=== block 1 ===
**Block 1: routing congestion**

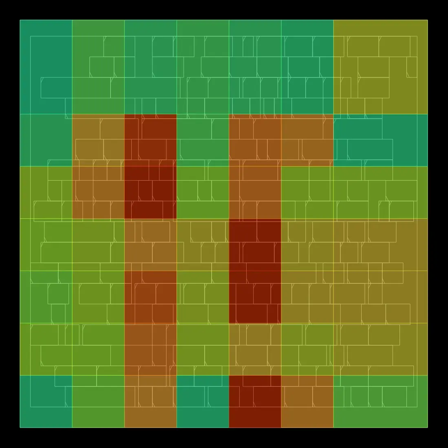

File: src/rtl/nand_flash_pkg.sv
`default_nettype none
// ============================================================================
//  Module      : nand_flash_pkg
//  Description : Shared definitions for the NAND flash page controller:
//                host command encodings, controller state encoding and the
//                default geometry (page/byte-counter widths).
//  Optional    : NAND_WRITE_VERIFY_EN (consumers only; nothing here changes)
//  Revision    : 1.0 - initial release
// ============================================================================
package nand_flash_pkg;

    localparam int DEF_ADDR_W     = 8;
    localparam int DEF_DATA_W     = 8;
    localparam int DEF_PAGE_BYTES = 16;

    // Byte-within-page counter width and page-number width for the default geometry.
    localparam int CNT_W  = $clog2(DEF_PAGE_BYTES);
    localparam int PAGE_W = DEF_ADDR_W - CNT_W;

    typedef enum logic [1:0] {
        OP_NOP   = 2'b00,
        OP_READ  = 2'b01,
        OP_PROG  = 2'b10,
        OP_ERASE = 2'b11
    } op_e;

    typedef enum logic [2:0] {
        ST_IDLE   = 3'd0,
        ST_READ   = 3'd1,
        ST_PROG   = 3'd2,
        ST_ERASE  = 3'd3,
        ST_VERIFY = 3'd4,
        ST_DONE   = 3'd5
    } state_e;

endpackage
`default_nettype wire

File: src/rtl/nand_flash_page_ctrl_if.sv
`default_nettype none
// ============================================================================
//  Module      : nand_flash_page_ctrl_if
//  Description : Host-side bundle of the page controller.
//                cmd_*  : command handshake (valid/ready, op, page)
//                wr_*   : PROGRAM data beats (valid/ready, data)
//                rd_*   : read byte stream (valid, data, last; no backpressure)
//                busy/done/status_err : command status
//                master = host side, slave = controller side.
//  Revision    : 1.0 - initial release
// ============================================================================
interface nand_flash_page_ctrl_if
    import nand_flash_pkg::*;
#(
    parameter int CMD_PAGE_W = PAGE_W,
    parameter int DATA_W     = DEF_DATA_W
);
    logic                  cmd_valid;
    logic                  cmd_ready;
    logic [1:0]            cmd_op;
    logic [CMD_PAGE_W-1:0] cmd_page;
    logic                  wr_valid;
    logic                  wr_ready;
    logic [DATA_W-1:0]     wr_data;
    logic                  rd_valid;
    logic [DATA_W-1:0]     rd_data;
    logic                  rd_last;
    logic                  busy;
    logic                  done;
    logic                  status_err;

    modport master (
        output cmd_valid, cmd_op, cmd_page, wr_valid, wr_data,
        input  cmd_ready, wr_ready, rd_valid, rd_data, rd_last, busy, done, status_err
    );

    modport slave (
        input  cmd_valid, cmd_op, cmd_page, wr_valid, wr_data,
        output cmd_ready, wr_ready, rd_valid, rd_data, rd_last, busy, done, status_err
    );
endinterface
`default_nettype wire

File: src/rtl/nand_page_buffer.sv
`default_nettype none
// ============================================================================
//  Module      : nand_page_buffer
//  Description : One-page register array holding the PROGRAM beats so the
//                verify pass can compare read-back data against them.
//                Only present when NAND_WRITE_VERIFY_EN is defined.
//  Ports       : clk          clock
//                we/waddr/wdata  synchronous write port (indexed by byte count)
//                raddr/rdata     asynchronous read port
//  Revision    : 1.0 - initial release
// ============================================================================
`ifdef NAND_WRITE_VERIFY_EN
module nand_page_buffer #(
    parameter int DATA_W = 8,
    parameter int DEPTH  = 16
)(
    input  wire logic                     clk,
    input  wire logic                     we,
    input  wire logic [$clog2(DEPTH)-1:0] waddr,
    input  wire logic [DATA_W-1:0]        wdata,
    input  wire logic [$clog2(DEPTH)-1:0] raddr,
    output logic      [DATA_W-1:0]        rdata
);
    // Storage only; contents are always rewritten before being compared, so no reset.
    logic [DATA_W-1:0] r_mem [DEPTH];

    always_ff @(posedge clk) begin
        if (we) begin
            r_mem[waddr] <= wdata;
        end
    end

    assign rdata = r_mem[raddr];
endmodule
`endif
`default_nettype wire

File: src/rtl/nand_flash_page_ctrl.sv
`default_nettype none
// ============================================================================
//  Module      : nand_flash_page_ctrl
//  Description : Page-level READ / PROGRAM / ERASE sequencer in front of a
//                byte-wide NAND array; one array access per cycle.
//  Ports       : clk, rst_n (async, active low)
//                host  : nand_flash_page_ctrl_if.slave (command, write beats,
//                        read stream, busy/done/status_err)
//                mem_we/mem_re/mem_addr/mem_wdata : array access
//                mem_rdata : array read data, valid the cycle after mem_re
//  Optional    : NAND_WRITE_VERIFY_EN - PROGRAM/ERASE are followed by a
//                read-back verify pass that sets status_err on a mismatch.
//  Revision    : 1.0 - initial release
// ============================================================================
module nand_flash_page_ctrl
    import nand_flash_pkg::*;
#(
    parameter int              ADDR_W     = DEF_ADDR_W,
    parameter int              DATA_W     = DEF_DATA_W,
    parameter int              PAGE_BYTES = DEF_PAGE_BYTES,
    parameter logic [DATA_W-1:0] ERASE_VAL = 8'hFF
)(
    input  wire logic                clk,
    input  wire logic                rst_n,
    nand_flash_page_ctrl_if.slave    host,
    output logic                     mem_we,
    output logic                     mem_re,
    output logic [ADDR_W-1:0]        mem_addr,
    output logic [DATA_W-1:0]        mem_wdata,
    input  wire logic [DATA_W-1:0]   mem_rdata
);
    localparam int                 c_cnt_w  = $clog2(PAGE_BYTES);
    localparam int                 c_page_w = ADDR_W - c_cnt_w;
    localparam logic [c_cnt_w-1:0] c_last   = c_cnt_w'(PAGE_BYTES - 1);
`ifdef NAND_WRITE_VERIFY_EN
    localparam state_e             c_after_wr = ST_VERIFY;
`else
    localparam state_e             c_after_wr = ST_DONE;
`endif

    state_e               r_state, w_next;
    logic [c_page_w-1:0]  r_page;
    logic [c_cnt_w-1:0]   r_cnt;
    logic                 r_rd_valid;
    logic                 r_rd_last;
    logic                 w_accept;
    logic                 w_beat;
    logic                 w_cnt_last;
    logic                 w_cnt_step;

    assign w_accept   = host.cmd_valid && (r_state == ST_IDLE);
    assign w_beat     = (r_state == ST_PROG) && host.wr_valid;
    assign w_cnt_last = (r_cnt == c_last);
    assign w_cnt_step = (r_state == ST_READ) || (r_state == ST_ERASE) ||
                        (r_state == ST_VERIFY) || w_beat;

    always_ff @(posedge clk or negedge rst_n) begin
        if (!rst_n) begin
            r_state <= ST_IDLE;
        end else begin
            r_state <= w_next;
        end
    end

    always_comb begin
        w_next    = r_state;
        mem_we    = 1'b0;
        mem_re    = 1'b0;
        mem_wdata = '0;
        case (r_state)
            ST_IDLE: begin
                if (w_accept) begin
                    case (host.cmd_op)
                        OP_READ:  w_next = ST_READ;
                        OP_PROG:  w_next = ST_PROG;
                        OP_ERASE: w_next = ST_ERASE;
                        default:  w_next = ST_DONE;
                    endcase
                end
            end
            ST_READ: begin
                mem_re = 1'b1;
                if (w_cnt_last) w_next = ST_DONE;
            end
            ST_PROG: begin
                // A missing beat is a stall: no write, counter and address hold.
                mem_we    = host.wr_valid;
                mem_wdata = host.wr_valid ? host.wr_data : '0;
                if (host.wr_valid && w_cnt_last) w_next = c_after_wr;
            end
            ST_ERASE: begin
                mem_we    = 1'b1;
                mem_wdata = ERASE_VAL;
                if (w_cnt_last) w_next = c_after_wr;
            end
`ifdef NAND_WRITE_VERIFY_EN
            ST_VERIFY: begin
                mem_re = 1'b1;
                if (w_cnt_last) w_next = ST_DONE;
            end
`endif
            ST_DONE: w_next = ST_IDLE;
            default: w_next = ST_IDLE;
        endcase
    end

    // Counter wraps naturally to 0 after the last byte, so a verify pass
    // following PROG/ERASE starts at byte 0 without an explicit clear.
    always_ff @(posedge clk or negedge rst_n) begin
        if (!rst_n) begin
            r_page     <= '0;
            r_cnt      <= '0;
            r_rd_valid <= 1'b0;
            r_rd_last  <= 1'b0;
        end else begin
            if (w_accept) begin
                r_page <= host.cmd_page;
                r_cnt  <= '0;
            end else if (w_cnt_step) begin
                r_cnt <= r_cnt + 1'b1;
            end
            r_rd_valid <= (r_state == ST_READ);
            r_rd_last  <= (r_state == ST_READ) && w_cnt_last;
        end
    end

    assign mem_addr        = {r_page, r_cnt};
    assign host.cmd_ready  = (r_state == ST_IDLE);
    assign host.wr_ready   = (r_state == ST_PROG);
    assign host.busy       = (r_state != ST_IDLE);
    assign host.done       = (r_state == ST_DONE);
    assign host.rd_valid   = r_rd_valid;
    assign host.rd_last    = r_rd_last;
    // The array already returns its data from a register one cycle after
    // mem_re; it is forwarded in that cycle, qualified by the delayed valid.
    assign host.rd_data    = r_rd_valid ? mem_rdata : '0;

`ifdef NAND_WRITE_VERIFY_EN
    logic                r_vfy_pend;
    logic [c_cnt_w-1:0]  r_vfy_idx;
    logic                r_op_prog;
    logic                r_err;
    logic [DATA_W-1:0]   w_buf_rd;
    logic [DATA_W-1:0]   w_vfy_exp;
    logic                w_cmp_fail;

    nand_page_buffer #(
        .DATA_W (DATA_W),
        .DEPTH  (PAGE_BYTES)
    ) u_page_buffer (
        .clk    (clk),
        .we     (w_beat),
        .waddr  (r_cnt),
        .wdata  (host.wr_data),
        .raddr  (r_vfy_idx),
        .rdata  (w_buf_rd)
    );

    assign w_vfy_exp  = r_op_prog ? w_buf_rd : ERASE_VAL;
    assign w_cmp_fail = r_vfy_pend && (mem_rdata != w_vfy_exp);

    // Compare happens the cycle after each verify read, tracking which byte it was.
    always_ff @(posedge clk or negedge rst_n) begin
        if (!rst_n) begin
            r_vfy_pend <= 1'b0;
            r_vfy_idx  <= '0;
            r_op_prog  <= 1'b0;
            r_err      <= 1'b0;
        end else begin
            r_vfy_pend <= (r_state == ST_VERIFY);
            r_vfy_idx  <= r_cnt;
            if (w_accept) begin
                r_op_prog <= (host.cmd_op == OP_PROG);
                r_err     <= 1'b0;
            end else if (w_cmp_fail) begin
                r_err <= 1'b1;
            end
        end
    end

    // A mismatch on the final byte must still be visible alongside done.
    assign host.status_err = r_err || w_cmp_fail;
`else
    assign host.status_err = 1'b0;
`endif

endmodule
`default_nettype wire

File: src/flat_wrapper.sv
// flat-port wrapper written by rule: the top's interface ports become plain ports
module nand_flash_page_ctrl_flat import nand_flash_pkg::*;
#(
    parameter int              ADDR_W     = DEF_ADDR_W,
    parameter int              DATA_W     = DEF_DATA_W,
    parameter int              PAGE_BYTES = DEF_PAGE_BYTES,
    parameter logic [DATA_W-1:0] ERASE_VAL = 8'hFF
)
  (clk, rst_n, mem_we, mem_re, mem_addr, mem_wdata, mem_rdata, host_cmd_valid, host_cmd_op, host_cmd_page, host_wr_valid, host_wr_data, host_cmd_ready, host_wr_ready, host_rd_valid, host_rd_data, host_rd_last, host_busy, host_done, host_status_err);
  nand_flash_page_ctrl_if #(.DATA_W(DATA_W)) host_i ();
  input  wire logic clk;
  input  wire logic rst_n;
  output logic mem_we;
  output logic mem_re;
  output logic [ADDR_W-1:0] mem_addr;
  output logic [DATA_W-1:0] mem_wdata;
  input  wire logic [DATA_W-1:0] mem_rdata;
  input wire logic [$bits(host_i.cmd_valid)-1:0] host_cmd_valid;
  input wire logic [$bits(host_i.cmd_op)-1:0] host_cmd_op;
  input wire logic [$bits(host_i.cmd_page)-1:0] host_cmd_page;
  input wire logic [$bits(host_i.wr_valid)-1:0] host_wr_valid;
  input wire logic [$bits(host_i.wr_data)-1:0] host_wr_data;
  output wire logic [$bits(host_i.cmd_ready)-1:0] host_cmd_ready;
  output wire logic [$bits(host_i.wr_ready)-1:0] host_wr_ready;
  output wire logic [$bits(host_i.rd_valid)-1:0] host_rd_valid;
  output wire logic [$bits(host_i.rd_data)-1:0] host_rd_data;
  output wire logic [$bits(host_i.rd_last)-1:0] host_rd_last;
  output wire logic [$bits(host_i.busy)-1:0] host_busy;
  output wire logic [$bits(host_i.done)-1:0] host_done;
  output wire logic [$bits(host_i.status_err)-1:0] host_status_err;
  assign host_i.cmd_valid = host_cmd_valid;
  assign host_i.cmd_op = host_cmd_op;
  assign host_i.cmd_page = host_cmd_page;
  assign host_i.wr_valid = host_wr_valid;
  assign host_i.wr_data = host_wr_data;
  assign host_cmd_ready = host_i.cmd_ready;
  assign host_wr_ready = host_i.wr_ready;
  assign host_rd_valid = host_i.rd_valid;
  assign host_rd_data = host_i.rd_data;
  assign host_rd_last = host_i.rd_last;
  assign host_busy = host_i.busy;
  assign host_done = host_i.done;
  assign host_status_err = host_i.status_err;
  nand_flash_page_ctrl #(.ADDR_W(ADDR_W), .DATA_W(DATA_W), .PAGE_BYTES(PAGE_BYTES), .ERASE_VAL(ERASE_VAL)) u_core (.clk(clk), .rst_n(rst_n), .host(host_i), .mem_we(mem_we), .mem_re(mem_re), .mem_addr(mem_addr), .mem_wdata(mem_wdata), .mem_rdata(mem_rdata));
endmodule
File: config.mk
export PLATFORM = sky130hd
export DESIGN_NAME = nand_flash_page_ctrl_flat
export DESIGN_NICKNAME = d
export VERILOG_FILES = /design/src/rtl/nand_flash_pkg.sv /design/src/rtl/nand_flash_page_ctrl_if.sv /design/src/rtl/nand_page_buffer.sv /design/src/rtl/nand_flash_page_ctrl.sv /design/src/flat_wrapper.sv
export SDC_FILE = /design/constraint.sdc
export NUM_CORES = 1
export LEC_CHECK = 0
export CORE_UTILIZATION = 30
export DETAILED_ROUTE_END_ITERATION = 6
export PLACE_DENSITY = 0.72
export SETUP_SLACK_MARGIN = 0.5
export SLEW_MARGIN = 5
export SYNTH_ARGS = -nofsm -noshare
export SYNTH_HDL_FRONTEND = slang
export SYNTH_SLANG_ARGS = --single-unit
File: constraint.sdc
create_clock -name clk -period 1.4 [get_ports clk]
set_input_delay 0.28 -clock clk [delete_from_list [all_inputs] [get_ports clk]]
set_output_delay 0.28 -clock clk [all_outputs]
set_load 0.01 [all_outputs]
=== block 2 ===
===== src/rtl/calc_disp_pkg.sv =====
// Shared encodings and defaults for the calculator display scheduler.
package calc_disp_pkg;

  typedef enum logic [2:0] {
    S_OP1       = 3'd0,
    S_PREVIEW   = 3'd1,
    S_OP2       = 3'd2,
    S_RES_FLASH = 3'd3,
    S_RES_HOLD  = 3'd4,
    S_ERR       = 3'd5
  } disp_state_e;

  typedef enum logic [1:0] {
    SRC_OP1 = 2'd0,
    SRC_OP2 = 2'd1,
    SRC_RES = 2'd2,
    SRC_SYM = 2'd3
  } disp_src_e;

  typedef enum logic [1:0] {
    OP_ADD = 2'd0,
    OP_SUB = 2'd1,
    OP_MUL = 2'd2,
    OP_DIV = 2'd3
  } op_e;

  localparam logic [3:0]  ERR_DIGIT         = 4'hE;
  localparam int unsigned FLASH_TICKS_DEF   = 4;
  localparam int unsigned PREVIEW_TICKS_DEF = 6;

endpackage


===== src/rtl/calc_zero_blank.sv =====
// Leading-zero blanking mask for a 7-digit BCD value; also flags an all-zero value.
module calc_zero_blank (
  input  logic [27:0] digits,
  input  logic [2:0]  dp_pos,
  input  logic [2:0]  keep_idx,
  output logic [6:0]  mask,
  output logic        is_zero
);

  // nz[k] is set when digit k or any higher digit is nonzero
  logic [6:0] nz;

  always_comb begin
    nz    = '0;
    mask  = '0;
    nz[6] = (digits[27:24] != 4'd0);
    for (int k = 5; k >= 0; k--) begin
      nz[k] = nz[k+1] | (digits[4*k +: 4] != 4'd0);
    end
    for (int k = 1; k < 7; k++) begin
      mask[k] = !nz[k] && (3'(k) > dp_pos) && (3'(k) != keep_idx);
    end
    is_zero = !nz[0];
  end

endmodule


===== src/rtl/calc_display_sched.sv =====
// Display scheduler: picks operand/result/operator content per calculator state, with
// cursor blink, operator preview and result flash sequences.
module calc_display_sched
  import calc_disp_pkg::*;
#(
  parameter int unsigned FLASH_TICKS   = FLASH_TICKS_DEF,
  parameter int unsigned PREVIEW_TICKS = PREVIEW_TICKS_DEF
) (
  input  logic        clk_blink,
  input  logic        rst,
  input  logic [2:0]  calc_state,
  input  logic [2:0]  digit_pos,
  input  logic [27:0] digits1,
  input  logic [27:0] digits2,
  input  logic [27:0] result_digits,
  input  logic [2:0]  decimal_pos1,
  input  logic [2:0]  decimal_pos2,
  input  logic        is_negative1,
  input  logic        is_negative2,
  input  logic        is_result_negative,
  input  logic [1:0]  operation,
  input  logic        err,
  output logic [27:0] disp_digits,
  output logic        disp_neg,
  output logic [2:0]  disp_dp_pos,
  output logic [6:0]  disp_blank,
  output logic [1:0]  disp_src,
  output logic [1:0]  disp_op,
  output logic        busy
);

  localparam int unsigned CNT_MAX = (FLASH_TICKS > PREVIEW_TICKS) ? FLASH_TICKS : PREVIEW_TICKS;
  localparam int unsigned CW      = (CNT_MAX < 1) ? 1 : $clog2(CNT_MAX + 1);

  logic [2:0]    calc_q;
  disp_state_e   state_q, state_d;
  logic [CW-1:0] cnt_q, cnt_d;
  logic          phase_q, phase_d;
  logic          same_group;

  logic [27:0] sel_digits, digits_d;
  logic [2:0]  sel_dp, sel_keep, dp_d;
  logic        sel_neg, sel_zero, neg_d, busy_d;
  logic [6:0]  zmask, blank_d, cursor;
  logic [1:0]  src_d, op_d;

  // Next state is decided from the registered calc_state.
  always_comb begin
    state_d = state_q;
    cnt_d   = cnt_q;
    phase_d = ~phase_q;
    case (calc_q)
      3'd1:    same_group = (state_q == S_PREVIEW);
      3'd2:    same_group = (state_q == S_OP2);
      3'd3:    same_group = (state_q == S_RES_FLASH) || (state_q == S_RES_HOLD) ||
                            (state_q == S_ERR);
      default: same_group = (state_q == S_OP1);
    endcase
    if (!same_group) begin
      cnt_d = '0;
      case (calc_q)
        3'd1: begin
          state_d = S_PREVIEW;
          cnt_d   = CW'(PREVIEW_TICKS);
        end
        3'd2: state_d = S_OP2;
        3'd3: begin
          if (err) begin
            state_d = S_ERR;
          end else begin
            state_d = S_RES_FLASH;
            cnt_d   = CW'(FLASH_TICKS);
          end
        end
        default: state_d = S_OP1;
      endcase
    end else begin
      case (state_q)
        S_PREVIEW: if (cnt_q != '0) cnt_d = cnt_q - CW'(1);
        S_RES_FLASH: begin
          if (cnt_q > CW'(1)) begin
            cnt_d = cnt_q - CW'(1);
          end else begin
            state_d = S_RES_HOLD;
            cnt_d   = '0;
          end
        end
        default: ;
      endcase
    end
  end

  // Source select feeding the shared leading-zero mask.
  always_comb begin
    sel_digits = digits1;
    sel_dp     = decimal_pos1;
    sel_neg    = is_negative1;
    sel_keep   = 3'd0;
    case (state_d)
      S_OP1: sel_keep = digit_pos;
      S_OP2: begin
        sel_digits = digits2;
        sel_dp     = decimal_pos2;
        sel_neg    = is_negative2;
        sel_keep   = digit_pos;
      end
      S_RES_FLASH, S_RES_HOLD, S_ERR: begin
        sel_digits = result_digits;
        sel_dp     = 3'd0;
        sel_neg    = is_result_negative;
      end
      default: ;
    endcase
  end

  calc_zero_blank u_zero_blank (
    .digits   (sel_digits),
    .dp_pos   (sel_dp),
    .keep_idx (sel_keep),
    .mask     (zmask),
    .is_zero  (sel_zero)
  );

  assign cursor = 7'b1 << digit_pos;

  always_comb begin
    digits_d = sel_digits;
    neg_d    = sel_neg & ~sel_zero;
    dp_d     = sel_dp;
    blank_d  = zmask;
    src_d    = SRC_OP1;
    op_d     = 2'd0;
    busy_d   = (state_d == S_RES_FLASH) || ((state_d == S_PREVIEW) && (cnt_d != '0));
    case (state_d)
      S_OP1: if (phase_d) blank_d = zmask | cursor;
      S_OP2: begin
        src_d = SRC_OP2;
        if (phase_d) blank_d = zmask | cursor;
      end
      S_PREVIEW: begin
        if ((cnt_d == '0) || phase_d) begin
          src_d    = SRC_SYM;
          op_d     = operation;
          digits_d = '0;
          neg_d    = 1'b0;
          dp_d     = 3'd0;
          blank_d  = 7'b1111110;
        end
      end
      S_RES_FLASH: begin
        src_d = SRC_RES;
        if (phase_d) begin
          blank_d = 7'h7F;
          neg_d   = 1'b0;
        end
      end
      S_RES_HOLD: src_d = SRC_RES;
      S_ERR: begin
        src_d    = SRC_RES;
        digits_d = {7{ERR_DIGIT}};
        neg_d    = 1'b0;
        blank_d  = 7'b0000000;
      end
      default: ;
    endcase
  end

  always_ff @(posedge clk_blink or posedge rst) begin
    if (rst) begin
      calc_q      <= 3'd0;
      state_q     <= S_OP1;
      cnt_q       <= '0;
      phase_q     <= 1'b0;
      disp_digits <= '0;
      disp_neg    <= 1'b0;
      disp_dp_pos <= 3'd0;
      disp_blank  <= 7'b1111110;
      disp_src    <= SRC_OP1;
      disp_op     <= 2'd0;
      busy        <= 1'b0;
    end else begin
      calc_q      <= calc_state;
      state_q     <= state_d;
      cnt_q       <= cnt_d;
      phase_q     <= phase_d;
      disp_digits <= digits_d;
      disp_neg    <= neg_d;
      disp_dp_pos <= dp_d;
      disp_blank  <= blank_d;
      disp_src    <= src_d;
      disp_op     <= op_d;
      busy        <= busy_d;
    end
  end

endmodule


===== config.mk =====
export PLATFORM = sky130hd
export DESIGN_NAME = calc_display_sched
export DESIGN_NICKNAME = d
export VERILOG_FILES = /design/src/rtl/calc_disp_pkg.sv /design/src/rtl/calc_zero_blank.sv /design/src/rtl/calc_display_sched.sv
export SDC_FILE = /design/constraint.sdc
export NUM_CORES = 1
export LEC_CHECK = 0
export ABC_CLOCK_PERIOD_IN_PS = 2900
export CAP_MARGIN = 0
export CORE_UTILIZATION = 35
export DETAILED_ROUTE_END_ITERATION = 6
export GPL_ROUTABILITY_DRIVEN = 0
export PLACE_DENSITY = 0.7
export SLEW_MARGIN = 25
export SYNTH_ARGS = -nofsm -noshare
export SYNTH_HDL_FRONTEND = slang
export SYNTH_SLANG_ARGS = --single-unit

===== constraint.sdc =====
create_clock -name clk_blink -period 2.9 [get_ports clk_blink]
set_input_delay 0.435 -clock clk_blink [delete_from_list [all_inputs] [get_ports clk_blink]]
set_output_delay 0.435 -clock clk_blink [all_outputs]
set_load 0.005 [all_outputs]

=== block 3 ===
File: src/rtl/uart_cmd_rx.sv
// UART 8N1 receiver with a 4-byte command frame parser (cmd, val0, val1, CR/LF).
// Emits validated frames on chr_* with a one-cycle rx_msg_done; discarded frames pulse rx_err.
module uart_cmd_rx #(
  parameter int CLK_FREQ     = 100_000_000,
  parameter int BAUD         = 9600,
  parameter int TIMEOUT_CLKS = 10_000_000
) (
  input  logic       clk,
  input  logic       rst_n,
  input  logic       rx,
  output logic [7:0] chr_cmd,
  output logic [7:0] chr_val0,
  output logic [7:0] chr_val1,
  output logic       rx_msg_done,
  output logic       rx_err
);

  localparam int CLKS_PER_BIT = CLK_FREQ / BAUD;
  localparam int CNT_W        = (CLKS_PER_BIT > 1) ? $clog2(CLKS_PER_BIT) : 1;
  localparam int HALF_M1      = (CLKS_PER_BIT / 2 > 0) ? (CLKS_PER_BIT / 2 - 1) : 0;
  localparam int TO_W         = $clog2(TIMEOUT_CLKS + 1);

  localparam logic [CNT_W-1:0] BIT_LAST  = CNT_W'(CLKS_PER_BIT - 1);
  localparam logic [CNT_W-1:0] HALF_LAST = CNT_W'(HALF_M1);
  localparam logic [TO_W-1:0]  TO_MAX    = TO_W'(TIMEOUT_CLKS);

  typedef enum logic [1:0] {
    IDLE  = 2'd0,
    START = 2'd1,
    DATA  = 2'd2,
    STOP  = 2'd3
  } rx_state_t;

  function automatic logic is_term(input logic [7:0] b);
    return (b == 8'h0D) || (b == 8'h0A);
  endfunction

  function automatic logic is_cmd(input logic [7:0] b);
    return ((b >= 8'h41) && (b <= 8'h44)) || (b == 8'h4C);
  endfunction

  function automatic logic is_digit(input logic [7:0] b);
    return (b >= 8'h30) && (b <= 8'h39);
  endfunction

  rx_state_t        state_r, state_s;
  logic             rx_meta_r, rx_sync_r;
  logic [CNT_W-1:0] cnt_r;
  logic [2:0]       bit_idx_r;
  logic [7:0]       shift_r;
  logic             byte_valid_r, framing_err_r;
  logic             cnt_clr_s, shift_en_s, byte_ok_s, frm_err_s;

  logic [1:0]       idx_r, idx_s;
  logic [7:0]       cmd_hold_r, val0_hold_r, val1_hold_r;
  logic [7:0]       cmd_hold_s, val0_hold_s, val1_hold_s;
  logic [TO_W-1:0]  to_cnt_r;
  logic             to_hit_s, msg_ok_s, err_s;
  logic             msg_ok_r, err_r;

  logic [7:0]       chr_cmd_r, chr_val0_r, chr_val1_r;
  logic             rx_msg_done_r, rx_err_r;

  // Two-flop synchronizer for the asynchronous line, idle high.
  always_ff @(posedge clk or negedge rst_n) begin
    if (!rst_n) begin
      rx_meta_r <= 1'b1;
      rx_sync_r <= 1'b1;
    end else begin
      rx_meta_r <= rx;
      rx_sync_r <= rx_meta_r;
    end
  end

  // Receiver state register.
  always_ff @(posedge clk or negedge rst_n) begin
    if (!rst_n) begin
      state_r <= IDLE;
    end else begin
      state_r <= state_s;
    end
  end

  // Receiver next-state and per-cycle control strobes.
  always_comb begin
    state_s    = state_r;
    cnt_clr_s  = 1'b0;
    shift_en_s = 1'b0;
    byte_ok_s  = 1'b0;
    frm_err_s  = 1'b0;
    case (state_r)
      IDLE: begin
        cnt_clr_s = 1'b1;
        if (!rx_sync_r) begin
          state_s = START;
        end else begin
          state_s = IDLE;
        end
      end
      START: begin
        if (cnt_r == HALF_LAST) begin
          cnt_clr_s = 1'b1;
          // A start bit that is gone by mid-bit was a glitch: back to idle quietly.
          if (!rx_sync_r) begin
            state_s = DATA;
          end else begin
            state_s = IDLE;
          end
        end else begin
          state_s = START;
        end
      end
      DATA: begin
        if (cnt_r == BIT_LAST) begin
          cnt_clr_s  = 1'b1;
          shift_en_s = 1'b1;
          if (bit_idx_r == 3'd7) begin
            state_s = STOP;
          end else begin
            state_s = DATA;
          end
        end else begin
          state_s = DATA;
        end
      end
      STOP: begin
        if (cnt_r == BIT_LAST) begin
          cnt_clr_s = 1'b1;
          state_s   = IDLE;
          if (rx_sync_r) begin
            byte_ok_s = 1'b1;
          end else begin
            frm_err_s = 1'b1;
          end
        end else begin
          state_s = STOP;
        end
      end
      default: begin
        state_s   = IDLE;
        cnt_clr_s = 1'b1;
      end
    endcase
  end

  // Bit timing counter, data shifter and byte strobes.
  always_ff @(posedge clk or negedge rst_n) begin
    if (!rst_n) begin
      cnt_r         <= '0;
      bit_idx_r     <= 3'd0;
      shift_r       <= 8'h00;
      byte_valid_r  <= 1'b0;
      framing_err_r <= 1'b0;
    end else begin
      cnt_r <= cnt_clr_s ? '0 : cnt_r + CNT_W'(1);
      if (state_r != DATA) begin
        bit_idx_r <= 3'd0;
      end else if (shift_en_s) begin
        bit_idx_r <= bit_idx_r + 3'd1;
      end
      if (shift_en_s) begin
        shift_r <= {rx_sync_r, shift_r[7:1]};
      end
      byte_valid_r  <= byte_ok_s;
      framing_err_r <= frm_err_s;
    end
  end

  assign to_hit_s = (idx_r != 2'd0) && (to_cnt_r == TO_MAX);

  // Frame parser: collects bytes, validates at the terminator, merges all error sources.
  always_comb begin
    idx_s       = idx_r;
    cmd_hold_s  = cmd_hold_r;
    val0_hold_s = val0_hold_r;
    val1_hold_s = val1_hold_r;
    msg_ok_s    = 1'b0;
    err_s       = 1'b0;
    if (byte_valid_r) begin
      case (idx_r)
        2'd0: begin
          if (is_term(shift_r)) begin
            idx_s = 2'd0;
          end else begin
            cmd_hold_s = shift_r;
            idx_s      = 2'd1;
          end
        end
        2'd1: begin
          if (is_term(shift_r)) begin
            err_s = 1'b1;
            idx_s = 2'd0;
          end else begin
            val0_hold_s = shift_r;
            idx_s       = 2'd2;
          end
        end
        2'd2: begin
          if (is_term(shift_r)) begin
            err_s = 1'b1;
            idx_s = 2'd0;
          end else begin
            val1_hold_s = shift_r;
            idx_s       = 2'd3;
          end
        end
        2'd3: begin
          idx_s = 2'd0;
          if (is_term(shift_r) && is_cmd(cmd_hold_r) &&
              is_digit(val0_hold_r) && is_digit(val1_hold_r)) begin
            msg_ok_s = 1'b1;
          end else begin
            err_s = 1'b1;
          end
        end
        default: begin
          idx_s = 2'd0;
        end
      endcase
    end else if (to_hit_s) begin
      err_s = 1'b1;
      idx_s = 2'd0;
    end else begin
      err_s = 1'b0;
    end
    if (framing_err_r) begin
      err_s = 1'b1;
      idx_s = 2'd0;
    end else begin
      msg_ok_s = msg_ok_s;
    end
  end

  // Parser state, holding registers and saturating inter-byte timeout.
  always_ff @(posedge clk or negedge rst_n) begin
    if (!rst_n) begin
      idx_r       <= 2'd0;
      cmd_hold_r  <= 8'h00;
      val0_hold_r <= 8'h00;
      val1_hold_r <= 8'h00;
      to_cnt_r    <= '0;
      msg_ok_r    <= 1'b0;
      err_r       <= 1'b0;
    end else begin
      idx_r       <= idx_s;
      cmd_hold_r  <= cmd_hold_s;
      val0_hold_r <= val0_hold_s;
      val1_hold_r <= val1_hold_s;
      msg_ok_r    <= msg_ok_s;
      err_r       <= err_s;
      if (byte_valid_r) begin
        to_cnt_r <= '0;
      end else if (to_cnt_r != TO_MAX) begin
        to_cnt_r <= to_cnt_r + TO_W'(1);
      end
    end
  end

  // Output stage: chr_* move only together with rx_msg_done.
  always_ff @(posedge clk or negedge rst_n) begin
    if (!rst_n) begin
      chr_cmd_r     <= 8'h00;
      chr_val0_r    <= 8'h00;
      chr_val1_r    <= 8'h00;
      rx_msg_done_r <= 1'b0;
      rx_err_r      <= 1'b0;
    end else begin
      rx_msg_done_r <= msg_ok_r;
      rx_err_r      <= err_r;
      if (msg_ok_r) begin
        chr_cmd_r  <= cmd_hold_r;
        chr_val0_r <= val0_hold_r;
        chr_val1_r <= val1_hold_r;
      end
    end
  end

  assign chr_cmd     = chr_cmd_r;
  assign chr_val0    = chr_val0_r;
  assign chr_val1    = chr_val1_r;
  assign rx_msg_done = rx_msg_done_r;
  assign rx_err      = rx_err_r;

endmodule

File: config.mk
export PLATFORM = sky130hd
export DESIGN_NAME = uart_cmd_rx
export DESIGN_NICKNAME = d
export VERILOG_FILES = /design/src/rtl/uart_cmd_rx.sv
export SDC_FILE = /design/constraint.sdc
export NUM_CORES = 1
export LEC_CHECK = 0
export CAP_MARGIN = 20
export CORE_MARGIN = 2
export CORE_UTILIZATION = 64
export CTS_CLUSTER_DIAMETER = 40
export DETAILED_ROUTE_END_ITERATION = 10
export PLACE_DENSITY = 0.85
export SLEW_MARGIN = 20
export SYNTH_ARGS = -nofsm -noshare
export SYNTH_HDL_FRONTEND = slang
export SYNTH_SLANG_ARGS = --single-unit
File: constraint.sdc
create_clock -name clk -period 3.9 [get_ports clk]
set_clock_uncertainty 0.05 [all_clocks]
set_input_delay 0.78 -clock clk [delete_from_list [all_inputs] [get_ports clk]]
set_output_delay 0.78 -clock clk [all_outputs]
set_load 0.005 [all_outputs]

==> layout pictures side by side <==
Signal wires on met1.
Scale bar: 20 µm. Supply wires on this layer in gray.
picture 1
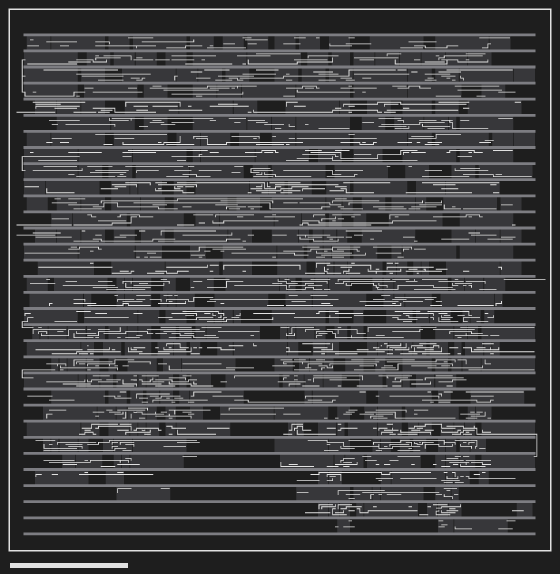
picture 2
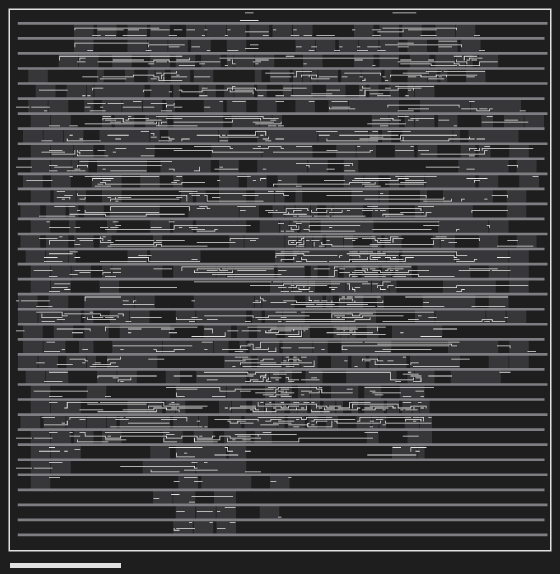
picture 3
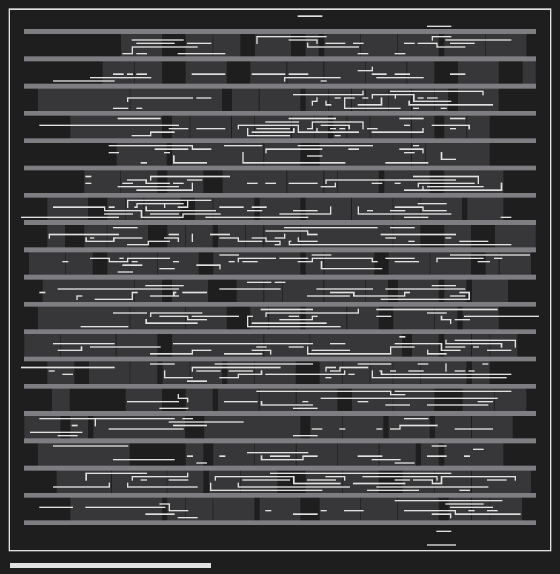
For block 3, see picture 1.
For block 1, see picture 3.
For block 2, see picture 2.
Of these, smallest die: picture 3

**Block 1: signal wires on met2**

Scale bar: 20 µm.
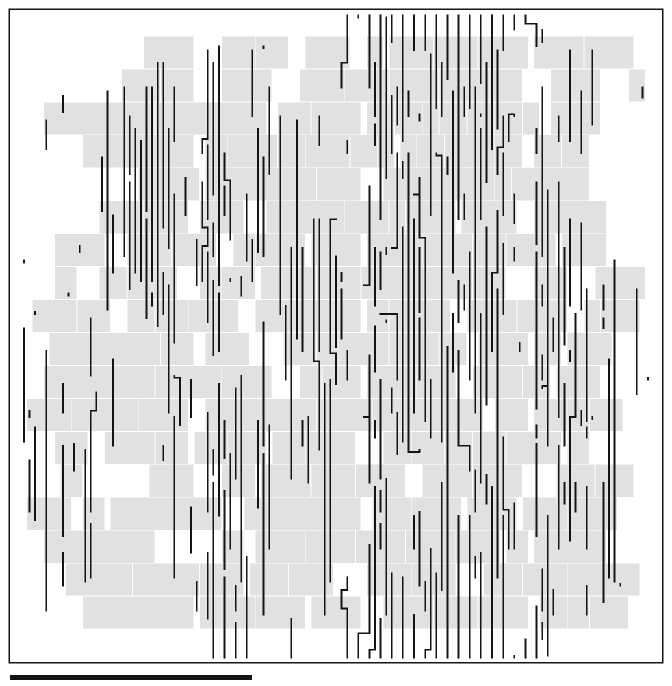
wire length on this layer: 1790 µm
main direction: vertical
nets with wire on the layer: 195
longest straight run: 26.9 µm
met2 usage: 38.9%
Post-Route WL: 3390 µm

Notes on 'routing congestion' of block 1 above:
Final Util: 79.6%
Most Used Layer, Global Route: met2
met1 Usage GRT: 25.7%
met3 usage: 3.67%

==> impl_metrics.yaml, block 1 <==
# physical design summary
run_status:
  outcome: "complete, but fails checks"
  violations: "negative setup slack"
setup_path:
  path_delay_family: "simple AND/OR/NAND/NOR gates"
  crit_chain: "and4bb_4 > nand2_1 > nand2_2 > buf_6"
power_and_ir_drop:
  clkPwrFrac_pct: 5.8
  switching_share_pct: 37.4
  clk-power_mw: 0.248
  power.density_nw_per_um2: 2150
global_routing:
  grt_antenna_before_repair: 0
  grt_pass1_vias: 978
  track_usage_pct: 21.5
final_timing:
  fin_ws_ps: -260
  fin_crit_ps: 1660
  finalClockPeriodUsage_pct: 119
  rsz0062_at_grt: "yes"
  max_freq_mhz: 602
  finalSetupViolCount: 24
drt:
  wl_per_cell_um: 15.5
  first_iter_violations: 8
  wl_met1_um: 1370
  drtAntennaViolNets: 0
layout:
  combGateArea_um2: 622
  buffer_area_share_pct: 48.4
  final_nets: 217
  comb_share_pct: 31.2
  seq_area_um2: 327
  final_cell_mix: "buf_6, clkdlybuf4s50_1, buf_4"
  drive_gt1_share_pct: 68.3
synth:
  top_area_cell: "dfrtp_1"
  yosysTopAreaCellShare_pct: 40.4
  edf_count: 0
  ys_cells: 88
placement:
  gp_congestion: 0.783
die:
  core_um2: 2500
clocking:
  cts_hold_buf: 0
## block 1: stage by stage
stage	TNS (ps)	instance area [µm²]	std cells	power, mW	hold slack (ps)
finish	-3930	1990	219	4.28	286
global route	-5320	1990	219	4.51	303
CTS	-3220	1770	207	3.66	293
detailed placement	-10950	1520	184	2.81	497
global placement	-10460	1520	184	2.76	494
floorplan	0	858	88	1.69	-15.6
## block 1: final timing paths
path | slack [ps] | endpoint | cells past startpoint
max in group asynchronous | 930 | u_core.host.rd_valid | 2
worst max register to register | -180 | u_core.r_page[1] | 5
worst min register to register | 520 | u_core.r_page[3] | 1
min in group clk | 520 | u_core.r_page[3] | 1
worst min-delay path | 290 | u_core.r_cnt[3] | 2
worst max-delay path | -260 | mem_wdata[2] | 4
## block 1: logic make-up (layout without fill, tap and decap cells)
family | after synthesis | count (layout) | synth area share [%]
AND/OR/NAND/NOR | 48 | 49 | 33.1
AND-OR/OR-AND | 11 | 11 | 10.2
multiplexers | 6 | 6 | 8.07
other | 1 | 1 | 0.465
buffers and inverters | 8 | 108 | 6.21
adder cells (fa/ha/maj) | 1 | 1 | 1.55
flip-flops | 13 | 13 | 40.4
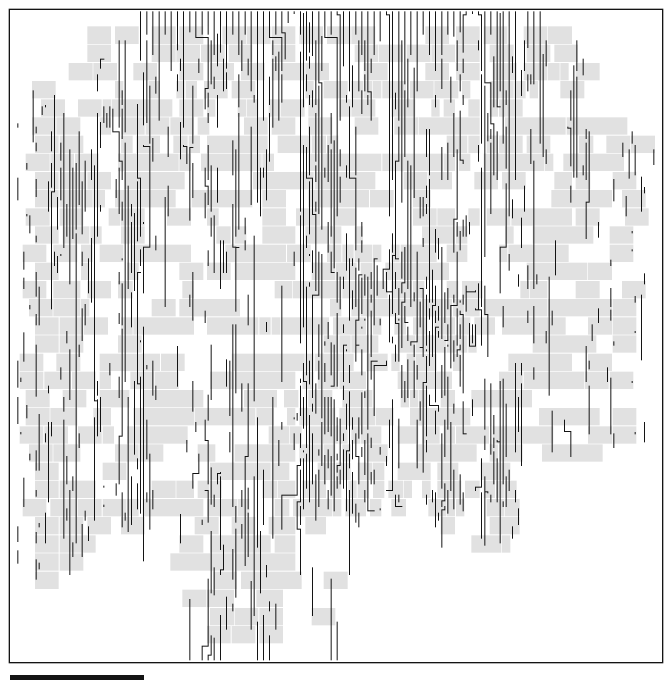
**Above:** block 2 (signal wires on met2).
Scale bar: 20 µm.
share of all routed wire: 49%
nets with wire on the layer: 502
wire length on this layer: 4400 µm
longest straight run: 46.2 µm
met2 usage: 32.7%
Post-Route WL: 8950 µm

**Block 2: cells by drive strength**

Scale bar: 20 µm.
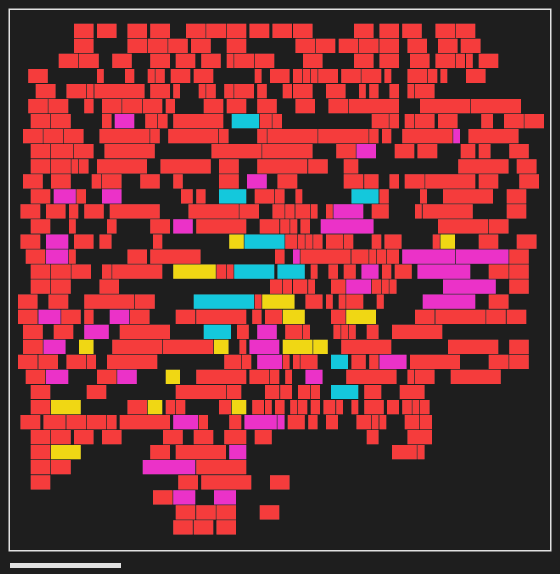
| color | size | cells |
|---|---|---|
| yellow | _3 and _4 cells | 15 |
| magenta | _2 cells | 37 |
| red | _0 and _1 cells | 401 |
| cyan | _6 and larger | 10 |
final worst slack: 341 ps
nonclk buf count: 157
area grow syn2layout: 53.3%
final instance area: 4910 µm²

==> impl_metrics.yaml, block 2 <==
# physical design summary
run_status:
  outcome: "complete, but fails checks"
  violations: "design-rule violations"
drt:
  first_iter_violations: 161
  drc: 14
die:
  rows: 34
  die_h_um: 97.6
synth:
  most_common_cell: "dfrtp_1"
  syn_area_um2: 3200
setup_path:
  crit_arrival_ps: 2830
  timing.rr.end: "disp_blank[1]"
  startpoint_type: "flip-flop"
clocking:
  cts_setup_buffers: 0
  clk_latency_ps: 310
layout:
  final_cell_mix: "clkdlybuf4s50_1, dfrtp_1, nor2_1"
power_and_ir_drop:
  switching_share_pct: 32.5
  pg_seq_mw: 1.07
placement:
  place_ws_ps: 273
global_routing:
  track_usage_pct: 19.3
  grt_antenna_before_repair: 0
block 2: critical path: cells and delay by family (launching register included):
kind,cells,cell delay (ps)
and+or+nand+nor,3,940
buffers and inverters,2,330
DFF,1,480
muxes,2,600
AOI/OAI and AO/OA,1,160
block 2: area by class of cell:
class	instances	area share (%)
Clock inverter	2	0.791
Multi-Input combinational cell	233	34.2
Clock buffer	6	1.68
Sequential cell	54	27.7
Inverter	11	0.842
Timing Repair Buffer	157	32.0
Tap cell	108	2.75
block 2: worst max path at each step:
stage	start	slack, ps	endpoint
floorplan	state_q[0]	700	disp_blank[6]
global placement	digits2[24]	390	disp_blank[1]
detailed placement	digits2[24]	270	disp_blank[1]
CTS	calc_q[0]	340	disp_blank[1]
global route	calc_q[0]	180	disp_blank[1]
finish	calc_q[0]	340	disp_blank[1]
block 2: per-stage QoR:
stage	instances	hold slack, ps	power, mW	utilization (%)
6_report	571	412	2.94	55.7
5_1_grt	571	446	3.12	55.7
4_1_cts	571	418	2.96	55.7
3_5_place_dp	563	675	2.42	54.3
3_3_place_gp	563	630	2.40	54.3
2_1_floorplan	315	466	1.76	-
**Block 3: signal wires on met2**

Scale bar: 20 µm.
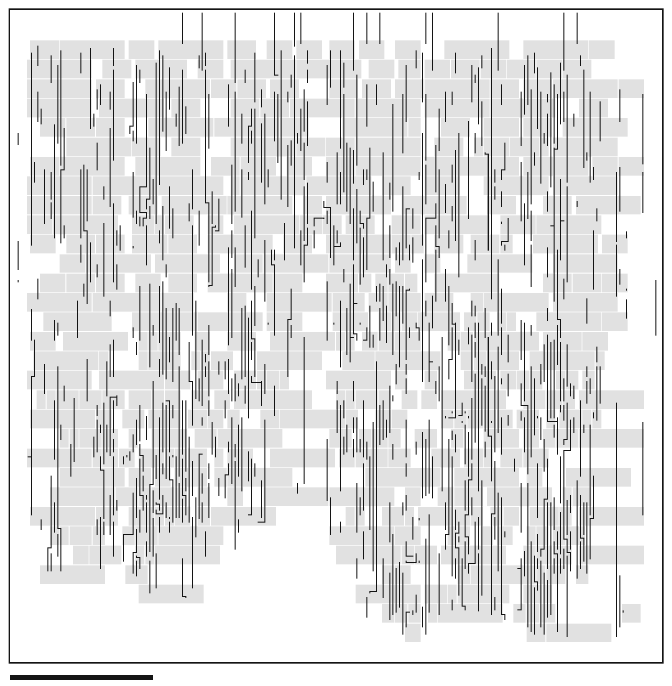
longest straight run: 35.0 µm
share of all routed wire: 48%
nets with wire on the layer: 382
wire length on this layer: 4080 µm

**Block 3: zoomed window**

Scale bar: 10 µm. Window x 26 to 66, y 7 to 47 µm. Cells in gray, sequential cells in the stronger gray; small squares are vias.
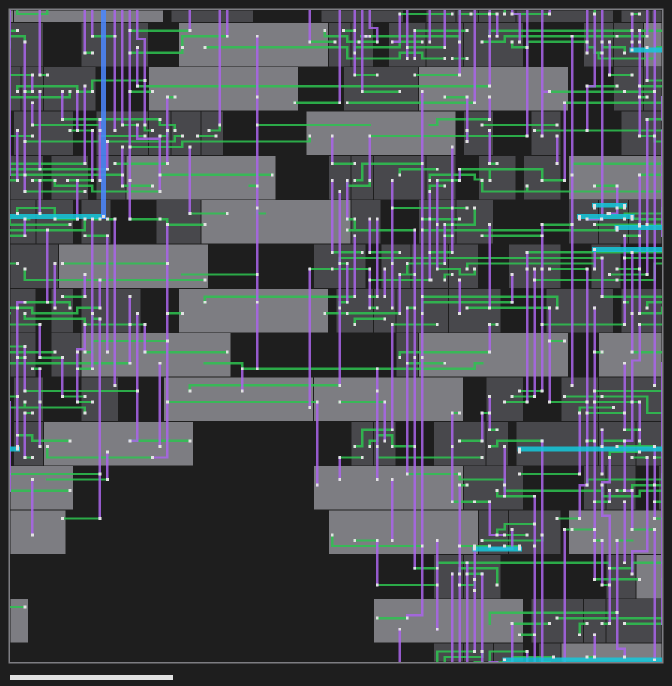
| color | layer |
|---|---|
| purple | metal 2 |
| blue | metal 4 |
| cyan | metal 3 |
| green | metal 1 |
cells with their middle in the window: 101
most frequent: dfrtp_1 (18), a21oi_1 (9), nor2_1 (8)
netlist names of flops here include: `to_cnt_r` (11), `cnt_r` (3)
sequential cells in the window: 18

==> impl_metrics.yaml, block 3 <==
# physical design summary
setup_path:
  r2r_slack_ps: 1430
  end_kind: "flip-flop"
drt:
  wirelength_um: 8470
  drc: 0
  viasPerCell: 5.93
  met3_length_um: 296
final_timing:
  finalHoldViolCount: 0
  fin_ws_ps: 1430
  finalSetupViolCount: 0
  worst_pin_slew_ps: 1050
global_routing:
  grt_max_degree: 60
  grt_antenna_before_repair: 0
  grt_pass1_vias: 3236
  grt_util_met1_pct: 31.8
run_status:
  outcome: "finished clean"
synth:
  syn_area_per_cell_um2: 12.0
  synthesis.nets: 419
  area_leaders: "dfrtp_1, mux2_2, xor2_1"
  mux_share_pct: 13.8
  synth_warnings: 0
  most_common_cell: "dfrtp_1"
  synthFlopType: "dfrtp_1"
layout:
  inverters: 11
  final_nets: 444
  dominant_cells: "registers"
  nMultiInputCombCells: 272
  clockNetworkAreaShare_pct: 3.37
  n_all_buffers: 29
  seq_cell_count: 109
  final_area_um2: 5410
clocking:
  h-tree-depth: 3
  cts_hold_buf: 0
placement:
  buffer_ports.inserted: 28
## block 3: cells in the final DEF (no fill, tap or decap), drive strengths merged, types with 12 or more instances in the layout
cell type	count
o21ai	16
mux2	56
clkdlybuf4s50	27
nand3	19
nand2	12
inv	14
xor2	13
nor2	29
or3	12
a21oi	17
dfrtp	107
## block 3: cell families after synthesis
group                    count (synthesis)
multiplexers                            60
AND/OR/NAND/NOR                        136
AND-OR/OR-AND                           47
XOR/XNOR                                20
flip-flops                             109
buffers and inverters                   26
adder cells (fa/ha/maj)                  9
## block 3: worst max-delay path by stage
stage / startpoint / to / slack, ps
final: cnt_r[0] / cnt_r[7] / 1430
after global routing: cnt_r[6] / cnt_r[3] / 1170
after CTS: cnt_r[0] / cnt_r[7] / 1430
after detailed placement: cnt_r[0] / cnt_r[7] / 1450
after global placement: cnt_r[0] / cnt_r[12] / 1530
after floorplan: cnt_r[0] / shift_r[0] / 1860
## block 3: power by group
part,internal (mW),leakage [nW],switching [mW]
Sequential,1.13,1.49,0.000961
Combinational,0.00364,0.905,0.0207
Clock,0.258,0.0922,0.382
## block 3: critical path: cells and delay by family, from the launching register on
kind	cells	cell delay, ps
compound gates	1	900
simple gates	3	740
fa+ha+maj	1	230
flops	1	400

=== block 4 ===
**Block 4: signal wires on met1**

Scale bar: 10 µm. Supply wires on this layer in gray.
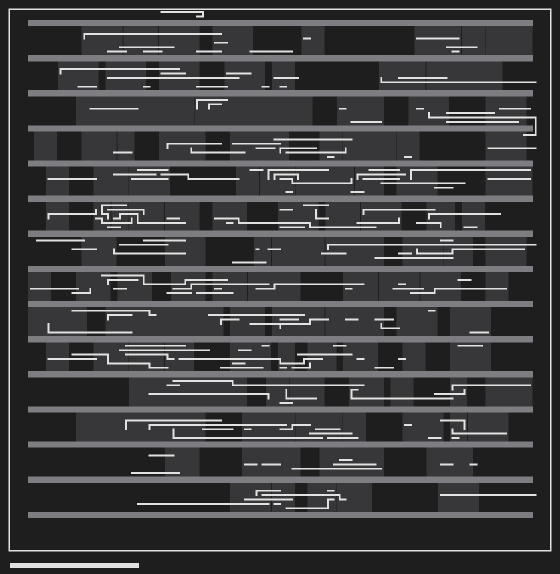

<file path="src/rtl/pipe_ctrl.sv">
// pipe_ctrl: pipeline hazard controller producing stall/bubble strobes, set_cc gating and a sticky halt machine.
// Optional perf counters are enabled by defining PIPE_CTRL_PERF_EN.
module pipe_ctrl #(
    parameter logic [3:0] STAT_AOK = 4'd1,
    parameter logic [3:0] STAT_HLT = 4'd2,
    parameter logic [3:0] STAT_ADR = 4'd3,
    parameter logic [3:0] STAT_INS = 4'd4
`ifdef PIPE_CTRL_PERF_EN
   ,parameter int CNT_W = 32
`endif
) (
    input  logic       clk,
    input  logic       rst_n,
    input  logic [3:0] D_icode,
    input  logic [3:0] d_srcA,
    input  logic [3:0] d_srcB,
    input  logic [3:0] E_icode,
    input  logic [3:0] E_destM,
    input  logic       e_Cnd,
    input  logic [3:0] M_icode,
    input  logic [3:0] m_stat,
    input  logic [3:0] W_stat,
    output logic       F_stall,
    output logic       D_stall,
    output logic       D_bubble,
    output logic       E_bubble,
    output logic       M_bubble,
    output logic       W_stall,
    output logic       set_cc,
    output logic       cpu_halted
`ifdef PIPE_CTRL_PERF_EN
   ,output logic [CNT_W-1:0] cnt_stall,
    output logic [CNT_W-1:0] cnt_bubble,
    output logic [CNT_W-1:0] cnt_mispred
`endif
);
    typedef enum logic [1:0] {RUN, DRAIN, HALTED} state_e;
    state_e state_q, state_d;
    logic lu, ret, mp, exc_m, exc_w;

    function automatic logic exc(input logic [3:0] s);
        return s != STAT_AOK && (s == STAT_HLT || s == STAT_ADR || s == STAT_INS);
    endfunction

    assign exc_m = exc(m_stat);
    assign exc_w = exc(W_stat);
    assign lu    = (E_icode == 4'h5 || E_icode == 4'hB) && E_destM != 4'hF &&
                   (E_destM == d_srcA || E_destM == d_srcB);
    assign ret   = D_icode == 4'h9 || E_icode == 4'h9 || M_icode == 4'h9;
    assign mp    = E_icode == 4'h7 && !e_Cnd;

    // A fault reaching W always wins; a DRAIN whose M fault vanishes was a squashed wrong-path fault.
    always_comb begin
        state_d = state_q;
        if (state_q != HALTED && exc_w) state_d = HALTED;
        else if (state_q == RUN && exc_m) state_d = DRAIN;
        else if (state_q == DRAIN && !exc_m) state_d = RUN;
    end

    always_ff @(posedge clk or negedge rst_n)
        if (!rst_n) state_q <= RUN;
        else state_q <= state_d;

    always_comb begin
        F_stall    = lu | ret;
        D_stall    = lu;
        D_bubble   = mp | (!lu & ret);
        E_bubble   = mp | lu;
        M_bubble   = exc_m | exc_w | (state_q == DRAIN);
        W_stall    = exc_w;
        set_cc     = E_icode == 4'h6 && !exc_m && !exc_w && state_q == RUN;
        cpu_halted = 1'b0;
        if (!rst_n) begin
            F_stall  = 1'b0;
            D_stall  = 1'b0;
            D_bubble = 1'b1;
            E_bubble = 1'b1;
            M_bubble = 1'b1;
            W_stall  = 1'b0;
            set_cc   = 1'b0;
        end else if (state_q == HALTED) begin
            F_stall    = 1'b1;
            D_stall    = 1'b1;
            D_bubble   = 1'b0;
            E_bubble   = 1'b0;
            M_bubble   = 1'b1;
            W_stall    = 1'b1;
            set_cc     = 1'b0;
            cpu_halted = 1'b1;
        end
    end

`ifdef PIPE_CTRL_PERF_EN
    logic [CNT_W-1:0] cnt_stall_q, cnt_bubble_q, cnt_mispred_q;
    logic [CNT_W-1:0] cnt_stall_d, cnt_bubble_d, cnt_mispred_d;
    logic live;

    function automatic logic [CNT_W-1:0] inc(input logic [CNT_W-1:0] c, input logic en);
        return (en && !(&c)) ? c + CNT_W'(1) : c;
    endfunction

    assign live         = state_q != HALTED;
    assign cnt_stall_d   = inc(cnt_stall_q, live & F_stall);
    assign cnt_bubble_d  = inc(cnt_bubble_q, live & E_bubble);
    assign cnt_mispred_d = inc(cnt_mispred_q, live & mp);

    always_ff @(posedge clk or negedge rst_n)
        if (!rst_n) begin
            cnt_stall_q   <= '0;
            cnt_bubble_q  <= '0;
            cnt_mispred_q <= '0;
        end else begin
            cnt_stall_q   <= cnt_stall_d;
            cnt_bubble_q  <= cnt_bubble_d;
            cnt_mispred_q <= cnt_mispred_d;
        end

    assign cnt_stall   = cnt_stall_q;
    assign cnt_bubble  = cnt_bubble_q;
    assign cnt_mispred = cnt_mispred_q;
`endif
endmodule

</file>
<file path="config.mk">
export PLATFORM = sky130hd
export DESIGN_NAME = pipe_ctrl
export DESIGN_NICKNAME = d
export VERILOG_FILES = /design/src/rtl/pipe_ctrl.sv
export SDC_FILE = /design/constraint.sdc
export NUM_CORES = 1
export LEC_CHECK = 0
export CAP_MARGIN = 10
export CORE_UTILIZATION = 24
export DETAILED_ROUTE_END_ITERATION = 6
export PLACE_DENSITY = 0.73
export SLEW_MARGIN = 20
export SYNTH_ARGS = -nofsm -noshare
export SYNTH_HDL_FRONTEND = slang
export SYNTH_SLANG_ARGS = --single-unit
</file>
<file path="constraint.sdc">
create_clock -name clk -period 1.29 [get_ports clk]
set_input_delay 0.258 -clock clk [delete_from_list [all_inputs] [get_ports clk]]
set_output_delay 0.258 -clock clk [all_outputs]
set_load 0.005 [all_outputs]
</file>
=== block 5 ===
### src/rtl/count_check_pkg.sv
// Shared types and helpers for the counter sequence checker.
package count_check_pkg;

    // Width of the standalone event record; matches the default counter width.
    localparam int EVENT_WIDTH = 16;

    typedef enum logic [1:0] {
        IDLE    = 2'd0,
        ACQUIRE = 2'd1,
        TRACK   = 2'd2,
        LOCKED  = 2'd3
    } check_state_t;

    typedef struct packed {
        logic [EVENT_WIDTH-1:0] expected;
        logic [EVENT_WIDTH-1:0] actual;
    } err_event_t;

    // Increment that sticks at limit instead of wrapping.
    function automatic logic [31:0] sat_inc(input logic [31:0] value, input logic [31:0] limit);
        return (value >= limit) ? value : value + 32'd1;
    endfunction

endpackage

### src/rtl/count_err_event_buf.sv
// Single-entry valid/ready holding buffer for mismatch events.
module count_err_event_buf
    import count_check_pkg::*;
#(
    parameter int DW = 32
) (
    input  logic          clk,
    input  logic          rst,
    input  logic          flush,
    input  logic          push,
    input  logic [DW-1:0] load_data,
    input  logic          ready,
    output logic          valid,
    output logic [DW-1:0] data,
    output logic          drop
);

    logic pop;

    assign pop  = valid & ready;
    assign drop = push & valid & ~ready & ~flush;

    // Hold one event; a handshake frees the slot on the same edge a new event may land.
    always_ff @(posedge clk or posedge rst) begin
        if (rst) begin
            valid <= 1'b0;
            data  <= '0;
        end else if (flush) begin
            valid <= 1'b0;
        end else if (push && (!valid || pop)) begin
            valid <= 1'b1;
            data  <= load_data;
        end else if (pop) begin
            valid <= 1'b0;
        end
    end

endmodule

### config.mk
export PLATFORM = sky130hd
export DESIGN_NAME = count_err_event_buf
export DESIGN_NICKNAME = d
export VERILOG_FILES = /design/src/rtl/count_check_pkg.sv /design/src/rtl/count_err_event_buf.sv
export SDC_FILE = /design/constraint.sdc
export NUM_CORES = 1
export LEC_CHECK = 0
export CORE_MARGIN = 2
export CORE_UTILIZATION = 40
export DETAILED_ROUTE_END_ITERATION = 6
export PLACE_DENSITY = 0.84
export SYNTH_ARGS = -nofsm -noshare
export SYNTH_HDL_FRONTEND = slang
export SYNTH_SLANG_ARGS = --single-unit
### constraint.sdc
create_clock -name clk -period 3.1 [get_ports clk]
set_input_delay 0.62 -clock clk [delete_from_list [all_inputs] [get_ports clk]]
set_output_delay 0.62 -clock clk [all_outputs]
set_load 0.01 [all_outputs]
=== block 6 ===
[src/rtl/fft_pkg.sv]
// Shared definitions for the in-place radix-2 DIF FFT stage controllers:
// one-hot state encoding and the address helper functions.
package fft_pkg;

    // Widest address any controller in this family generates.
    localparam int FFT_MAX_W = 16;
    localparam logic [FFT_MAX_W-1:0] FFT_ONE  = 16'd1;
    localparam logic [FFT_MAX_W-1:0] FFT_ZERO = 16'd0;

    // One-hot controller states.
    localparam logic [4:0] ST_IDLE   = 5'b00001;
    localparam logic [4:0] ST_RD_TOP = 5'b00010;
    localparam logic [4:0] ST_RD_BOT = 5'b00100;
    localparam logic [4:0] ST_DRAIN  = 5'b01000;
    localparam logic [4:0] ST_DONE   = 5'b10000;

    // Reverse the low 'size' bits of addr; bits above 'size' come back as 0.
    function automatic logic [FFT_MAX_W-1:0] bitrev(input logic [FFT_MAX_W-1:0] addr,
                                                    input int size);
        logic [FFT_MAX_W-1:0] r;
        r = FFT_ZERO;
        for (int i = 0; i < FFT_MAX_W; i++) begin
            if (i < size) begin
                r = (r << 1) | ((addr >> i) & FFT_ONE);
            end else begin
                r = r;
            end
        end
        return r;
    endfunction

    // Open a 0 bit at position pos: bits below pos stay, bits at/above move up one.
    function automatic logic [FFT_MAX_W-1:0] insert_zero(input logic [FFT_MAX_W-1:0] b,
                                                         input int pos);
        logic [FFT_MAX_W-1:0] lo_mask;
        lo_mask = (FFT_ONE << pos) - FFT_ONE;
        return ((b & ~lo_mask) << 1) | (b & lo_mask);
    endfunction

endpackage

[src/rtl/fft_addr_delay.sv]
// LAT-deep delay line for a (valid, address) pair. Used to turn the read
// stream into the write-back stream after the butterfly latency.
module fft_addr_delay #(
    parameter int LAT  = 3,
    parameter int SIZE = 4
) (
    input  logic            clk,
    input  logic            rst,
    input  logic            vld_i,
    input  logic [SIZE-1:0] addr_i,
    output logic            vld_o,
    output logic [SIZE-1:0] addr_o
);

    logic [LAT-1:0]  vld_sr_r;
    logic [SIZE-1:0] addr_sr_r [LAT];

    // Shift valid and address one stage per cycle; reset empties the line.
    always_ff @(posedge clk or posedge rst) begin
        if (rst) begin
            vld_sr_r <= {LAT{1'b0}};
            for (int i = 0; i < LAT; i++) begin
                addr_sr_r[i] <= {SIZE{1'b0}};
            end
        end else begin
            vld_sr_r[0]  <= vld_i;
            addr_sr_r[0] <= addr_i;
            for (int i = 1; i < LAT; i++) begin
                vld_sr_r[i]  <= vld_sr_r[i-1];
                addr_sr_r[i] <= addr_sr_r[i-1];
            end
        end
    end

    assign vld_o  = vld_sr_r[LAT-1];
    assign addr_o = addr_sr_r[LAT-1];

endmodule

[src/rtl/fft_stage_addr_ctrl.sv]
// Read / twiddle / write-back address sequencer for one radix-2 DIF stage of
// an N-point in-place FFT. The stage index is chosen per pass; write-back
// addresses trail the reads by LAT cycles and may be bit-reversed.
module fft_stage_addr_ctrl
    import fft_pkg::*;
#(
    parameter int N    = 16,
    parameter int SIZE = 4,
    parameter int LAT  = 3
) (
    input  logic            clk,
    input  logic            rst,
    input  logic            start,
    input  logic [SIZE-1:0] stage_i,
    input  logic            brev_i,
    output logic            busy,
    output logic            done_o,
    output logic            err_o,
    output logic            en_rd,
    output logic [SIZE-1:0] rd_ptr,
    output logic            en_rd_tw,
    output logic [SIZE-2:0] tw_ptr,
    output logic            en_wr,
    output logic [SIZE-1:0] wr_ptr
);

    localparam int BW = SIZE - 1;
    localparam int DW = (LAT > 1) ? $clog2(LAT) : 1;

    localparam logic [BW-1:0]   B_ZERO = BW'(0);
    localparam logic [BW-1:0]   B_ONE  = BW'(1);
    localparam logic [BW-1:0]   B_LAST = BW'(N / 2 - 1);
    localparam logic [DW-1:0]   D_ZERO = DW'(0);
    localparam logic [DW-1:0]   D_ONE  = DW'(1);
    localparam logic [DW-1:0]   D_LAST = DW'(LAT - 1);
    localparam logic [SIZE:0]   SIZE_V = (SIZE + 1)'(SIZE);
    localparam logic [SIZE-1:0] A_ZERO = SIZE'(0);
    localparam logic [BW-1:0]   T_ZERO = BW'(0);

    // Controller state and pass context.
    logic [4:0]      state_r, state_s;
    logic [BW-1:0]   b_r, b_s;
    logic [DW-1:0]   drain_r, drain_s;
    logic [SIZE-1:0] stage_r, stage_s;
    logic            brev_r, brev_s;

    // Next values of the registered outputs.
    logic            busy_s, done_s, err_s;
    logic            en_rd_s, en_rd_tw_s;
    logic [SIZE-1:0] rd_ptr_s;
    logic [SIZE-2:0] tw_ptr_s;

    // Butterfly address arithmetic, carried out at the package width.
    int                   pos_s;
    logic [FFT_MAX_W-1:0] b_ext_s, top_ext_s, h_ext_s, bot_ext_s, tw_ext_s, rev_ext_s;
    logic [SIZE-1:0]      top_s, bot_s, dly_addr_s;
    logic [SIZE-2:0]      tw_s;
    logic                 addr_unused_s;

    // Next-state logic: pass sequencing, butterfly counter and drain timer.
    always_comb begin
        state_s = state_r;
        b_s     = b_r;
        drain_s = drain_r;
        stage_s = stage_r;
        brev_s  = brev_r;
        err_s   = 1'b0;
        case (state_r)
            ST_IDLE: begin
                if (start) begin
                    if ({1'b0, stage_i} < SIZE_V) begin
                        state_s = ST_RD_TOP;
                        b_s     = B_ZERO;
                        stage_s = stage_i;
                        brev_s  = brev_i;
                    end else begin
                        err_s   = 1'b1;
                    end
                end else begin
                    state_s = ST_IDLE;
                end
            end
            ST_RD_TOP: begin
                state_s = ST_RD_BOT;
            end
            ST_RD_BOT: begin
                if (b_r == B_LAST) begin
                    state_s = ST_DRAIN;
                    drain_s = D_ZERO;
                end else begin
                    state_s = ST_RD_TOP;
                    b_s     = b_r + B_ONE;
                end
            end
            ST_DRAIN: begin
                // Leave once the last read has reached the end of the delay line.
                if (drain_r == D_LAST) begin
                    state_s = ST_DONE;
                end else begin
                    drain_s = drain_r + D_ONE;
                end
            end
            ST_DONE: begin
                state_s = ST_IDLE;
            end
            default: begin
                state_s = ST_IDLE;
                b_s     = B_ZERO;
                drain_s = D_ZERO;
            end
        endcase
    end

    // Top/bottom/twiddle addresses of the butterfly selected for the next cycle.
    always_comb begin
        pos_s     = SIZE - 1 - int'(stage_s);
        b_ext_s   = FFT_MAX_W'(b_s);
        top_ext_s = insert_zero(b_ext_s, pos_s);
        h_ext_s   = FFT_ONE << pos_s;
        bot_ext_s = top_ext_s | h_ext_s;
        tw_ext_s  = (b_ext_s & (h_ext_s - FFT_ONE)) << stage_s;
    end

    assign top_s = top_ext_s[SIZE-1:0];
    assign bot_s = bot_ext_s[SIZE-1:0];
    assign tw_s  = tw_ext_s[SIZE-2:0];

    // Output decode from the state being entered, so outputs leave flops.
    always_comb begin
        busy_s     = 1'b0;
        done_s     = 1'b0;
        en_rd_s    = 1'b0;
        rd_ptr_s   = A_ZERO;
        en_rd_tw_s = 1'b0;
        tw_ptr_s   = T_ZERO;
        case (state_s)
            ST_IDLE: begin
                busy_s = 1'b0;
            end
            ST_RD_TOP: begin
                busy_s     = 1'b1;
                en_rd_s    = 1'b1;
                rd_ptr_s   = top_s;
                en_rd_tw_s = 1'b1;
                tw_ptr_s   = tw_s;
            end
            ST_RD_BOT: begin
                busy_s   = 1'b1;
                en_rd_s  = 1'b1;
                rd_ptr_s = bot_s;
            end
            ST_DRAIN: begin
                busy_s = 1'b1;
            end
            ST_DONE: begin
                done_s = 1'b1;
            end
            default: begin
                busy_s = 1'b0;
            end
        endcase
    end

    // State, pass context and registered outputs.
    always_ff @(posedge clk or posedge rst) begin
        if (rst) begin
            state_r  <= ST_IDLE;
            b_r      <= B_ZERO;
            drain_r  <= D_ZERO;
            stage_r  <= A_ZERO;
            brev_r   <= 1'b0;
            busy     <= 1'b0;
            done_o   <= 1'b0;
            err_o    <= 1'b0;
            en_rd    <= 1'b0;
            rd_ptr   <= A_ZERO;
            en_rd_tw <= 1'b0;
            tw_ptr   <= T_ZERO;
        end else begin
            state_r  <= state_s;
            b_r      <= b_s;
            drain_r  <= drain_s;
            stage_r  <= stage_s;
            brev_r   <= brev_s;
            busy     <= busy_s;
            done_o   <= done_s;
            err_o    <= err_s;
            en_rd    <= en_rd_s;
            rd_ptr   <= rd_ptr_s;
            en_rd_tw <= en_rd_tw_s;
            tw_ptr   <= tw_ptr_s;
        end
    end

    // Write address as it enters the delay line: reversed when brev is latched.
    always_comb begin
        rev_ext_s = bitrev(FFT_MAX_W'(rd_ptr), SIZE);
        if (brev_r) begin
            dly_addr_s = rev_ext_s[SIZE-1:0];
        end else begin
            dly_addr_s = rd_ptr;
        end
    end

    assign addr_unused_s = ^{top_ext_s[FFT_MAX_W-1:SIZE], bot_ext_s[FFT_MAX_W-1:SIZE],
                             tw_ext_s[FFT_MAX_W-1:SIZE-1], rev_ext_s[FFT_MAX_W-1:SIZE]};

    fft_addr_delay #(
        .LAT  (LAT),
        .SIZE (SIZE)
    ) u_wr_delay (
        .clk    (clk),
        .rst    (rst),
        .vld_i  (en_rd),
        .addr_i (dly_addr_s),
        .vld_o  (en_wr),
        .addr_o (wr_ptr)
    );

endmodule

[config.mk]
export PLATFORM = sky130hd
export DESIGN_NAME = fft_stage_addr_ctrl
export DESIGN_NICKNAME = d
export VERILOG_FILES = /design/src/rtl/fft_pkg.sv /design/src/rtl/fft_addr_delay.sv /design/src/rtl/fft_stage_addr_ctrl.sv
export SDC_FILE = /design/constraint.sdc
export NUM_CORES = 1
export LEC_CHECK = 0
export ABC_AREA = 1
export CORE_MARGIN = 2
export CORE_UTILIZATION = 30
export CTS_CLUSTER_SIZE = 25
export DETAILED_ROUTE_END_ITERATION = 8
export GPL_TIMING_DRIVEN = 0
export PLACE_DENSITY = 0.49
export SLEW_MARGIN = 20
export SYNTH_ARGS = -nofsm -noshare
export SYNTH_HDL_FRONTEND = slang
export SYNTH_SLANG_ARGS = --single-unit
[constraint.sdc]
create_clock -name clk -period 4.6 [get_ports clk]
set_clock_uncertainty 0.05 [all_clocks]
set_input_delay 0.46 -clock clk [delete_from_list [all_inputs] [get_ports clk]]
set_output_delay 0.46 -clock clk [all_outputs]
set_load 0.02 [all_outputs]
=== block 7 ===
[src/rtl/divider.sv]
// Iterative restoring divider: one quotient bit per clock, signed/unsigned,
// with RISC-V M-extension results for divide-by-zero and signed overflow.
module divider #(
    parameter int WIDTH = 32
) (
    input  logic             clk,
    input  logic             rst_n,
    input  logic             in_valid,
    output logic             in_ready,
    input  logic             is_signed,
    input  logic [WIDTH-1:0] dividend,
    input  logic [WIDTH-1:0] divisor,
    output logic             out_valid,
    input  logic             out_ready,
    output logic [WIDTH-1:0] quotient,
    output logic [WIDTH-1:0] remainder
);

    localparam int CW = (WIDTH > 2) ? $clog2(WIDTH) : 1;

    typedef enum logic [1:0] {IDLE, CALC, FIX, DONE} state_t;

    state_t           state_reg;
    logic [CW-1:0]    count_reg;
    // dvd_reg shifts dividend bits out at the top and quotient bits in at the bottom
    logic [WIDTH-1:0] dvd_reg;
    logic [WIDTH-1:0] partial_reg;
    logic [WIDTH-1:0] div_mag_reg;
    logic [WIDTH-1:0] orig_dvd_reg;
    logic [WIDTH-1:0] quotient_reg;
    logic [WIDTH-1:0] remainder_reg;
    logic             neg_q_reg;
    logic             neg_r_reg;
    logic             div_zero_reg;
    logic             in_ready_reg;
    logic             out_valid_reg;

    logic [WIDTH:0]   shifted;
    logic [WIDTH:0]   diff;
    logic             q_bit;
    logic [WIDTH-1:0] partial_next;
    logic [WIDTH-1:0] dividend_mag;
    logic [WIDTH-1:0] divisor_mag;
    logic [WIDTH-1:0] quo_fix;
    logic [WIDTH-1:0] rem_fix;

    // Partial remainder is kept one bit wider while comparing so the shifted-out
    // MSB still takes part in the subtraction.
    always_comb begin
        shifted      = {partial_reg, dvd_reg[WIDTH-1]};
        diff         = shifted - {1'b0, div_mag_reg};
        q_bit        = ~diff[WIDTH];
        partial_next = q_bit ? diff[WIDTH-1:0] : shifted[WIDTH-1:0];
    end

    always_comb begin
        dividend_mag = (is_signed && dividend[WIDTH-1]) ? -dividend : dividend;
        divisor_mag  = (is_signed && divisor[WIDTH-1])  ? -divisor  : divisor;
    end

    // MIN / -1 needs no special case: |MIN| / 1 = MIN, and negating MIN gives MIN.
    always_comb begin
        quo_fix = neg_q_reg ? -dvd_reg : dvd_reg;
        rem_fix = neg_r_reg ? -partial_reg : partial_reg;
        if (div_zero_reg) begin
            quo_fix = '1;
            rem_fix = orig_dvd_reg;
        end
    end

    always_ff @(posedge clk or negedge rst_n) begin
        if (!rst_n) begin
            state_reg     <= IDLE;
            count_reg     <= '0;
            dvd_reg       <= '0;
            partial_reg   <= '0;
            div_mag_reg   <= '0;
            orig_dvd_reg  <= '0;
            quotient_reg  <= '0;
            remainder_reg <= '0;
            neg_q_reg     <= 1'b0;
            neg_r_reg     <= 1'b0;
            div_zero_reg  <= 1'b0;
            in_ready_reg  <= 1'b1;
            out_valid_reg <= 1'b0;
        end else begin
            case (state_reg)
                IDLE: begin
                    if (in_valid) begin
                        dvd_reg      <= dividend_mag;
                        div_mag_reg  <= divisor_mag;
                        orig_dvd_reg <= dividend;
                        partial_reg  <= '0;
                        count_reg    <= '0;
                        neg_q_reg    <= is_signed && (dividend[WIDTH-1] ^ divisor[WIDTH-1]);
                        neg_r_reg    <= is_signed && dividend[WIDTH-1];
                        div_zero_reg <= (divisor == '0);
                        in_ready_reg <= 1'b0;
                        state_reg    <= CALC;
                    end
                end
                CALC: begin
                    partial_reg <= partial_next;
                    dvd_reg     <= {dvd_reg[WIDTH-2:0], q_bit};
                    count_reg   <= count_reg + CW'(1);
                    if (count_reg == CW'(WIDTH - 1)) begin
                        state_reg <= FIX;
                    end
                end
                FIX: begin
                    quotient_reg  <= quo_fix;
                    remainder_reg <= rem_fix;
                    out_valid_reg <= 1'b1;
                    state_reg     <= DONE;
                end
                DONE: begin
                    if (out_ready) begin
                        out_valid_reg <= 1'b0;
                        in_ready_reg  <= 1'b1;
                        state_reg     <= IDLE;
                    end
                end
                default: begin
                    state_reg     <= IDLE;
                    in_ready_reg  <= 1'b1;
                    out_valid_reg <= 1'b0;
                end
            endcase
        end
    end

    assign in_ready  = in_ready_reg;
    assign out_valid = out_valid_reg;
    assign quotient  = quotient_reg;
    assign remainder = remainder_reg;

endmodule

[config.mk]
export PLATFORM = sky130hd
export DESIGN_NAME = divider
export DESIGN_NICKNAME = d
export VERILOG_FILES = /design/src/rtl/divider.sv
export SDC_FILE = /design/constraint.sdc
export NUM_CORES = 1
export LEC_CHECK = 0
export CORE_ASPECT_RATIO = 1.2
export CORE_MARGIN = 10
export CORE_UTILIZATION = 40
export DETAILED_ROUTE_END_ITERATION = 7
export HOLD_SLACK_MARGIN = 0.12
export PLACE_DENSITY = 0.57
export SKIP_CTS_REPAIR_TIMING = 1
export SLEW_MARGIN = 20
export SYNTH_ARGS = -nofsm -noshare
export SYNTH_HDL_FRONTEND = slang
export SYNTH_SLANG_ARGS = --single-unit
[constraint.sdc]
create_clock -name clk -period 4.2 [get_ports clk]
set_clock_uncertainty 0.15 [all_clocks]
set_input_delay 0.63 -clock clk [delete_from_list [all_inputs] [get_ports clk]]
set_output_delay 0.63 -clock clk [all_outputs]
set_load 0.02 [all_outputs]

==> notes/layouts.md <==
Pictures saved along the way, in no particular order.

Signal wires on met1.
image #1
Scale bar: 50 µm. Supply wires on this layer in gray.
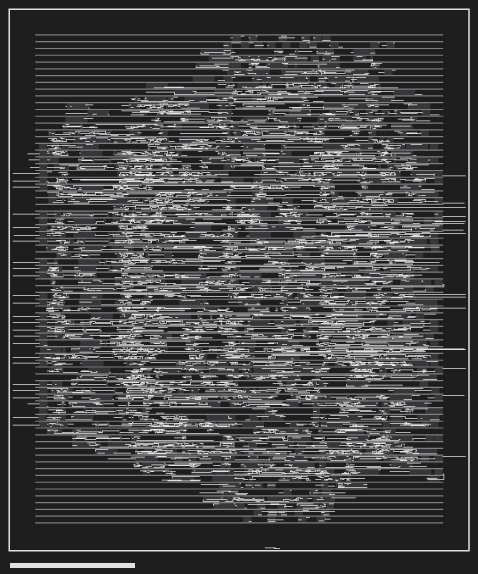
image #2
Scale bar: 20 µm. Supply wires on this layer in gray.
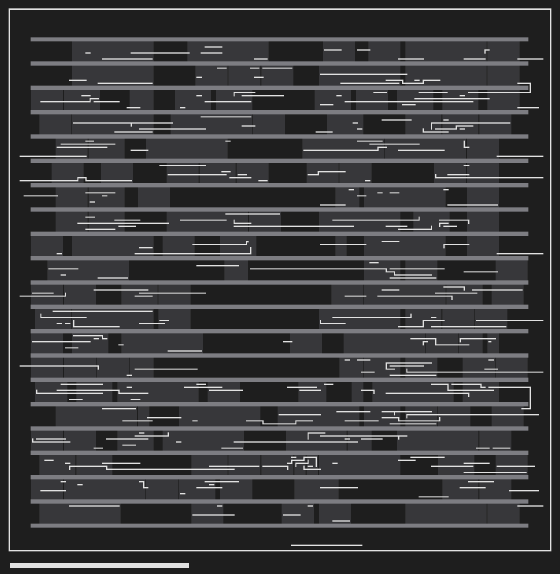
image #3
Scale bar: 20 µm. Supply wires on this layer in gray.
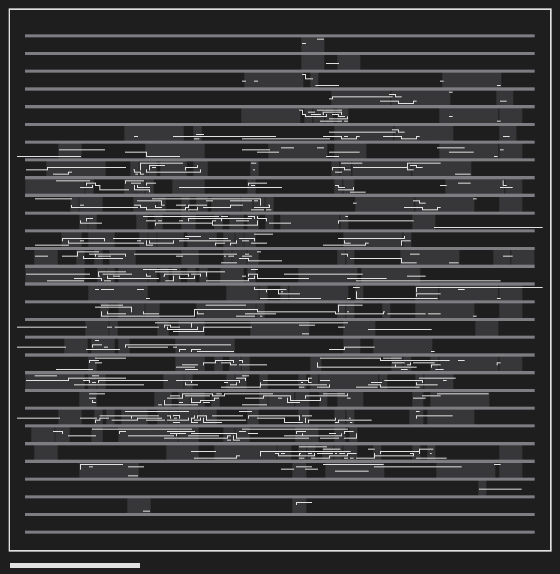
For block 6, see image #3.
For block 5, see image #2.
For block 7, see image #1.
- smallest die: image #2
- largest die: image #1

Key to image #3:
wire length on this layer: 1670 µm
main direction: horizontal
longest straight run: 29.4 µm

**Block 4: signal wires on met2**

Scale bar: 10 µm.
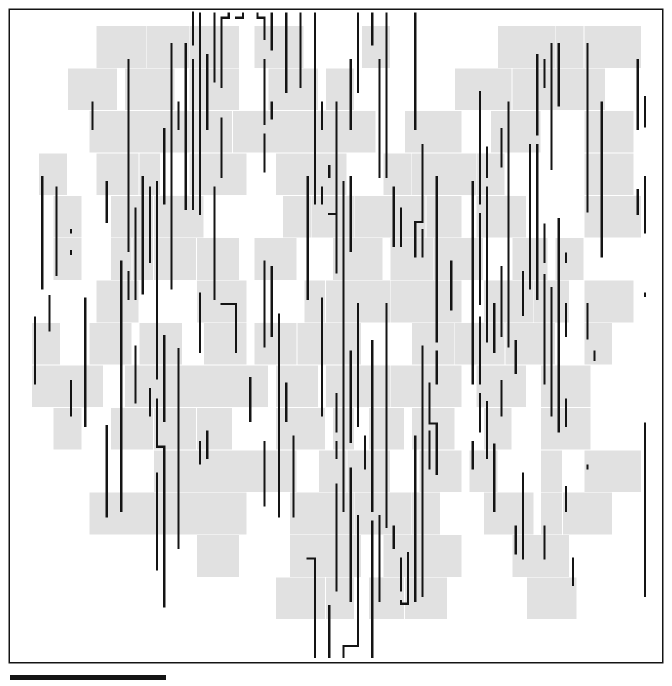
wire length on this layer: 786 µm
nets with wire on the layer: 125
Post-Route WL: 1560 µm
vias: 598

About 'signal wires on met1' of block 4:
nets with wire on the layer: 118
share of all routed wire: 41%
met1 Usage GRT: 20.2%

==> impl_metrics.yaml, block 4 <==
# physical design summary
synth:
  yosysChipArea_um2: 380
  synthesis.nets: 83
power_and_ir_drop:
  switching_share_pct: 28.7
final_timing:
  finalHoldViolCount: 0
  finalSetupViolCount: 8
  fin_ws_ps: -519
setup_path:
  crit_chain: "buf_6 > buf_6 > nor2b_1 > or4_1 > buf_2"
  r2r-start: "state_q[1]"
placement:
  gp_congestion: 0.682
run_status:
  outcome: "complete, but fails checks"
  violations: "negative setup slack"
clocking:
  clk_latency_ps: 230
die:
  ioPinCount: 43
  rows: 14
drt:
  viasPerCell: 4.86
layout:
  area.growth.synth_to_final_pct: 151
  largest_reg_flops: 2
global_routing:
  track_usage_pct: 18.6
  grt-busiest-layer: "met2"
block 4: cells in the mapped netlist:
master    count
o211ai_1      1
or4_1         1
or3_1         1
nand2_1       2
nand4_1       3
xnor2_1       8
and4bb_2      1
nor3_1        1
nor2_1        4
and2b_1       1
nor4_1        1
dfrtp_1       2
o21a_1        3
or3_2         1
mux2i_1       2
o41ai_2       1
nand3b_1      1
nor3b_1       1
or2_2         2
a21o_1        1
o21bai_1      1
o21ai_1       1
nor4bb_1      2
inv_1         2
nor2b_1       1
a21oi_1       2
and3b_1       1
block 4: area by class of cell:
class                           instances  share of cell area, %
Timing Repair Buffer                   56                   46.5
Inverter                                2                  0.786
Sequential cell                         2                   5.24
Tap cell                               16                   2.10
Multi-Input combinational cell         44                   43.0
Clock buffer                            3                   2.36
block 4: stage by stage:
step           total power, mW  setup TNS [ps]  util [%]  hold WS, ps
4_1_cts                  0.415           -3150      64.5          363
3_3_place_gp             0.276           -7650      58.7          567
3_5_place_dp             0.279           -7810      58.7          575
6_report                 0.409           -2840      64.1         14.9
5_1_grt                  0.442           -3330      64.1         15.4
2_1_floorplan            0.124           -15.6         -        -37.6
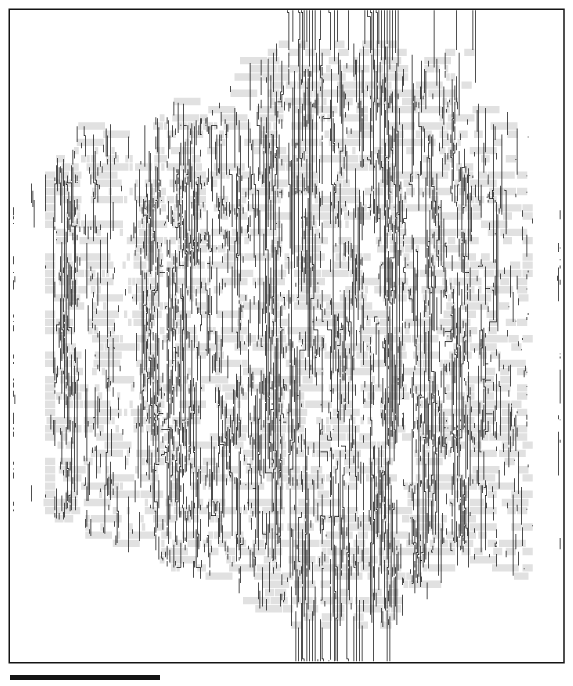
**Above:** block 7 (signal wires on met2).
Scale bar: 50 µm.
wire length on this layer: 17900 µm
longest straight run: 102 µm
share of all routed wire: 50%
nets with wire on the layer: 1279
main direction: vertical

==> impl_metrics.yaml, block 7 <==
# physical design summary
worst_hold_path:
  min_from: "div_mag_reg[17]"
  min_path_cells: 2
synth:
  ys_types: 71
  synthTopLogicFamily: "AND-OR/OR-AND gates"
  syn_inst: 1421
  area_leaders: "dfrtp_1, o21ai_0, xnor2_1"
  aoi_share_pct: 21.7
  yosys.area_share.simple_pct: 13.9
  synth-xor-area-share_pct: 9.71
  mux_share_pct: 6.61
  yosysTopAreaCellShare_pct: 39.4
  edf_count: 0
setup_path:
  path_delay_family: "AND-OR/OR-AND gates"
  required_ps: 4460
  path_common_cell: "a31o_2"
  crit_arrival_ps: 3670
  crit_chain: "inv_1 > ha_1 > fa_1 > nand2b_1 > a21o_1 > a31o_2 > a211oi_1 > a21boi_0 > or3_1 > mux2i_1 > a31o_2"
  crit_end: "partial_reg[26]"
  startpoint: "dvd_reg[31]"
drt:
  drtAntennaViolNets: 0
  first_iter_violations: 699
  wirelength_um: 36000
  wl_per_cell_um: 18.5
  drc: 0
power_and_ir_drop:
  pwr-share-seq_pct: 29.2
  power.internal_mw: 7.17
  power.density_nw_per_um2: 817
  power.switching_mw: 5.44
die:
  die_h_um: 217
  rows: 72
  chip_area_um2: 39900
global_routing:
  grt_overflow: 0
  track_usage_pct: 17.6
  grt_max_degree: 83
  grt_pass1_wl_um: 58100
  grt_pass1_vias: 10808
layout:
  area.growth.synth_to_final_pct: 19.7
  diodes: 0
clocking:
  path_clk_slew_ps: 60
  cts_buffers: 24
run_status:
  outcome: "finished clean"
final_timing:
  slew_viol_final: 0
  finalHoldViolCount: 0
  max_freq_mhz: 292
flow_run:
  maxCapViolations: 0
block 7: layer usage:
layer / part of all wire (%) / vias up / global-route usage, %
met5: 0 / - / 0
met4: 1.6 / 0 / 3.99
met3: 4.4 / 39 / 2.37
met2: 50 / 225 / 31.1
met1: 44 / 5154 / 22.3
li1: - / 5311 / -
block 7: metrics by stage:
stage / setup WS (ps) / area, µm² / hold slack [ps]
6_report: 781 / 15400 / 328
5_1_grt: 604 / 15400 / 352
4_1_cts: 742 / 15400 / 23.8
3_5_place_dp: 348 / 14700 / 321
3_3_place_gp: 389 / 14700 / 315
2_1_floorplan: 1110 / 12900 / 184
block 7: layout make-up:
cell class	count	area, µm²
repair buffers	160	1590
fillers	3132	16600
flip-flops and latches	204	5110
inverters	60	225
multi-input cells	1074	7260
well taps	407	509
clock buffers	36	737
clock inverters	3	15.0
block 7: synth_stat cells, drive strengths merged, types with 23 or more instances:
cell,number
o22a,27
nand2,147
ha,42
xor2,69
inv,60
nor2,72
clkbuf,73
o21ai,164
o31ai,39
a22oi,23
dfrtp,203
nand3,28
xnor2,74
mux2i,29
a21oi,83
mux2,50
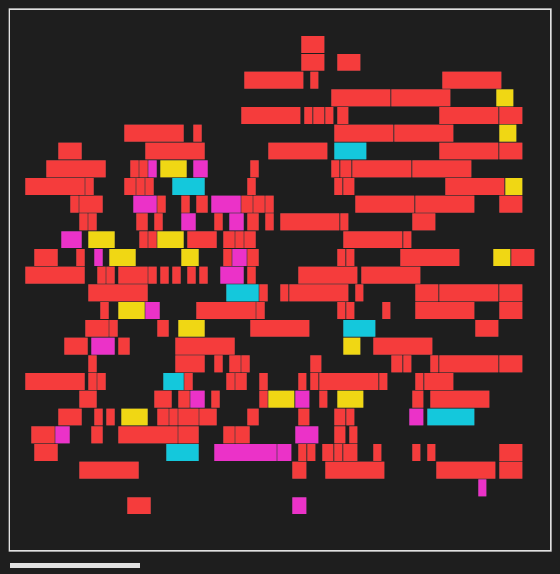
**Above:** block 6 (cells by drive strength).
Scale bar: 20 µm.
| color | size | cells |
|---|---|---|
| red | _0 and _1 cells | 182 |
| cyan | _6 and larger | 7 |
| magenta | _2 cells | 21 |
| yellow | _3 and _4 cells | 15 |
final worst slack: 1630 ps
area grow syn2layout: 24.0%

**Block 6: routing congestion**

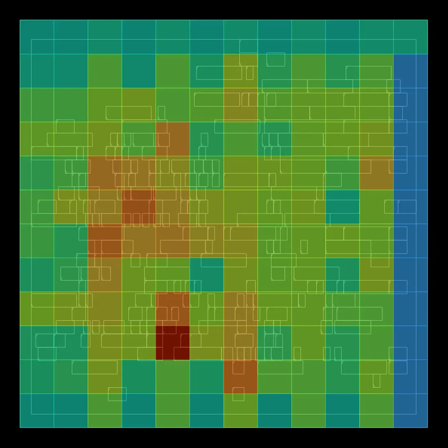
met2 usage: 16.5%
met1 Usage GRT: 15.1%
gr usage total: 11.3%
Final Util: 38.8%
met3 usage: 2.98%

==> impl_metrics.yaml, block 6 <==
# physical design summary
placement:
  placed_cell_area_um2: 2220
  place_ws_ps: 1300
  hpwl_um: 2570
synth:
  most_common_cell: "dfrtp_1"
  synth_warnings: 0
  yosys.area_share.simple_pct: 26.4
  syn_area_per_cell_um2: 9.71
  synth_adder_area_share_pct: 2.68
  ys_ff: 42
  mux_share_pct: 0
  ys_types: 26
  syn_inst: 192
  edf_count: 0
die:
  fp.dieW_um: 82.8
  ioPinCount: 25
drt:
  drtAntennaViolNets: 0
  num_vias: 1286
clocking:
  cts_setup_buffers: 0
  root_buffer: "clkbuf_8"
  h-tree-depth: 2
  cts_hold_buf: 0
setup_path:
  r2r-start: "state_r[0]"
  crit_arrival_ps: 3160
  startpoint: "stage_i[3]"
  end_kind: "flip-flop"
  path_depth: 17
final_timing:
  worst_pin_slew_ps: 489
  max_freq_mhz: 337
  finalHoldViolCount: 0
power_and_ir_drop:
  power.density_nw_per_um2: 487
  pwr-share-comb_pct: 37.8
  clk-power_mw: 0.247
  power_leader: "sequential cells"
  leakage_nw: 1.18
  p_comb_mw: 0.425
run_status:
  outcome: "finished clean"
layout:
  inverters: 29
  buffer_area_share_pct: 12.7
  combGateArea_um2: 669
  seq_cell_count: 42
  seq_area_um2: 1050
  comb_share_pct: 29.0
worst_hold_path:
  min_path_cells: 0
global_routing:
  grt_antenna_before_repair: 0
  grt_overflow: 0
==> block 6: placed cells by master, fill, tap and decap left out <==
cell type and count:
inv_2 3, inv_1 26, nor2_1 16, nand3_1 14, dfstp_2 1, nand3_2 4, or2_2 2, o211ai_1 2
ha_1 4, clkbuf_8 5, xnor2_1 1, clkbuf_1 1, a21oi_1 4, inv_6 1, nor2_4 6, a21boi_0 1
dfrtp_1 41, buf_12 1, nand2_4 3, clkdlybuf4s50_1 24, o21ai_0 9, nor3_1 2, clkinvlp_4 2, a21oi_2 1
nand2_2 7, o221ai_1 1, nand2_1 33, o211ai_2 1, nand4_1 3, buf_4 4, nor2_2 2
==> block 6: flip-flops by register name (all words and copies together) (netlist names), 2 cells and up <==
register / flops
u_wr_delay.addr_sr_r: 8
state_r: 5
rd_ptr: 4
stage_r: 4
u_wr_delay.addr_o: 4
b_r: 3
tw_ptr: 3
u_wr_delay.vld_sr_r: 3
drain_r: 2
==> block 6: layer usage <==
layer  GRT usage [%]  vias to the layer above  part of all wire [%]
met5               0                        -                     0
met3            2.98                        7                   4.2
met1            15.1                      586                    49
met4            6.86                        0                   2.6
li1                -                      665                     -
met2            16.5                       28                    44
**Block 5: signal wires on met2**

Scale bar: 20 µm.
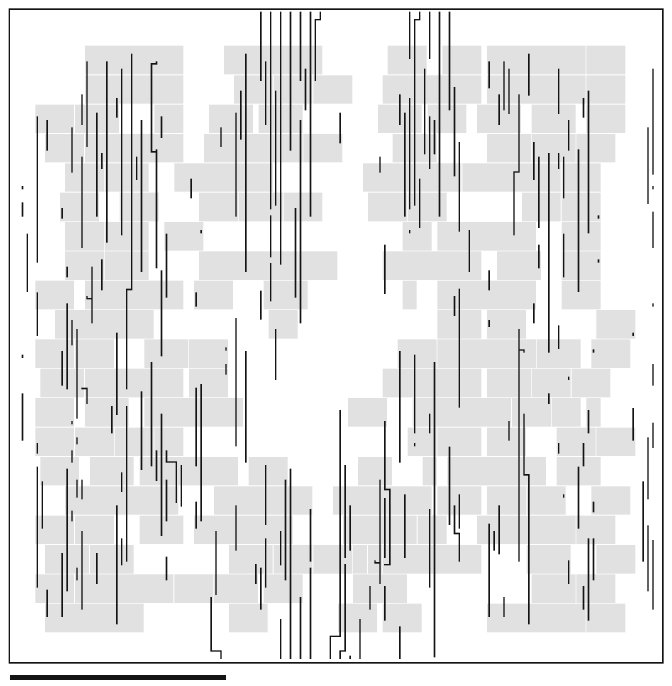
longest straight run: 27.2 µm
wire length on this layer: 1230 µm
share of all routed wire: 49%
main direction: vertical
nets with wire on the layer: 162

**Block 5: cells by drive strength**

Scale bar: 20 µm.
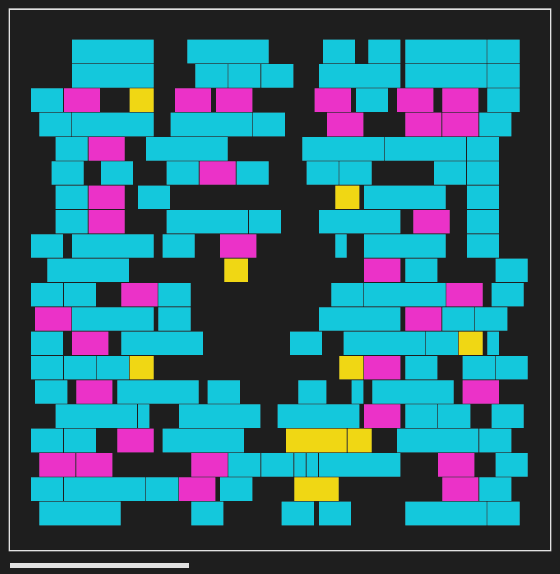
| color | size | cells |
|---|---|---|
| magenta | _2 cells | 32 |
| yellow | _3 and _4 cells | 9 |
| cyan | _0 and _1 cells | 110 |
final worst slack: 542 ps
final instance area: 2060 µm²
area grow syn2layout: 61.7%

==> impl_metrics.yaml, block 5 <==
# physical design summary
synth:
  area_leaders: "dfrtp_1, mux2_2, buf_6"
  yosysChipArea_um2: 1270
  synthesis.nets: 111
  ys_cells: 74
  syn_inst: 74
  ys_seq_share_pct: 64.9
clocking:
  root_buffer: "clkbuf_4"
  cts_hold_buf: 0
global_routing:
  grt_pass1_vias: 904
  track_usage_pct: 14.8
  grt_overflow: 0
setup_path:
  required_ps: 2480
  startpoint: "ready"
power_and_ir_drop:
  clk-power_mw: 0.212
  pg_seq_mw: 0.536
worst_hold_path:
  min_from: "data[15]"
  hold_class: "reg2reg"
final_timing:
  fin_crit_ps: 2560
  holdWs_ps: 510
  slew_viol_final: 0
  setup_tns_ps: 0
run_status:
  outcome: "finished clean"
flow_run:
  maxCapViolations: 0
drt:
  viasPerCell: 4.44
die:
  rows: 20
  core_um2: 3030
block 5: cells by family (layout without fill, tap and decap cells):
family | count (synthesis) | count (layout) | synth area share (%)
mux | 32 | 32 | 28.3
buf+inv | 4 | 81 | 2.95
flops | 33 | 33 | 64.9
simple gates | 5 | 5 | 3.84
block 5: layout make-up:
cell class / instances / area share, %
clock buffers: 8 / 2.37
inverters: 1 / 0.182
multi-input cells: 37 / 19.9
flip-flops and latches: 33 / 40.1
well taps: 44 / 2.67
repair buffers: 72 / 34.8
block 5: worst reg2reg max path, stage by stage (launching register included):
cell and delay, ps:
dfrtp_1 390, nor2b_4 140, nor3b_4 150, buf_4 380
mux2_2 400
block 5: through the flow:
stage          total power [mW]  instance area (µm²)  instances
2_1_floorplan             0.670                 1270         74
3_3_place_gp              0.867                 2010        187
3_5_place_dp              0.878                 2010        187
4_1_cts                    1.10                 2060        195
5_1_grt                    1.14                 2060        195
6_report                   1.08                 2060        195
block 5: sequential cells by signal (all words and copies together), names as in the netlist:
name   count
data      32
valid      1
block 5: layer usage:
layer	track usage, %	up-vias	part of all wire (%)
met2	26.2	54	49
met4	5.71	0	0.56
met3	7.68	3	13
met1	14.7	395	38
li1	-	413	-
met5	0	-	0

=== block 8 ===
**Block 8: signal wires on met1**

Scale bar: 20 µm. Supply wires on this layer in gray.
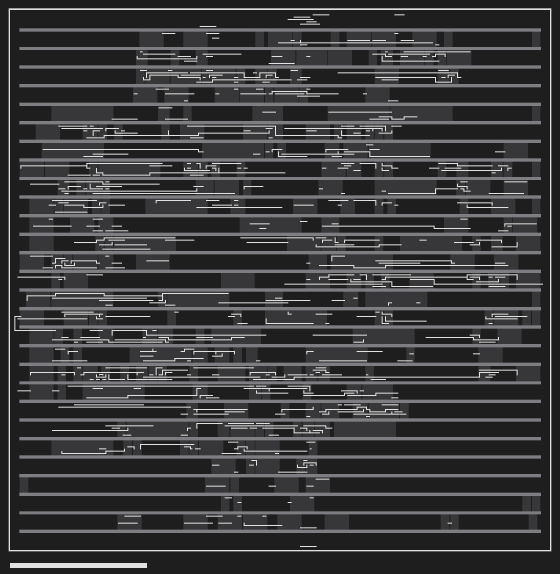

--- src/rtl/apb_timer_pkg.sv ---
// Shared definitions for the APB timer register block: register offsets,
// CTRL/STATUS bit positions and the completer FSM state type.
package apb_timer_pkg;

  localparam logic [3:0] LOAD_OFS   = 4'h0;
  localparam logic [3:0] CTRL_OFS   = 4'h4;
  localparam logic [3:0] COUNT_OFS  = 4'h8;
  localparam logic [3:0] STATUS_OFS = 4'hC;

  localparam int CTRL_EN_BIT     = 0;
  localparam int CTRL_IRQ_EN_BIT = 1;
  localparam int STATUS_INTR_BIT = 0;

  localparam int WCNT_W = 3;

  typedef enum logic {
    IDLE   = 1'b0,
    ACCESS = 1'b1
  } apb_cmp_state_t;

endpackage

--- src/rtl/apb_if.sv ---
// APB3 bus bundle between the system fabric (master) and a completer (slave).
interface apb_if #(
  parameter int ADDR_W = 8
);
  logic              psel;
  logic              penable;
  logic              pwrite;
  logic [ADDR_W-1:0] paddr;
  logic [31:0]       pwdata;
  logic              pready;
  logic [31:0]       prdata;
  logic              pslverr;

  modport master (
    output psel, penable, pwrite, paddr, pwdata,
    input  pready, prdata, pslverr
  );

  modport slave (
    input  psel, penable, pwrite, paddr, pwdata,
    output pready, prdata, pslverr
  );
endinterface

--- src/rtl/apb_timer_irq_sticky.sv ---
// Timer interrupt capture: rising-edge detect on intr_req_i, sticky INTR flag
// with write-one-to-clear, and IRQ_EN masking of the outgoing interrupt.
module apb_timer_irq_sticky (
  input  logic clk,
  input  logic rst_n,
  input  logic intr_req_i,
  input  logic clr_i,
  input  logic irq_en_i,
  output logic intr_o,
  output logic irq_o
);

  logic req_dly_q;
  logic intr_q, intr_d;
  logic rise_s;

  assign rise_s = intr_req_i & ~req_dly_q;

  // A new edge wins over a simultaneous clear so no event is lost.
  always_comb begin
    intr_d = intr_q;
    if (rise_s) begin
      intr_d = 1'b1;
    end else if (clr_i) begin
      intr_d = 1'b0;
    end else begin
      intr_d = intr_q;
    end
  end

  always_ff @(posedge clk or negedge rst_n) begin
    if (!rst_n) begin
      req_dly_q <= 1'b0;
      intr_q    <= 1'b0;
    end else begin
      req_dly_q <= intr_req_i;
      intr_q    <= intr_d;
    end
  end

  assign intr_o = intr_q;
  assign irq_o  = intr_q & irq_en_i;

endmodule

--- src/rtl/apb_timer_regs.sv ---
// APB3 completer for the countdown timer: LOAD/CTRL registers driving the core,
// COUNT readback and sticky interrupt STATUS, with configurable wait states.
module apb_timer_regs
  import apb_timer_pkg::*;
#(
  parameter int ADDR_W      = 8,
  parameter int WAIT_STATES = 0
) (
  input  logic        clk,
  input  logic        rst_n,
  apb_if.slave        apb,
  output logic [15:0] load_o,
  output logic        en_o,
  input  logic [15:0] count_i,
  input  logic        intr_req_i,
  output logic        irq_o
);

  localparam logic [WCNT_W-1:0] WAIT_INIT = WCNT_W'(WAIT_STATES);

  apb_cmp_state_t    state_q, state_d;
  logic [WCNT_W-1:0] wcnt_q, wcnt_d;
  logic [15:0]       load_q, load_d;
  logic [1:0]        ctrl_q, ctrl_d;
  logic              pready_s, addr_ok_s, wr_en_s, w1c_s, intr_s;
  logic [3:0]        ofs_s;
  logic [31:0]       rdata_s;
  logic              unused_s;

  assign ofs_s     = {apb.paddr[3:2], 2'b00};
  assign addr_ok_s = (apb.paddr[ADDR_W-1:4] == '0);
  assign pready_s  = (state_q == ACCESS) && (wcnt_q == '0);
  assign wr_en_s   = apb.psel & apb.penable & apb.pwrite & pready_s & addr_ok_s;
  assign unused_s  = ^{apb.paddr[1:0], apb.pwdata[31:16]};

  // Completer FSM: setup loads the wait counter, access drains it; dropping psel aborts.
  always_comb begin
    state_d = state_q;
    wcnt_d  = wcnt_q;
    case (state_q)
      IDLE: begin
        if (apb.psel && !apb.penable) begin
          state_d = ACCESS;
          wcnt_d  = WAIT_INIT;
        end else begin
          state_d = IDLE;
        end
      end
      ACCESS: begin
        if (!apb.psel) begin
          state_d = IDLE;
        end else if (pready_s && apb.penable) begin
          state_d = IDLE;
        end else if (wcnt_q != '0) begin
          wcnt_d = wcnt_q - 1'b1;
        end else begin
          wcnt_d = wcnt_q;
        end
      end
      default: begin
        state_d = IDLE;
        wcnt_d  = '0;
      end
    endcase
  end

  always_comb begin
    load_d = load_q;
    ctrl_d = ctrl_q;
    w1c_s  = 1'b0;
    if (wr_en_s) begin
      case (ofs_s)
        LOAD_OFS:   load_d = apb.pwdata[15:0];
        CTRL_OFS:   ctrl_d = apb.pwdata[1:0];
        STATUS_OFS: w1c_s  = apb.pwdata[STATUS_INTR_BIT];
        default:    w1c_s  = 1'b0;
      endcase
    end else begin
      w1c_s = 1'b0;
    end
  end

  always_comb begin
    rdata_s = 32'h0;
    case (ofs_s)
      LOAD_OFS:   rdata_s = {16'h0, load_q};
      CTRL_OFS:   rdata_s = {30'h0, ctrl_q};
      COUNT_OFS:  rdata_s = {16'h0, count_i};
      STATUS_OFS: rdata_s = {31'h0, intr_s};
      default:    rdata_s = 32'h0;
    endcase
  end

  always_ff @(posedge clk or negedge rst_n) begin
    if (!rst_n) begin
      state_q <= IDLE;
      wcnt_q  <= '0;
      load_q  <= 16'h0;
      ctrl_q  <= 2'b00;
    end else begin
      state_q <= state_d;
      wcnt_q  <= wcnt_d;
      load_q  <= load_d;
      ctrl_q  <= ctrl_d;
    end
  end

  apb_timer_irq_sticky u_irq (
    .clk        (clk),
    .rst_n      (rst_n),
    .intr_req_i (intr_req_i),
    .clr_i      (w1c_s),
    .irq_en_i   (ctrl_q[CTRL_IRQ_EN_BIT]),
    .intr_o     (intr_s),
    .irq_o      (irq_o)
  );

  assign apb.pready  = pready_s;
  assign apb.prdata  = (pready_s && addr_ok_s) ? rdata_s : 32'h0;
  assign apb.pslverr = pready_s & ~addr_ok_s;
  assign load_o      = load_q;
  assign en_o        = ctrl_q[CTRL_EN_BIT];

endmodule

--- src/flat_wrapper.sv ---
// flat-port wrapper written by rule: the top's interface ports become plain ports
module apb_timer_regs_flat import apb_timer_pkg::*;
#(
  parameter int ADDR_W      = 8,
  parameter int WAIT_STATES = 0
)
  (clk, rst_n, load_o, en_o, count_i, intr_req_i, irq_o, apb_psel, apb_penable, apb_pwrite, apb_paddr, apb_pwdata, apb_pready, apb_prdata, apb_pslverr);
  apb_if #(.ADDR_W(ADDR_W)) apb_i ();
  input  logic clk;
  input  logic rst_n;
  output logic [15:0] load_o;
  output logic en_o;
  input  logic [15:0] count_i;
  input  logic intr_req_i;
  output logic irq_o;
  input wire logic [$bits(apb_i.psel)-1:0] apb_psel;
  input wire logic [$bits(apb_i.penable)-1:0] apb_penable;
  input wire logic [$bits(apb_i.pwrite)-1:0] apb_pwrite;
  input wire logic [$bits(apb_i.paddr)-1:0] apb_paddr;
  input wire logic [$bits(apb_i.pwdata)-1:0] apb_pwdata;
  output wire logic [$bits(apb_i.pready)-1:0] apb_pready;
  output wire logic [$bits(apb_i.prdata)-1:0] apb_prdata;
  output wire logic [$bits(apb_i.pslverr)-1:0] apb_pslverr;
  assign apb_i.psel = apb_psel;
  assign apb_i.penable = apb_penable;
  assign apb_i.pwrite = apb_pwrite;
  assign apb_i.paddr = apb_paddr;
  assign apb_i.pwdata = apb_pwdata;
  assign apb_pready = apb_i.pready;
  assign apb_prdata = apb_i.prdata;
  assign apb_pslverr = apb_i.pslverr;
  apb_timer_regs #(.ADDR_W(ADDR_W), .WAIT_STATES(WAIT_STATES)) u_core (.clk(clk), .rst_n(rst_n), .apb(apb_i), .load_o(load_o), .en_o(en_o), .count_i(count_i), .intr_req_i(intr_req_i), .irq_o(irq_o));
endmodule
--- config.mk ---
export PLATFORM = sky130hd
export DESIGN_NAME = apb_timer_regs_flat
export DESIGN_NICKNAME = d
export VERILOG_FILES = /design/src/rtl/apb_timer_pkg.sv /design/src/rtl/apb_if.sv /design/src/rtl/apb_timer_irq_sticky.sv /design/src/rtl/apb_timer_regs.sv /design/src/flat_wrapper.sv
export SDC_FILE = /design/constraint.sdc
export NUM_CORES = 1
export LEC_CHECK = 0
export ABC_AREA = 1
export CORE_UTILIZATION = 25
export DETAILED_ROUTE_END_ITERATION = 16
export GPL_ROUTABILITY_DRIVEN = 0
export REMOVE_ABC_BUFFERS = 1
export SYNTH_ARGS = -nofsm -noshare
export SYNTH_HDL_FRONTEND = slang
export SYNTH_SLANG_ARGS = --single-unit
--- constraint.sdc ---
create_clock -name clk -period 3.3 [get_ports clk]
set_input_delay 0.66 -clock clk [delete_from_list [all_inputs] [get_ports clk]]
set_output_delay 0.66 -clock clk [all_outputs]
set_load 0.02 [all_outputs]
=== block 9 ===
[src/rtl/mux8_rr_sched_pkg.sv]
// Shared types and constants for the round-robin mux scheduler.
// State encodings, select width and requester count live here so every file agrees.
package mux8_rr_sched_pkg;

    localparam int SEL_W = 3;
    localparam int REQ_N = 8;
    localparam int CNT_W = 4;

    typedef enum logic {
        ST_IDLE = 1'b0,
        ST_BUSY = 1'b1
    } state_t;

    // Index that follows a given select, wrapping 7 back to 0.
    function automatic logic [SEL_W-1:0] next_idx(input logic [SEL_W-1:0] idx);
        return idx + SEL_W'(1);
    endfunction

endpackage

[src/rtl/mux8_rr_sched_mux.sv]
// Plain 8:1 single-bit multiplexer for the shared data path.
// The scheduler owns its select input.
module mux8x1 (
    input  logic [7:0] in,
    input  logic [2:0] sel,
    output logic       out
);

    assign out = in[sel];

endmodule

[src/rtl/mux8_rr_sched_pick.sv]
// Combinational rotate-and-find-first over eight requests.
// The search starts at ptr and walks upward modulo 8.
module rr_pick8
    import mux8_rr_sched_pkg::*;
(
    input  logic [REQ_N-1:0] req,
    input  logic [SEL_W-1:0] ptr,
    output logic [SEL_W-1:0] idx,
    output logic             any
);

    logic [SEL_W-1:0] cand;

    // Scan from the farthest offset down so the nearest set bit is the last one written.
    always_comb begin
        idx  = ptr;
        any  = |req;
        cand = '0;
        for (int i = REQ_N - 1; i >= 0; i--) begin
            cand = ptr + SEL_W'(i);
            if (req[cand]) begin
                idx = cand;
            end
        end
    end

endmodule

[src/rtl/mux8_rr_sched.sv]
// Round-robin scheduler sharing one 8:1 mux between eight level requesters.
// Each tenure is bounded by HOLD_MAX cycles; handover happens with no idle bubble.
module mux8_rr_sched
    import mux8_rr_sched_pkg::*;
#(
    parameter int HOLD_MAX = 4,
    parameter int N        = 8
) (
    input  logic             clk,
    input  logic             rst,
    input  logic [N-1:0]     req,
    input  logic [N-1:0]     in,
    output logic [N-1:0]     grant,
    output logic [SEL_W-1:0] sel,
    output logic             out,
    output logic             out_valid
);

    localparam logic [CNT_W-1:0] CNT_LAST = CNT_W'(HOLD_MAX - 1);
    localparam logic [CNT_W-1:0] CNT_SAT  = '1;

    state_t           state_q, state_d;
    logic [SEL_W-1:0] sel_q, sel_d;
    logic [SEL_W-1:0] ptr_q, ptr_d;
    logic [CNT_W-1:0] cnt_q, cnt_d;

    logic [SEL_W-1:0] pick_ptr;
    logic [SEL_W-1:0] pick_idx;
    logic             pick_any;
    logic             release_now;

    // While busy, arbitration looks ahead from the pointer a release would install.
    assign pick_ptr    = (state_q == ST_BUSY) ? next_idx(sel_q) : ptr_q;
    assign release_now = (state_q == ST_BUSY) && (!req[sel_q] || (cnt_q == CNT_LAST));

    rr_pick8 u_pick (
        .req (req),
        .ptr (pick_ptr),
        .idx (pick_idx),
        .any (pick_any)
    );

    always_ff @(posedge clk) begin
        if (rst) begin
            state_q <= ST_IDLE;
            sel_q   <= '0;
            ptr_q   <= '0;
            cnt_q   <= '0;
        end else begin
            state_q <= state_d;
            sel_q   <= sel_d;
            ptr_q   <= ptr_d;
            cnt_q   <= cnt_d;
        end
    end

    always_comb begin
        state_d = state_q;
        sel_d   = sel_q;
        ptr_d   = ptr_q;
        cnt_d   = cnt_q;
        unique case (state_q)
            ST_IDLE: begin
                if (pick_any) begin
                    state_d = ST_BUSY;
                    sel_d   = pick_idx;
                    cnt_d   = '0;
                end
            end
            ST_BUSY: begin
                if (release_now) begin
                    ptr_d = next_idx(sel_q);
                    if (pick_any) begin
                        sel_d = pick_idx;
                        cnt_d = '0;
                    end else begin
                        state_d = ST_IDLE;
                    end
                end else if (cnt_q != CNT_SAT) begin
                    cnt_d = cnt_q + CNT_W'(1);
                end
            end
            default: begin
                state_d = ST_IDLE;
            end
        endcase
    end

    always_comb begin
        grant = '0;
        if (state_q == ST_BUSY) begin
            grant[sel_q] = 1'b1;
        end
    end

    assign sel       = sel_q;
    assign out_valid = (state_q == ST_BUSY) && req[sel_q];

    mux8x1 u_mux (
        .in  (in),
        .sel (sel_q),
        .out (out)
    );

endmodule
[config.mk]
export PLATFORM = sky130hd
export DESIGN_NAME = mux8_rr_sched
export DESIGN_NICKNAME = d
export VERILOG_FILES = /design/src/rtl/mux8_rr_sched_pkg.sv /design/src/rtl/mux8_rr_sched_mux.sv /design/src/rtl/mux8_rr_sched_pick.sv /design/src/rtl/mux8_rr_sched.sv
export SDC_FILE = /design/constraint.sdc
export NUM_CORES = 1
export LEC_CHECK = 0
export CAP_MARGIN = 10
export CORE_MARGIN = 2
export CORE_UTILIZATION = 30
export CTS_CLUSTER_DIAMETER = 120
export DETAILED_ROUTE_END_ITERATION = 6
export SLEW_MARGIN = 20
export SYNTH_ARGS = -nofsm -noshare
export SYNTH_HDL_FRONTEND = slang
export SYNTH_SLANG_ARGS = --single-unit
[constraint.sdc]
create_clock -name clk -period 7 [get_ports clk]
set_input_delay 0.7 -clock clk [delete_from_list [all_inputs] [get_ports clk]]
set_output_delay 0.7 -clock clk [all_outputs]
set_load 0.005 [all_outputs]
=== block 10 ===
===== src/rtl/fetch_pkg.sv =====
// Shared types and constants for the instruction fetch sequencer.
package fetch_pkg;

  typedef enum logic [1:0] {
    IDLE = 2'd0,
    RUN  = 2'd1,
    HALT = 2'd2
  } state_t;

  localparam logic [31:0] PC_STEP      = 32'd4;
  localparam logic [31:0] HALT_WORD    = 32'h0000_0000;
  localparam logic [31:0] DEF_RESET_PC = 32'h0000_0000;

endpackage


===== src/rtl/fetch_buf.sv =====
// One-entry fetch buffer between the sequencer and decode.
import fetch_pkg::*;

module fetch_buf (
  input  logic        clk,
  input  logic        reset,
  input  logic        load,
  input  logic        flush,
  input  logic        consume,
  input  logic [31:0] instr,
  input  logic [31:0] pc,
  output logic        dec_valid,
  output logic [31:0] dec_instr,
  output logic [31:0] dec_pc
);

  // Flush wins; stale payload is kept when the entry is just consumed.
  always_ff @(posedge clk or posedge reset) begin
    if (reset) begin
      dec_valid <= 1'b0;
      dec_instr <= 32'h0;
      dec_pc    <= 32'h0;
    end else if (flush) begin
      dec_valid <= 1'b0;
    end else if (load) begin
      dec_valid <= 1'b1;
      dec_instr <= instr;
      dec_pc    <= pc;
    end else if (consume) begin
      dec_valid <= 1'b0;
    end
  end

endmodule


===== src/rtl/fetch_ctrl.sv =====
// Fetch sequencer: PC, run/halt FSM, fetch buffer feed.
// Optional halt on all-zero word: define FETCH_HALT_ON_ZERO_EN.
import fetch_pkg::*;

module fetch_ctrl #(
  parameter int          ADDR_W   = 5,
  parameter logic [31:0] RESET_PC = DEF_RESET_PC
) (
  input  logic        clk,
  input  logic        reset,
  input  logic        enable,
  output logic [31:0] imem_pc,
  input  logic [31:0] imem_instr,
  input  logic        redirect_valid,
  input  logic [31:0] redirect_pc,
  output logic        dec_valid,
  input  logic        dec_ready,
  output logic [31:0] dec_instr,
  output logic [31:0] dec_pc,
  output logic        halted
);

  localparam logic [31:0] PC_MASK =
    32'((64'd1 << (ADDR_W + 2)) - 64'd1) & ~32'd3;

  state_t state;
  logic   free;
  logic   consume;
  logic   is_halt;
  logic   fetch_ok;
  logic   capture;
  logic   halt_go;

  assign consume  = dec_valid & dec_ready;
  assign free     = ~dec_valid | dec_ready;
  assign fetch_ok = (state == RUN) & free & ~redirect_valid;

`ifdef FETCH_HALT_ON_ZERO_EN
  assign is_halt = (imem_instr == HALT_WORD);
`else
  assign is_halt = 1'b0;
`endif

  assign capture = fetch_ok & ~is_halt;
  assign halt_go = fetch_ok & is_halt;

  always_ff @(posedge clk or posedge reset) begin
    if (reset) begin
      imem_pc <= RESET_PC;
    end else if (redirect_valid) begin
      imem_pc <= redirect_pc & PC_MASK;
    end else if (capture) begin
      imem_pc <= (imem_pc + PC_STEP) & PC_MASK;
    end
  end

  // A redirect in IDLE only moves the PC; HALT is left only by redirect.
  always_ff @(posedge clk or posedge reset) begin
    if (reset) begin
      state <= IDLE;
    end else begin
      case (state)
        IDLE: if (enable && !redirect_valid) state <= RUN;
        RUN: begin
          if (!enable)      state <= IDLE;
          else if (halt_go) state <= HALT;
        end
        HALT: if (redirect_valid) state <= enable ? RUN : IDLE;
        default: state <= IDLE;
      endcase
    end
  end

`ifdef FETCH_HALT_ON_ZERO_EN
  always_ff @(posedge clk or posedge reset) begin
    if (reset)               halted <= 1'b0;
    else if (redirect_valid) halted <= 1'b0;
    else if (halt_go)        halted <= 1'b1;
  end
`else
  assign halted = 1'b0;
`endif

  fetch_buf u_buf (
    .clk       (clk),
    .reset     (reset),
    .load      (capture),
    .flush     (redirect_valid),
    .consume   (consume),
    .instr     (imem_instr),
    .pc        (imem_pc),
    .dec_valid (dec_valid),
    .dec_instr (dec_instr),
    .dec_pc    (dec_pc)
  );

endmodule


===== config.mk =====
export PLATFORM = sky130hd
export DESIGN_NAME = fetch_ctrl
export DESIGN_NICKNAME = d
export VERILOG_FILES = /design/src/rtl/fetch_pkg.sv /design/src/rtl/fetch_buf.sv /design/src/rtl/fetch_ctrl.sv
export SDC_FILE = /design/constraint.sdc
export NUM_CORES = 1
export LEC_CHECK = 0
export CAP_MARGIN = 15
export CORE_MARGIN = 1.5
export CORE_UTILIZATION = 34
export DETAILED_ROUTE_END_ITERATION = 8
export PLACE_DENSITY = 0.78
export SYNTH_ARGS = -nofsm -noshare
export SYNTH_HDL_FRONTEND = slang
export SYNTH_SLANG_ARGS = --single-unit
export TNS_END_PERCENT = 20

===== constraint.sdc =====
create_clock -name clk -period 1.9 [get_ports clk]
set_input_delay 0.19 -clock clk [delete_from_list [all_inputs] [get_ports clk]]
set_output_delay 0.19 -clock clk [all_outputs]
set_load 0.02 [all_outputs]

**Block 9: cells by drive strength**

Scale bar: 20 µm.
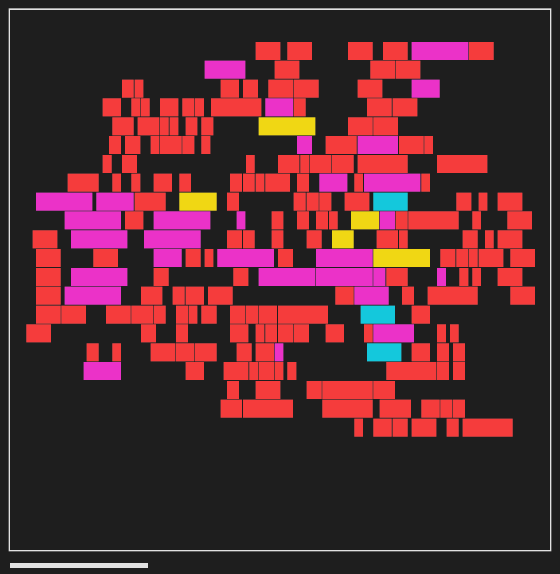
| color | size | cells |
|---|---|---|
| yellow | _3 and _4 cells | 5 |
| red | _0 and _1 cells | 179 |
| magenta | _2 cells | 29 |
| cyan | _6 and larger | 3 |

==> impl_metrics.yaml, block 9 <==
# physical design summary
power_and_ir_drop:
  clk-power_mw: 0.0677
  pwr-share-seq_pct: 15.1
  pg_seq_mw: 0.110
  pwr-share-comb_pct: 75.7
  power_leader: "combinational logic"
  power.switching_mw: 0.350
  clkPwrFrac_pct: 9.3
  p_comb_mw: 0.552
  switching_share_pct: 48.0
  leakage_nw: 0.745
clocking:
  path_clk_slew_ps: 60
  cts_resized: 0
  clock_tree.buffer_depth: 2
  h-tree-depth: 1
  cts_buffers: 3
global_routing:
  grt_max_degree: 14
  track_usage_pct: 15.6
final_timing:
  setup_tns_ps: 0
  rsz0062_at_grt: "no"
  final.setup_skew_ps: 5.12
  finalHoldViolCount: 0
  finalClockPeriodUsage_pct: 49.0
  max_freq_mhz: 291
synth:
  most_common_cell: "nor2_1"
  synthFlopType: "dfxtp_1"
  mux_share_pct: 29.9
  aoi_share_pct: 19.0
  synthTopLogicFamily: "multiplexers"
  ys_types: 50
  syn_area_um2: 1640
  ys_ff: 11
  syn_inst: 189
  syn_area_per_cell_um2: 8.69
layout:
  area.growth.synth_to_final_pct: 23.4
  n_all_buffers: 30
  seq_cell_count: 11
  seq_area_um2: 220
  layout_top_cell: "clkdlybuf4s50_1"
  final_cell_mix: "clkdlybuf4s50_1, nor2_1, mux4_2"
  num-fill-cells: 541
  n_clock_buffer: 3
  dominant_cells: "multi-input combinational cells"
  diodes: 0
die:
  ioPinCount: 31
  taps: 70
  die_h_um: 78
drt:
  drc: 0
  num_vias: 1624
  wirelength_um: 4600
setup_path:
  max_stage_delay_ps: 580
  crit_type: "in2out"
  r2r_slack_ps: 3640
run_status:
  outcome: "finished clean"
placement:
  gp_congestion: 0.883
## block 9: per-layer routing
layer | vias up | global-route usage [%] | part of all wire (%) | wire, µm
li1 | 783 | - | - | -
met1 | 790 | 22.1 | 47 | 2140
met2 | 45 | 25.9 | 48 | 2200
met3 | 6 | 1.16 | 4.5 | 209
met4 | 0 | 3.51 | 0.89 | 41
met5 | - | 0 | 0 | 0
## block 9: final timing paths
path / startpoint / endpoint / cells past startpoint
setup / recovery: req[6] / out_valid / 5
hold / removal: ptr_q[0] / ptr_q[0] / 2
setup reg to reg: sel[0] / sel[2] / 8
hold reg to reg: ptr_q[0] / ptr_q[0] / 2
## block 9: registers in the layout, indices dropped and copies added, names as in the netlist
register	cells
state_q	1
cnt_q	4
ptr_q	3
sel	3
## block 9: per-stage QoR
stage / instances / total power [mW] / setup slack [ps] / hold WS, ps / instance area [µm²]
finish: 286 / 0.729 / 3570 / 514 / 2030
CTS: 286 / 0.730 / 3570 / 510 / 2030
global placement: 282 / 0.661 / 3570 / 491 / 1980
floorplan: 189 / 0.533 / 4270 / 474 / 1640
global route: 286 / 0.791 / 3410 / 533 / 2030
detailed placement: 282 / 0.661 / 3560 / 501 / 1980
**Block 8: zoomed window**

Scale bar: 10 µm. Window x 20 to 60, y 4 to 44 µm. Cells in gray, sequential cells in the stronger gray; small squares are vias.
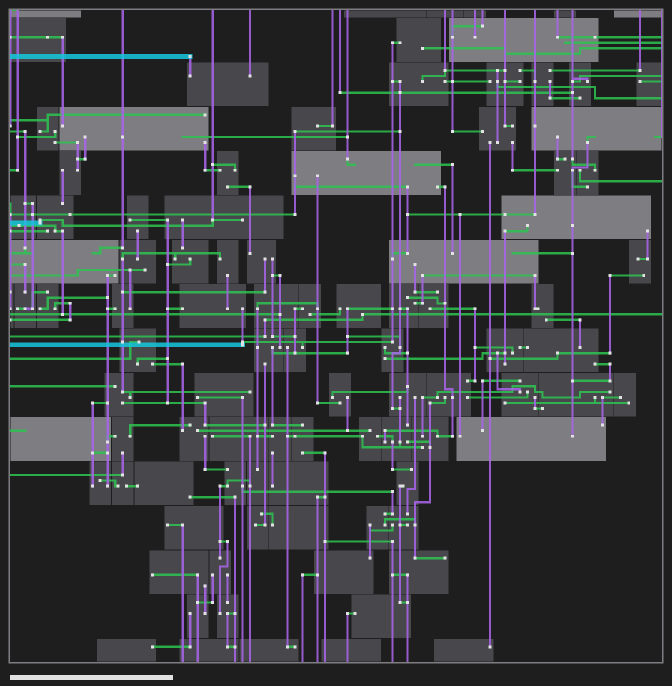
| color | layer |
|---|---|
| purple | metal 2 |
| green | metal 1 |
| cyan | metal 3 |
netlist names of flops here include: `u_core.load_o` (3), `u_core.wcnt_q` (3)
sequential cells in the window: 9
cells with their middle in the window: 88
most frequent: nand2_1 (16), clkdlybuf4s50_1 (15), dfrtp_1 (9)

**Block 8: routing congestion**

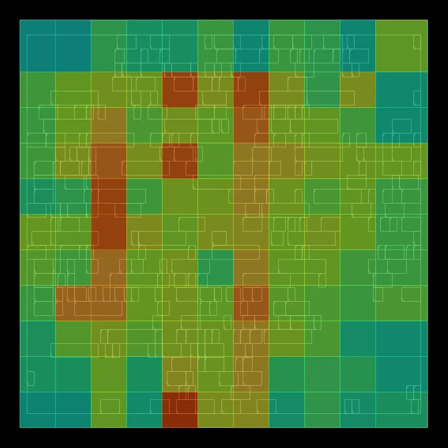
routed length per instance: 12.0 µm
Most Used Layer, Global Route: met2
met1 Usage GRT: 18.5%
gr usage total: 14.6%

Notes on 'signal wires on met1' of block 8 above:
longest straight run: 27.1 µm
wire length on this layer: 1840 µm
share of all routed wire: 43%
vias: 1564
Post-Route WL: 4250 µm

==> impl_metrics.yaml, block 8 <==
# physical design summary
run_status:
  outcome: "finished clean"
synth:
  area_leaders: "dfrtp_1, nand2_1, buf_4"
  ys_ff: 24
  top_area_cell: "dfrtp_1"
  syn_inst: 203
  syn_area_um2: 1490
  mux_share_pct: 0
  aoi_share_pct: 6.57
  ys_cells: 203
power_and_ir_drop:
  switching_share_pct: 30.6
  pwr-share-comb_pct: 33.2
  power_leader: "sequential cells"
setup_path:
  max_stage_delay_ps: 630
flow_run:
  maxCapViolations: 0
layout:
  buffer_area_share_pct: 36.7
  final_area_um2: 2350
==> block 8: per-stage QoR <==
stage / hold slack [ps] / std cells
finish: 477 / 353
global placement: 464 / 350
detailed placement: 471 / 350
CTS: 483 / 353
global route: 502 / 353
floorplan: 364 / 192
==> block 8: flip-flops by register name, indices dropped and copies added, names as in the netlist <==
signal                  count
u_core.wcnt_q               3
u_core.u_irq.req_dly_q      1
u_core.ctrl_q               2
u_core.load_o              16
u_core.u_irq.intr_o         1
u_core.state_q              1
==> block 8: synthesized netlist by cell type <==
| master | n |
|---|---|
| o22ai_1 | 2 |
| buf_2 | 6 |
| nand3_2 | 1 |
| o21ai_0 | 3 |
| buf_4 | 19 |
| nand3b_1 | 1 |
| nor2_2 | 3 |
| nor2_1 | 9 |
| nor2_4 | 1 |
| buf_6 | 1 |
| conb_1 | 1 |
| ha_1 | 2 |
| nand3_1 | 6 |
| a21oi_1 | 14 |
| inv_1 | 7 |
| nand4_1 | 18 |
| dfrtp_1 | 24 |
| inv_2 | 4 |
| nand2_1 | 79 |
| and3_1 | 1 |
| nand2_2 | 1 |
**Block 10: zoomed window**

Scale bar: 10 µm. Window x 21 to 61, y 5 to 45 µm. Cells in gray, sequential cells in the stronger gray; small squares are vias.
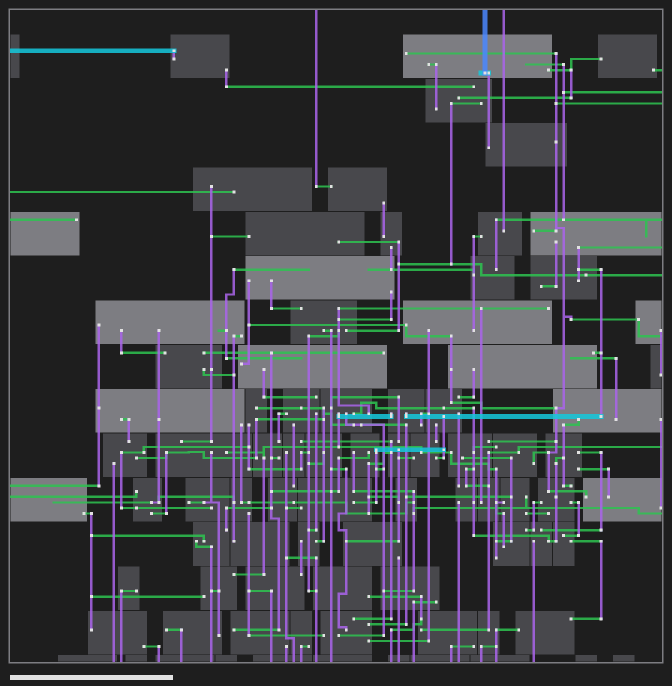
| color | layer |
|---|---|
| blue | metal 4 |
| cyan | metal 3 |
| purple | metal 2 |
| green | metal 1 |
cells with their middle in the window: 70
netlist names of flops here include: `imem_pc` (5), `u_buf.dec_pc` (3)
sequential cells in the window: 11
most frequent: clkdlybuf4s50_1 (13), dfrtp_1 (11)

==> impl_metrics.yaml, block 10 <==
# physical design summary
setup_path:
  r2r_slack_ps: 320
  cpMaxStageDelayCell: "dfrtp_1"
  startpoint_type: "flip-flop"
  rr_worst_depth: 4
  crit_arrival_ps: 1760
clocking:
  cts_buffers: 5
  cts_hold_buf: 0
  clock_tree.buffer_depth: 2
final_timing:
  worst_pin_slew_ps: 572
synth:
  top_cells_by_count: "buf_4, dfrtp_1, mux2_2"
  ys_seq_share_pct: 50.6
  top_area_cell: "dfrtp_1"
  most_common_cell: "buf_4"
  aoi_share_pct: 3.57
layout:
  final_area_um2: 3010
  final_nets: 335
  seq_area_um2: 1100
  drive_gt1_share_pct: 20.3
global_routing:
  grt_pass1_vias: 1430
  grt_max_degree: 23
placement:
  hpwl_um: 3270
die:
  core_um2: 6060
worst_hold_path:
  hold_class: "in2async"
run_status:
  outcome: "finished clean"
drt:
  num_vias: 1443
  first_iter_violations: 38
block 10: metrics by stage:
step,cells,power [mW],util (%)
after floorplan,228,1.88,-
after global placement,333,2.30,48.1
after detailed placement,333,2.33,48.1
after CTS,341,2.94,49.7
after global routing,341,3.05,49.7
final,341,2.90,49.7
block 10: cell type report:
type,instances,area share (%)
Sequential cell,44,36.6
Timing Repair Buffer,89,30.0
Multi-Input combinational cell,122,26.8
Tap cell,75,3.12
Clock buffer,6,2.74
Inverter,3,0.374
Clock inverter,2,0.333
block 10: metal layers:
metal,wire (µm),up-vias
met1,1540,694
met4,30,0
met5,0,-
met3,339,5
li1,-,662
met2,2260,82
block 10: sequential cells by signal, indices dropped and copies added (netlist names):
register / count
imem_pc: 5
u_buf.dec_pc: 5
u_buf.dec_instr: 32
u_buf.dec_valid: 1
state: 1
block 10: worst max-delay path: cells and delay by family, from the launching register on:
family / cells / cell delay [ps]
AND/OR/NAND/NOR: 2 / 510
flip-flops: 1 / 400
multiplexers: 1 / 350
buffers and inverters: 1 / 210
block 10: power by group:
part           switching, mW  total, mW  internal [mW]
registers              0.104       1.23           1.12
logic                  0.524       1.07          0.548
clock network          0.306      0.596          0.290
total                  0.934       2.90           1.96


==> gallery <==
Zoomed window.
panel A
Scale bar: 10 µm. Window x 19 to 59, y 3 to 43 µm. Cells in gray, sequential cells in the stronger gray; small squares are vias.
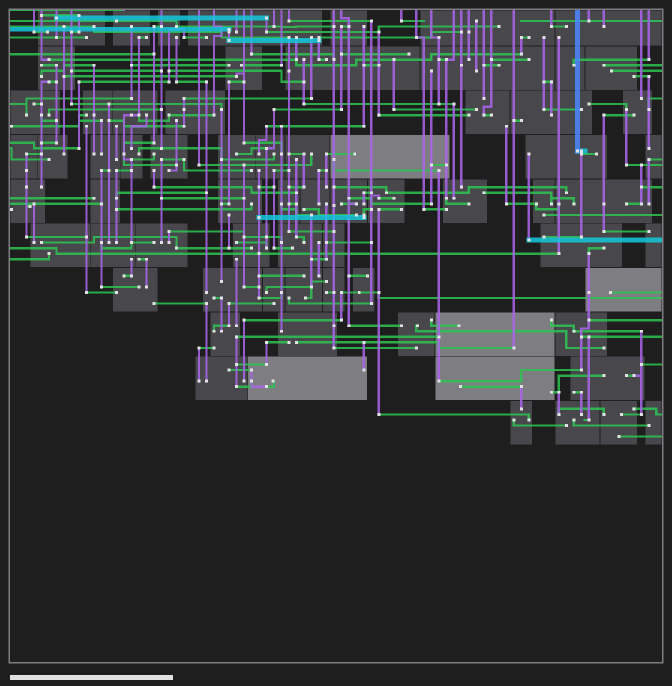
panel B
Scale bar: 10 µm. Window x 29 to 69, y 9 to 49 µm. Cells in gray, sequential cells in the stronger gray; small squares are vias.
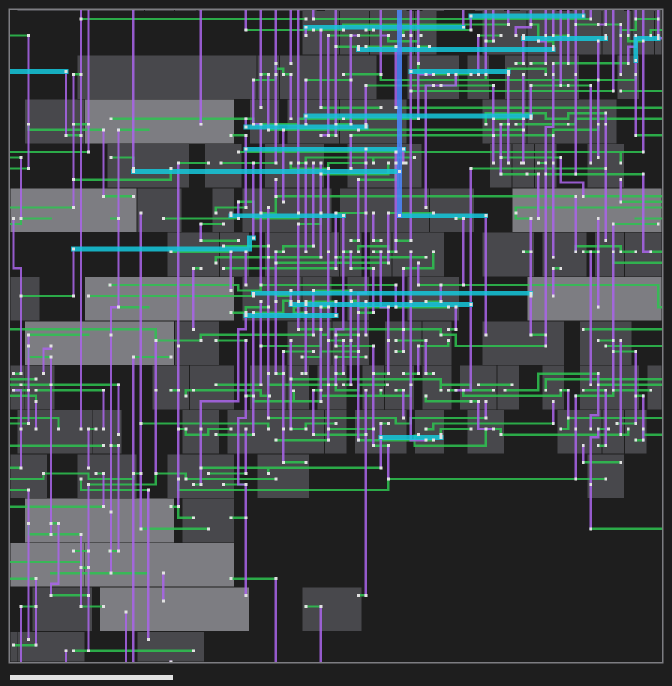
panel C
Scale bar: 10 µm. Window x 72 to 112, y 45 to 85 µm. Cells in gray, sequential cells in the stronger gray; small squares are vias.
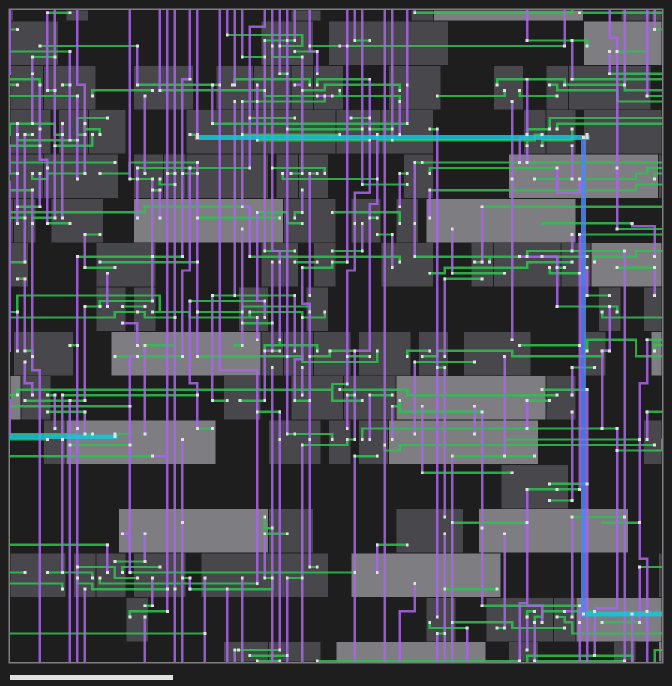
panel D
Scale bar: 10 µm. Window x 10 to 50, y 0 to 40 µm. Cells in gray, sequential cells in the stronger gray; small squares are vias.
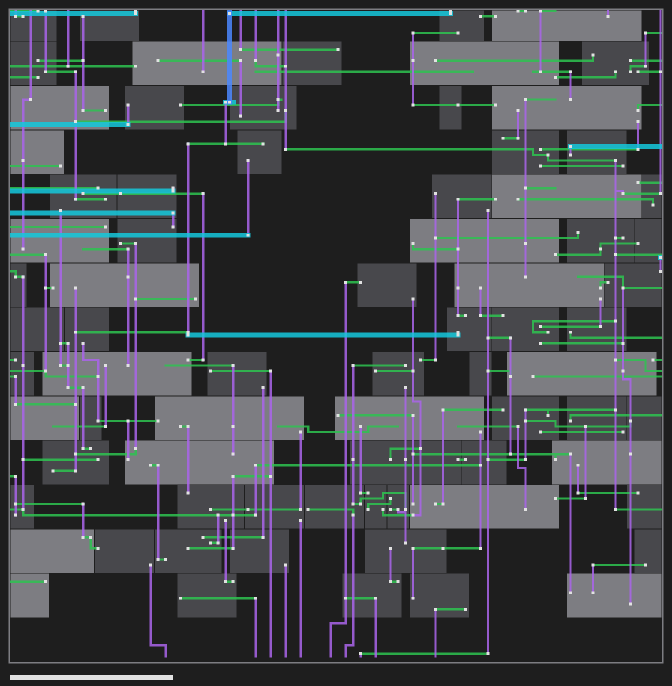
panel E
Scale bar: 10 µm. Window x 21 to 61, y 5 to 45 µm. Cells in gray, sequential cells in the stronger gray; small squares are vias.
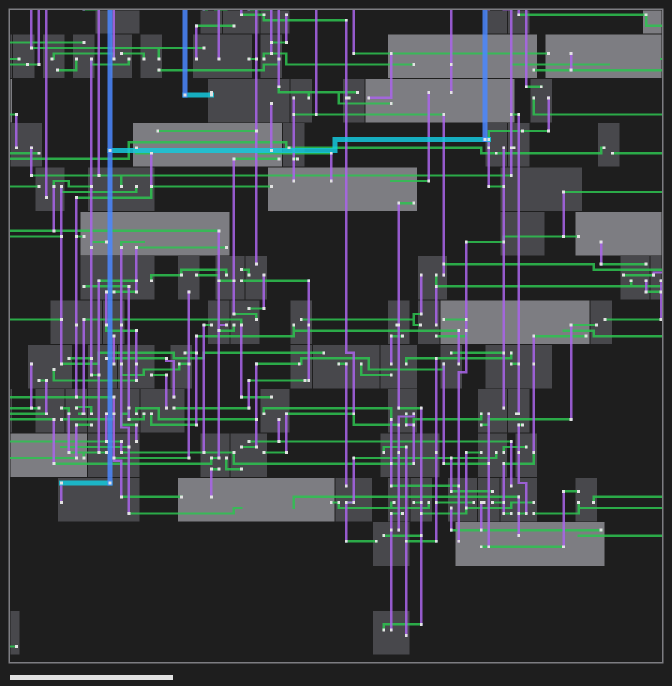
Block 7 is panel C.
Block 2 is panel B.
Block 9 is panel A.
Block 5 is panel D.
Block 6 is panel E.

Key to panel D:
| color | layer |
|---|---|
| blue | metal 4 |
| purple | metal 2 |
| cyan | metal 3 |
| green | metal 1 |
most frequent: clkdlybuf4s50_1 (21), dfrtp_1 (19), mux2_2 (13)
cells with their middle in the window: 66
sequential cells in the window: 19
netlist names of flops here include: `data` (18), `valid` (1)


==> notes/layouts.md <==
Pictures saved along the way, in no particular order.

Cells by drive strength.
(a)
Scale bar: 20 µm.
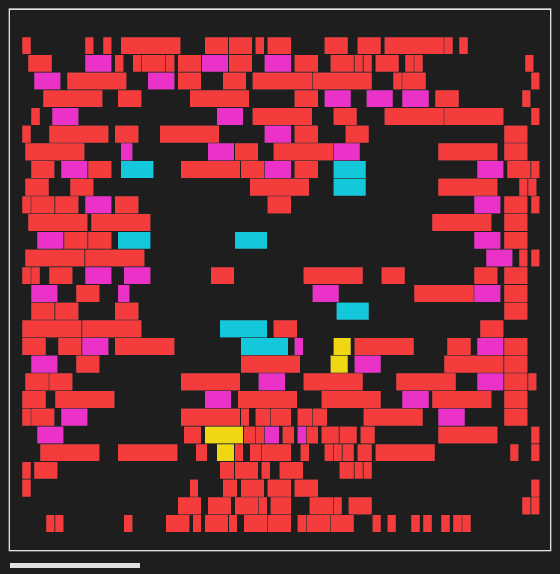
(b)
Scale bar: 20 µm.
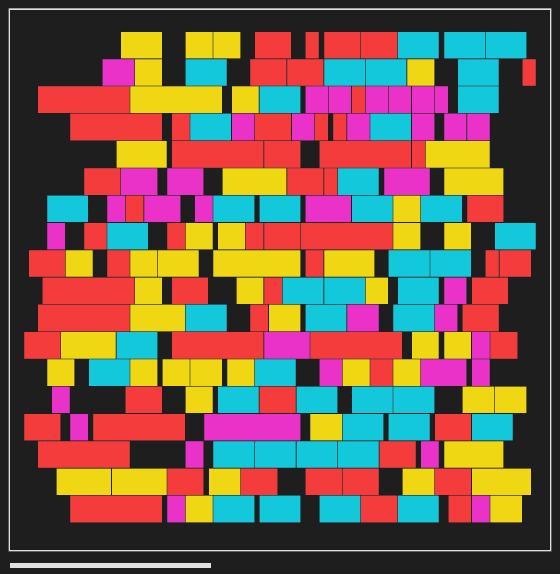
(a) -> block 10
(b) -> block 1

Power is estimated from default activity; no workload was simulated.
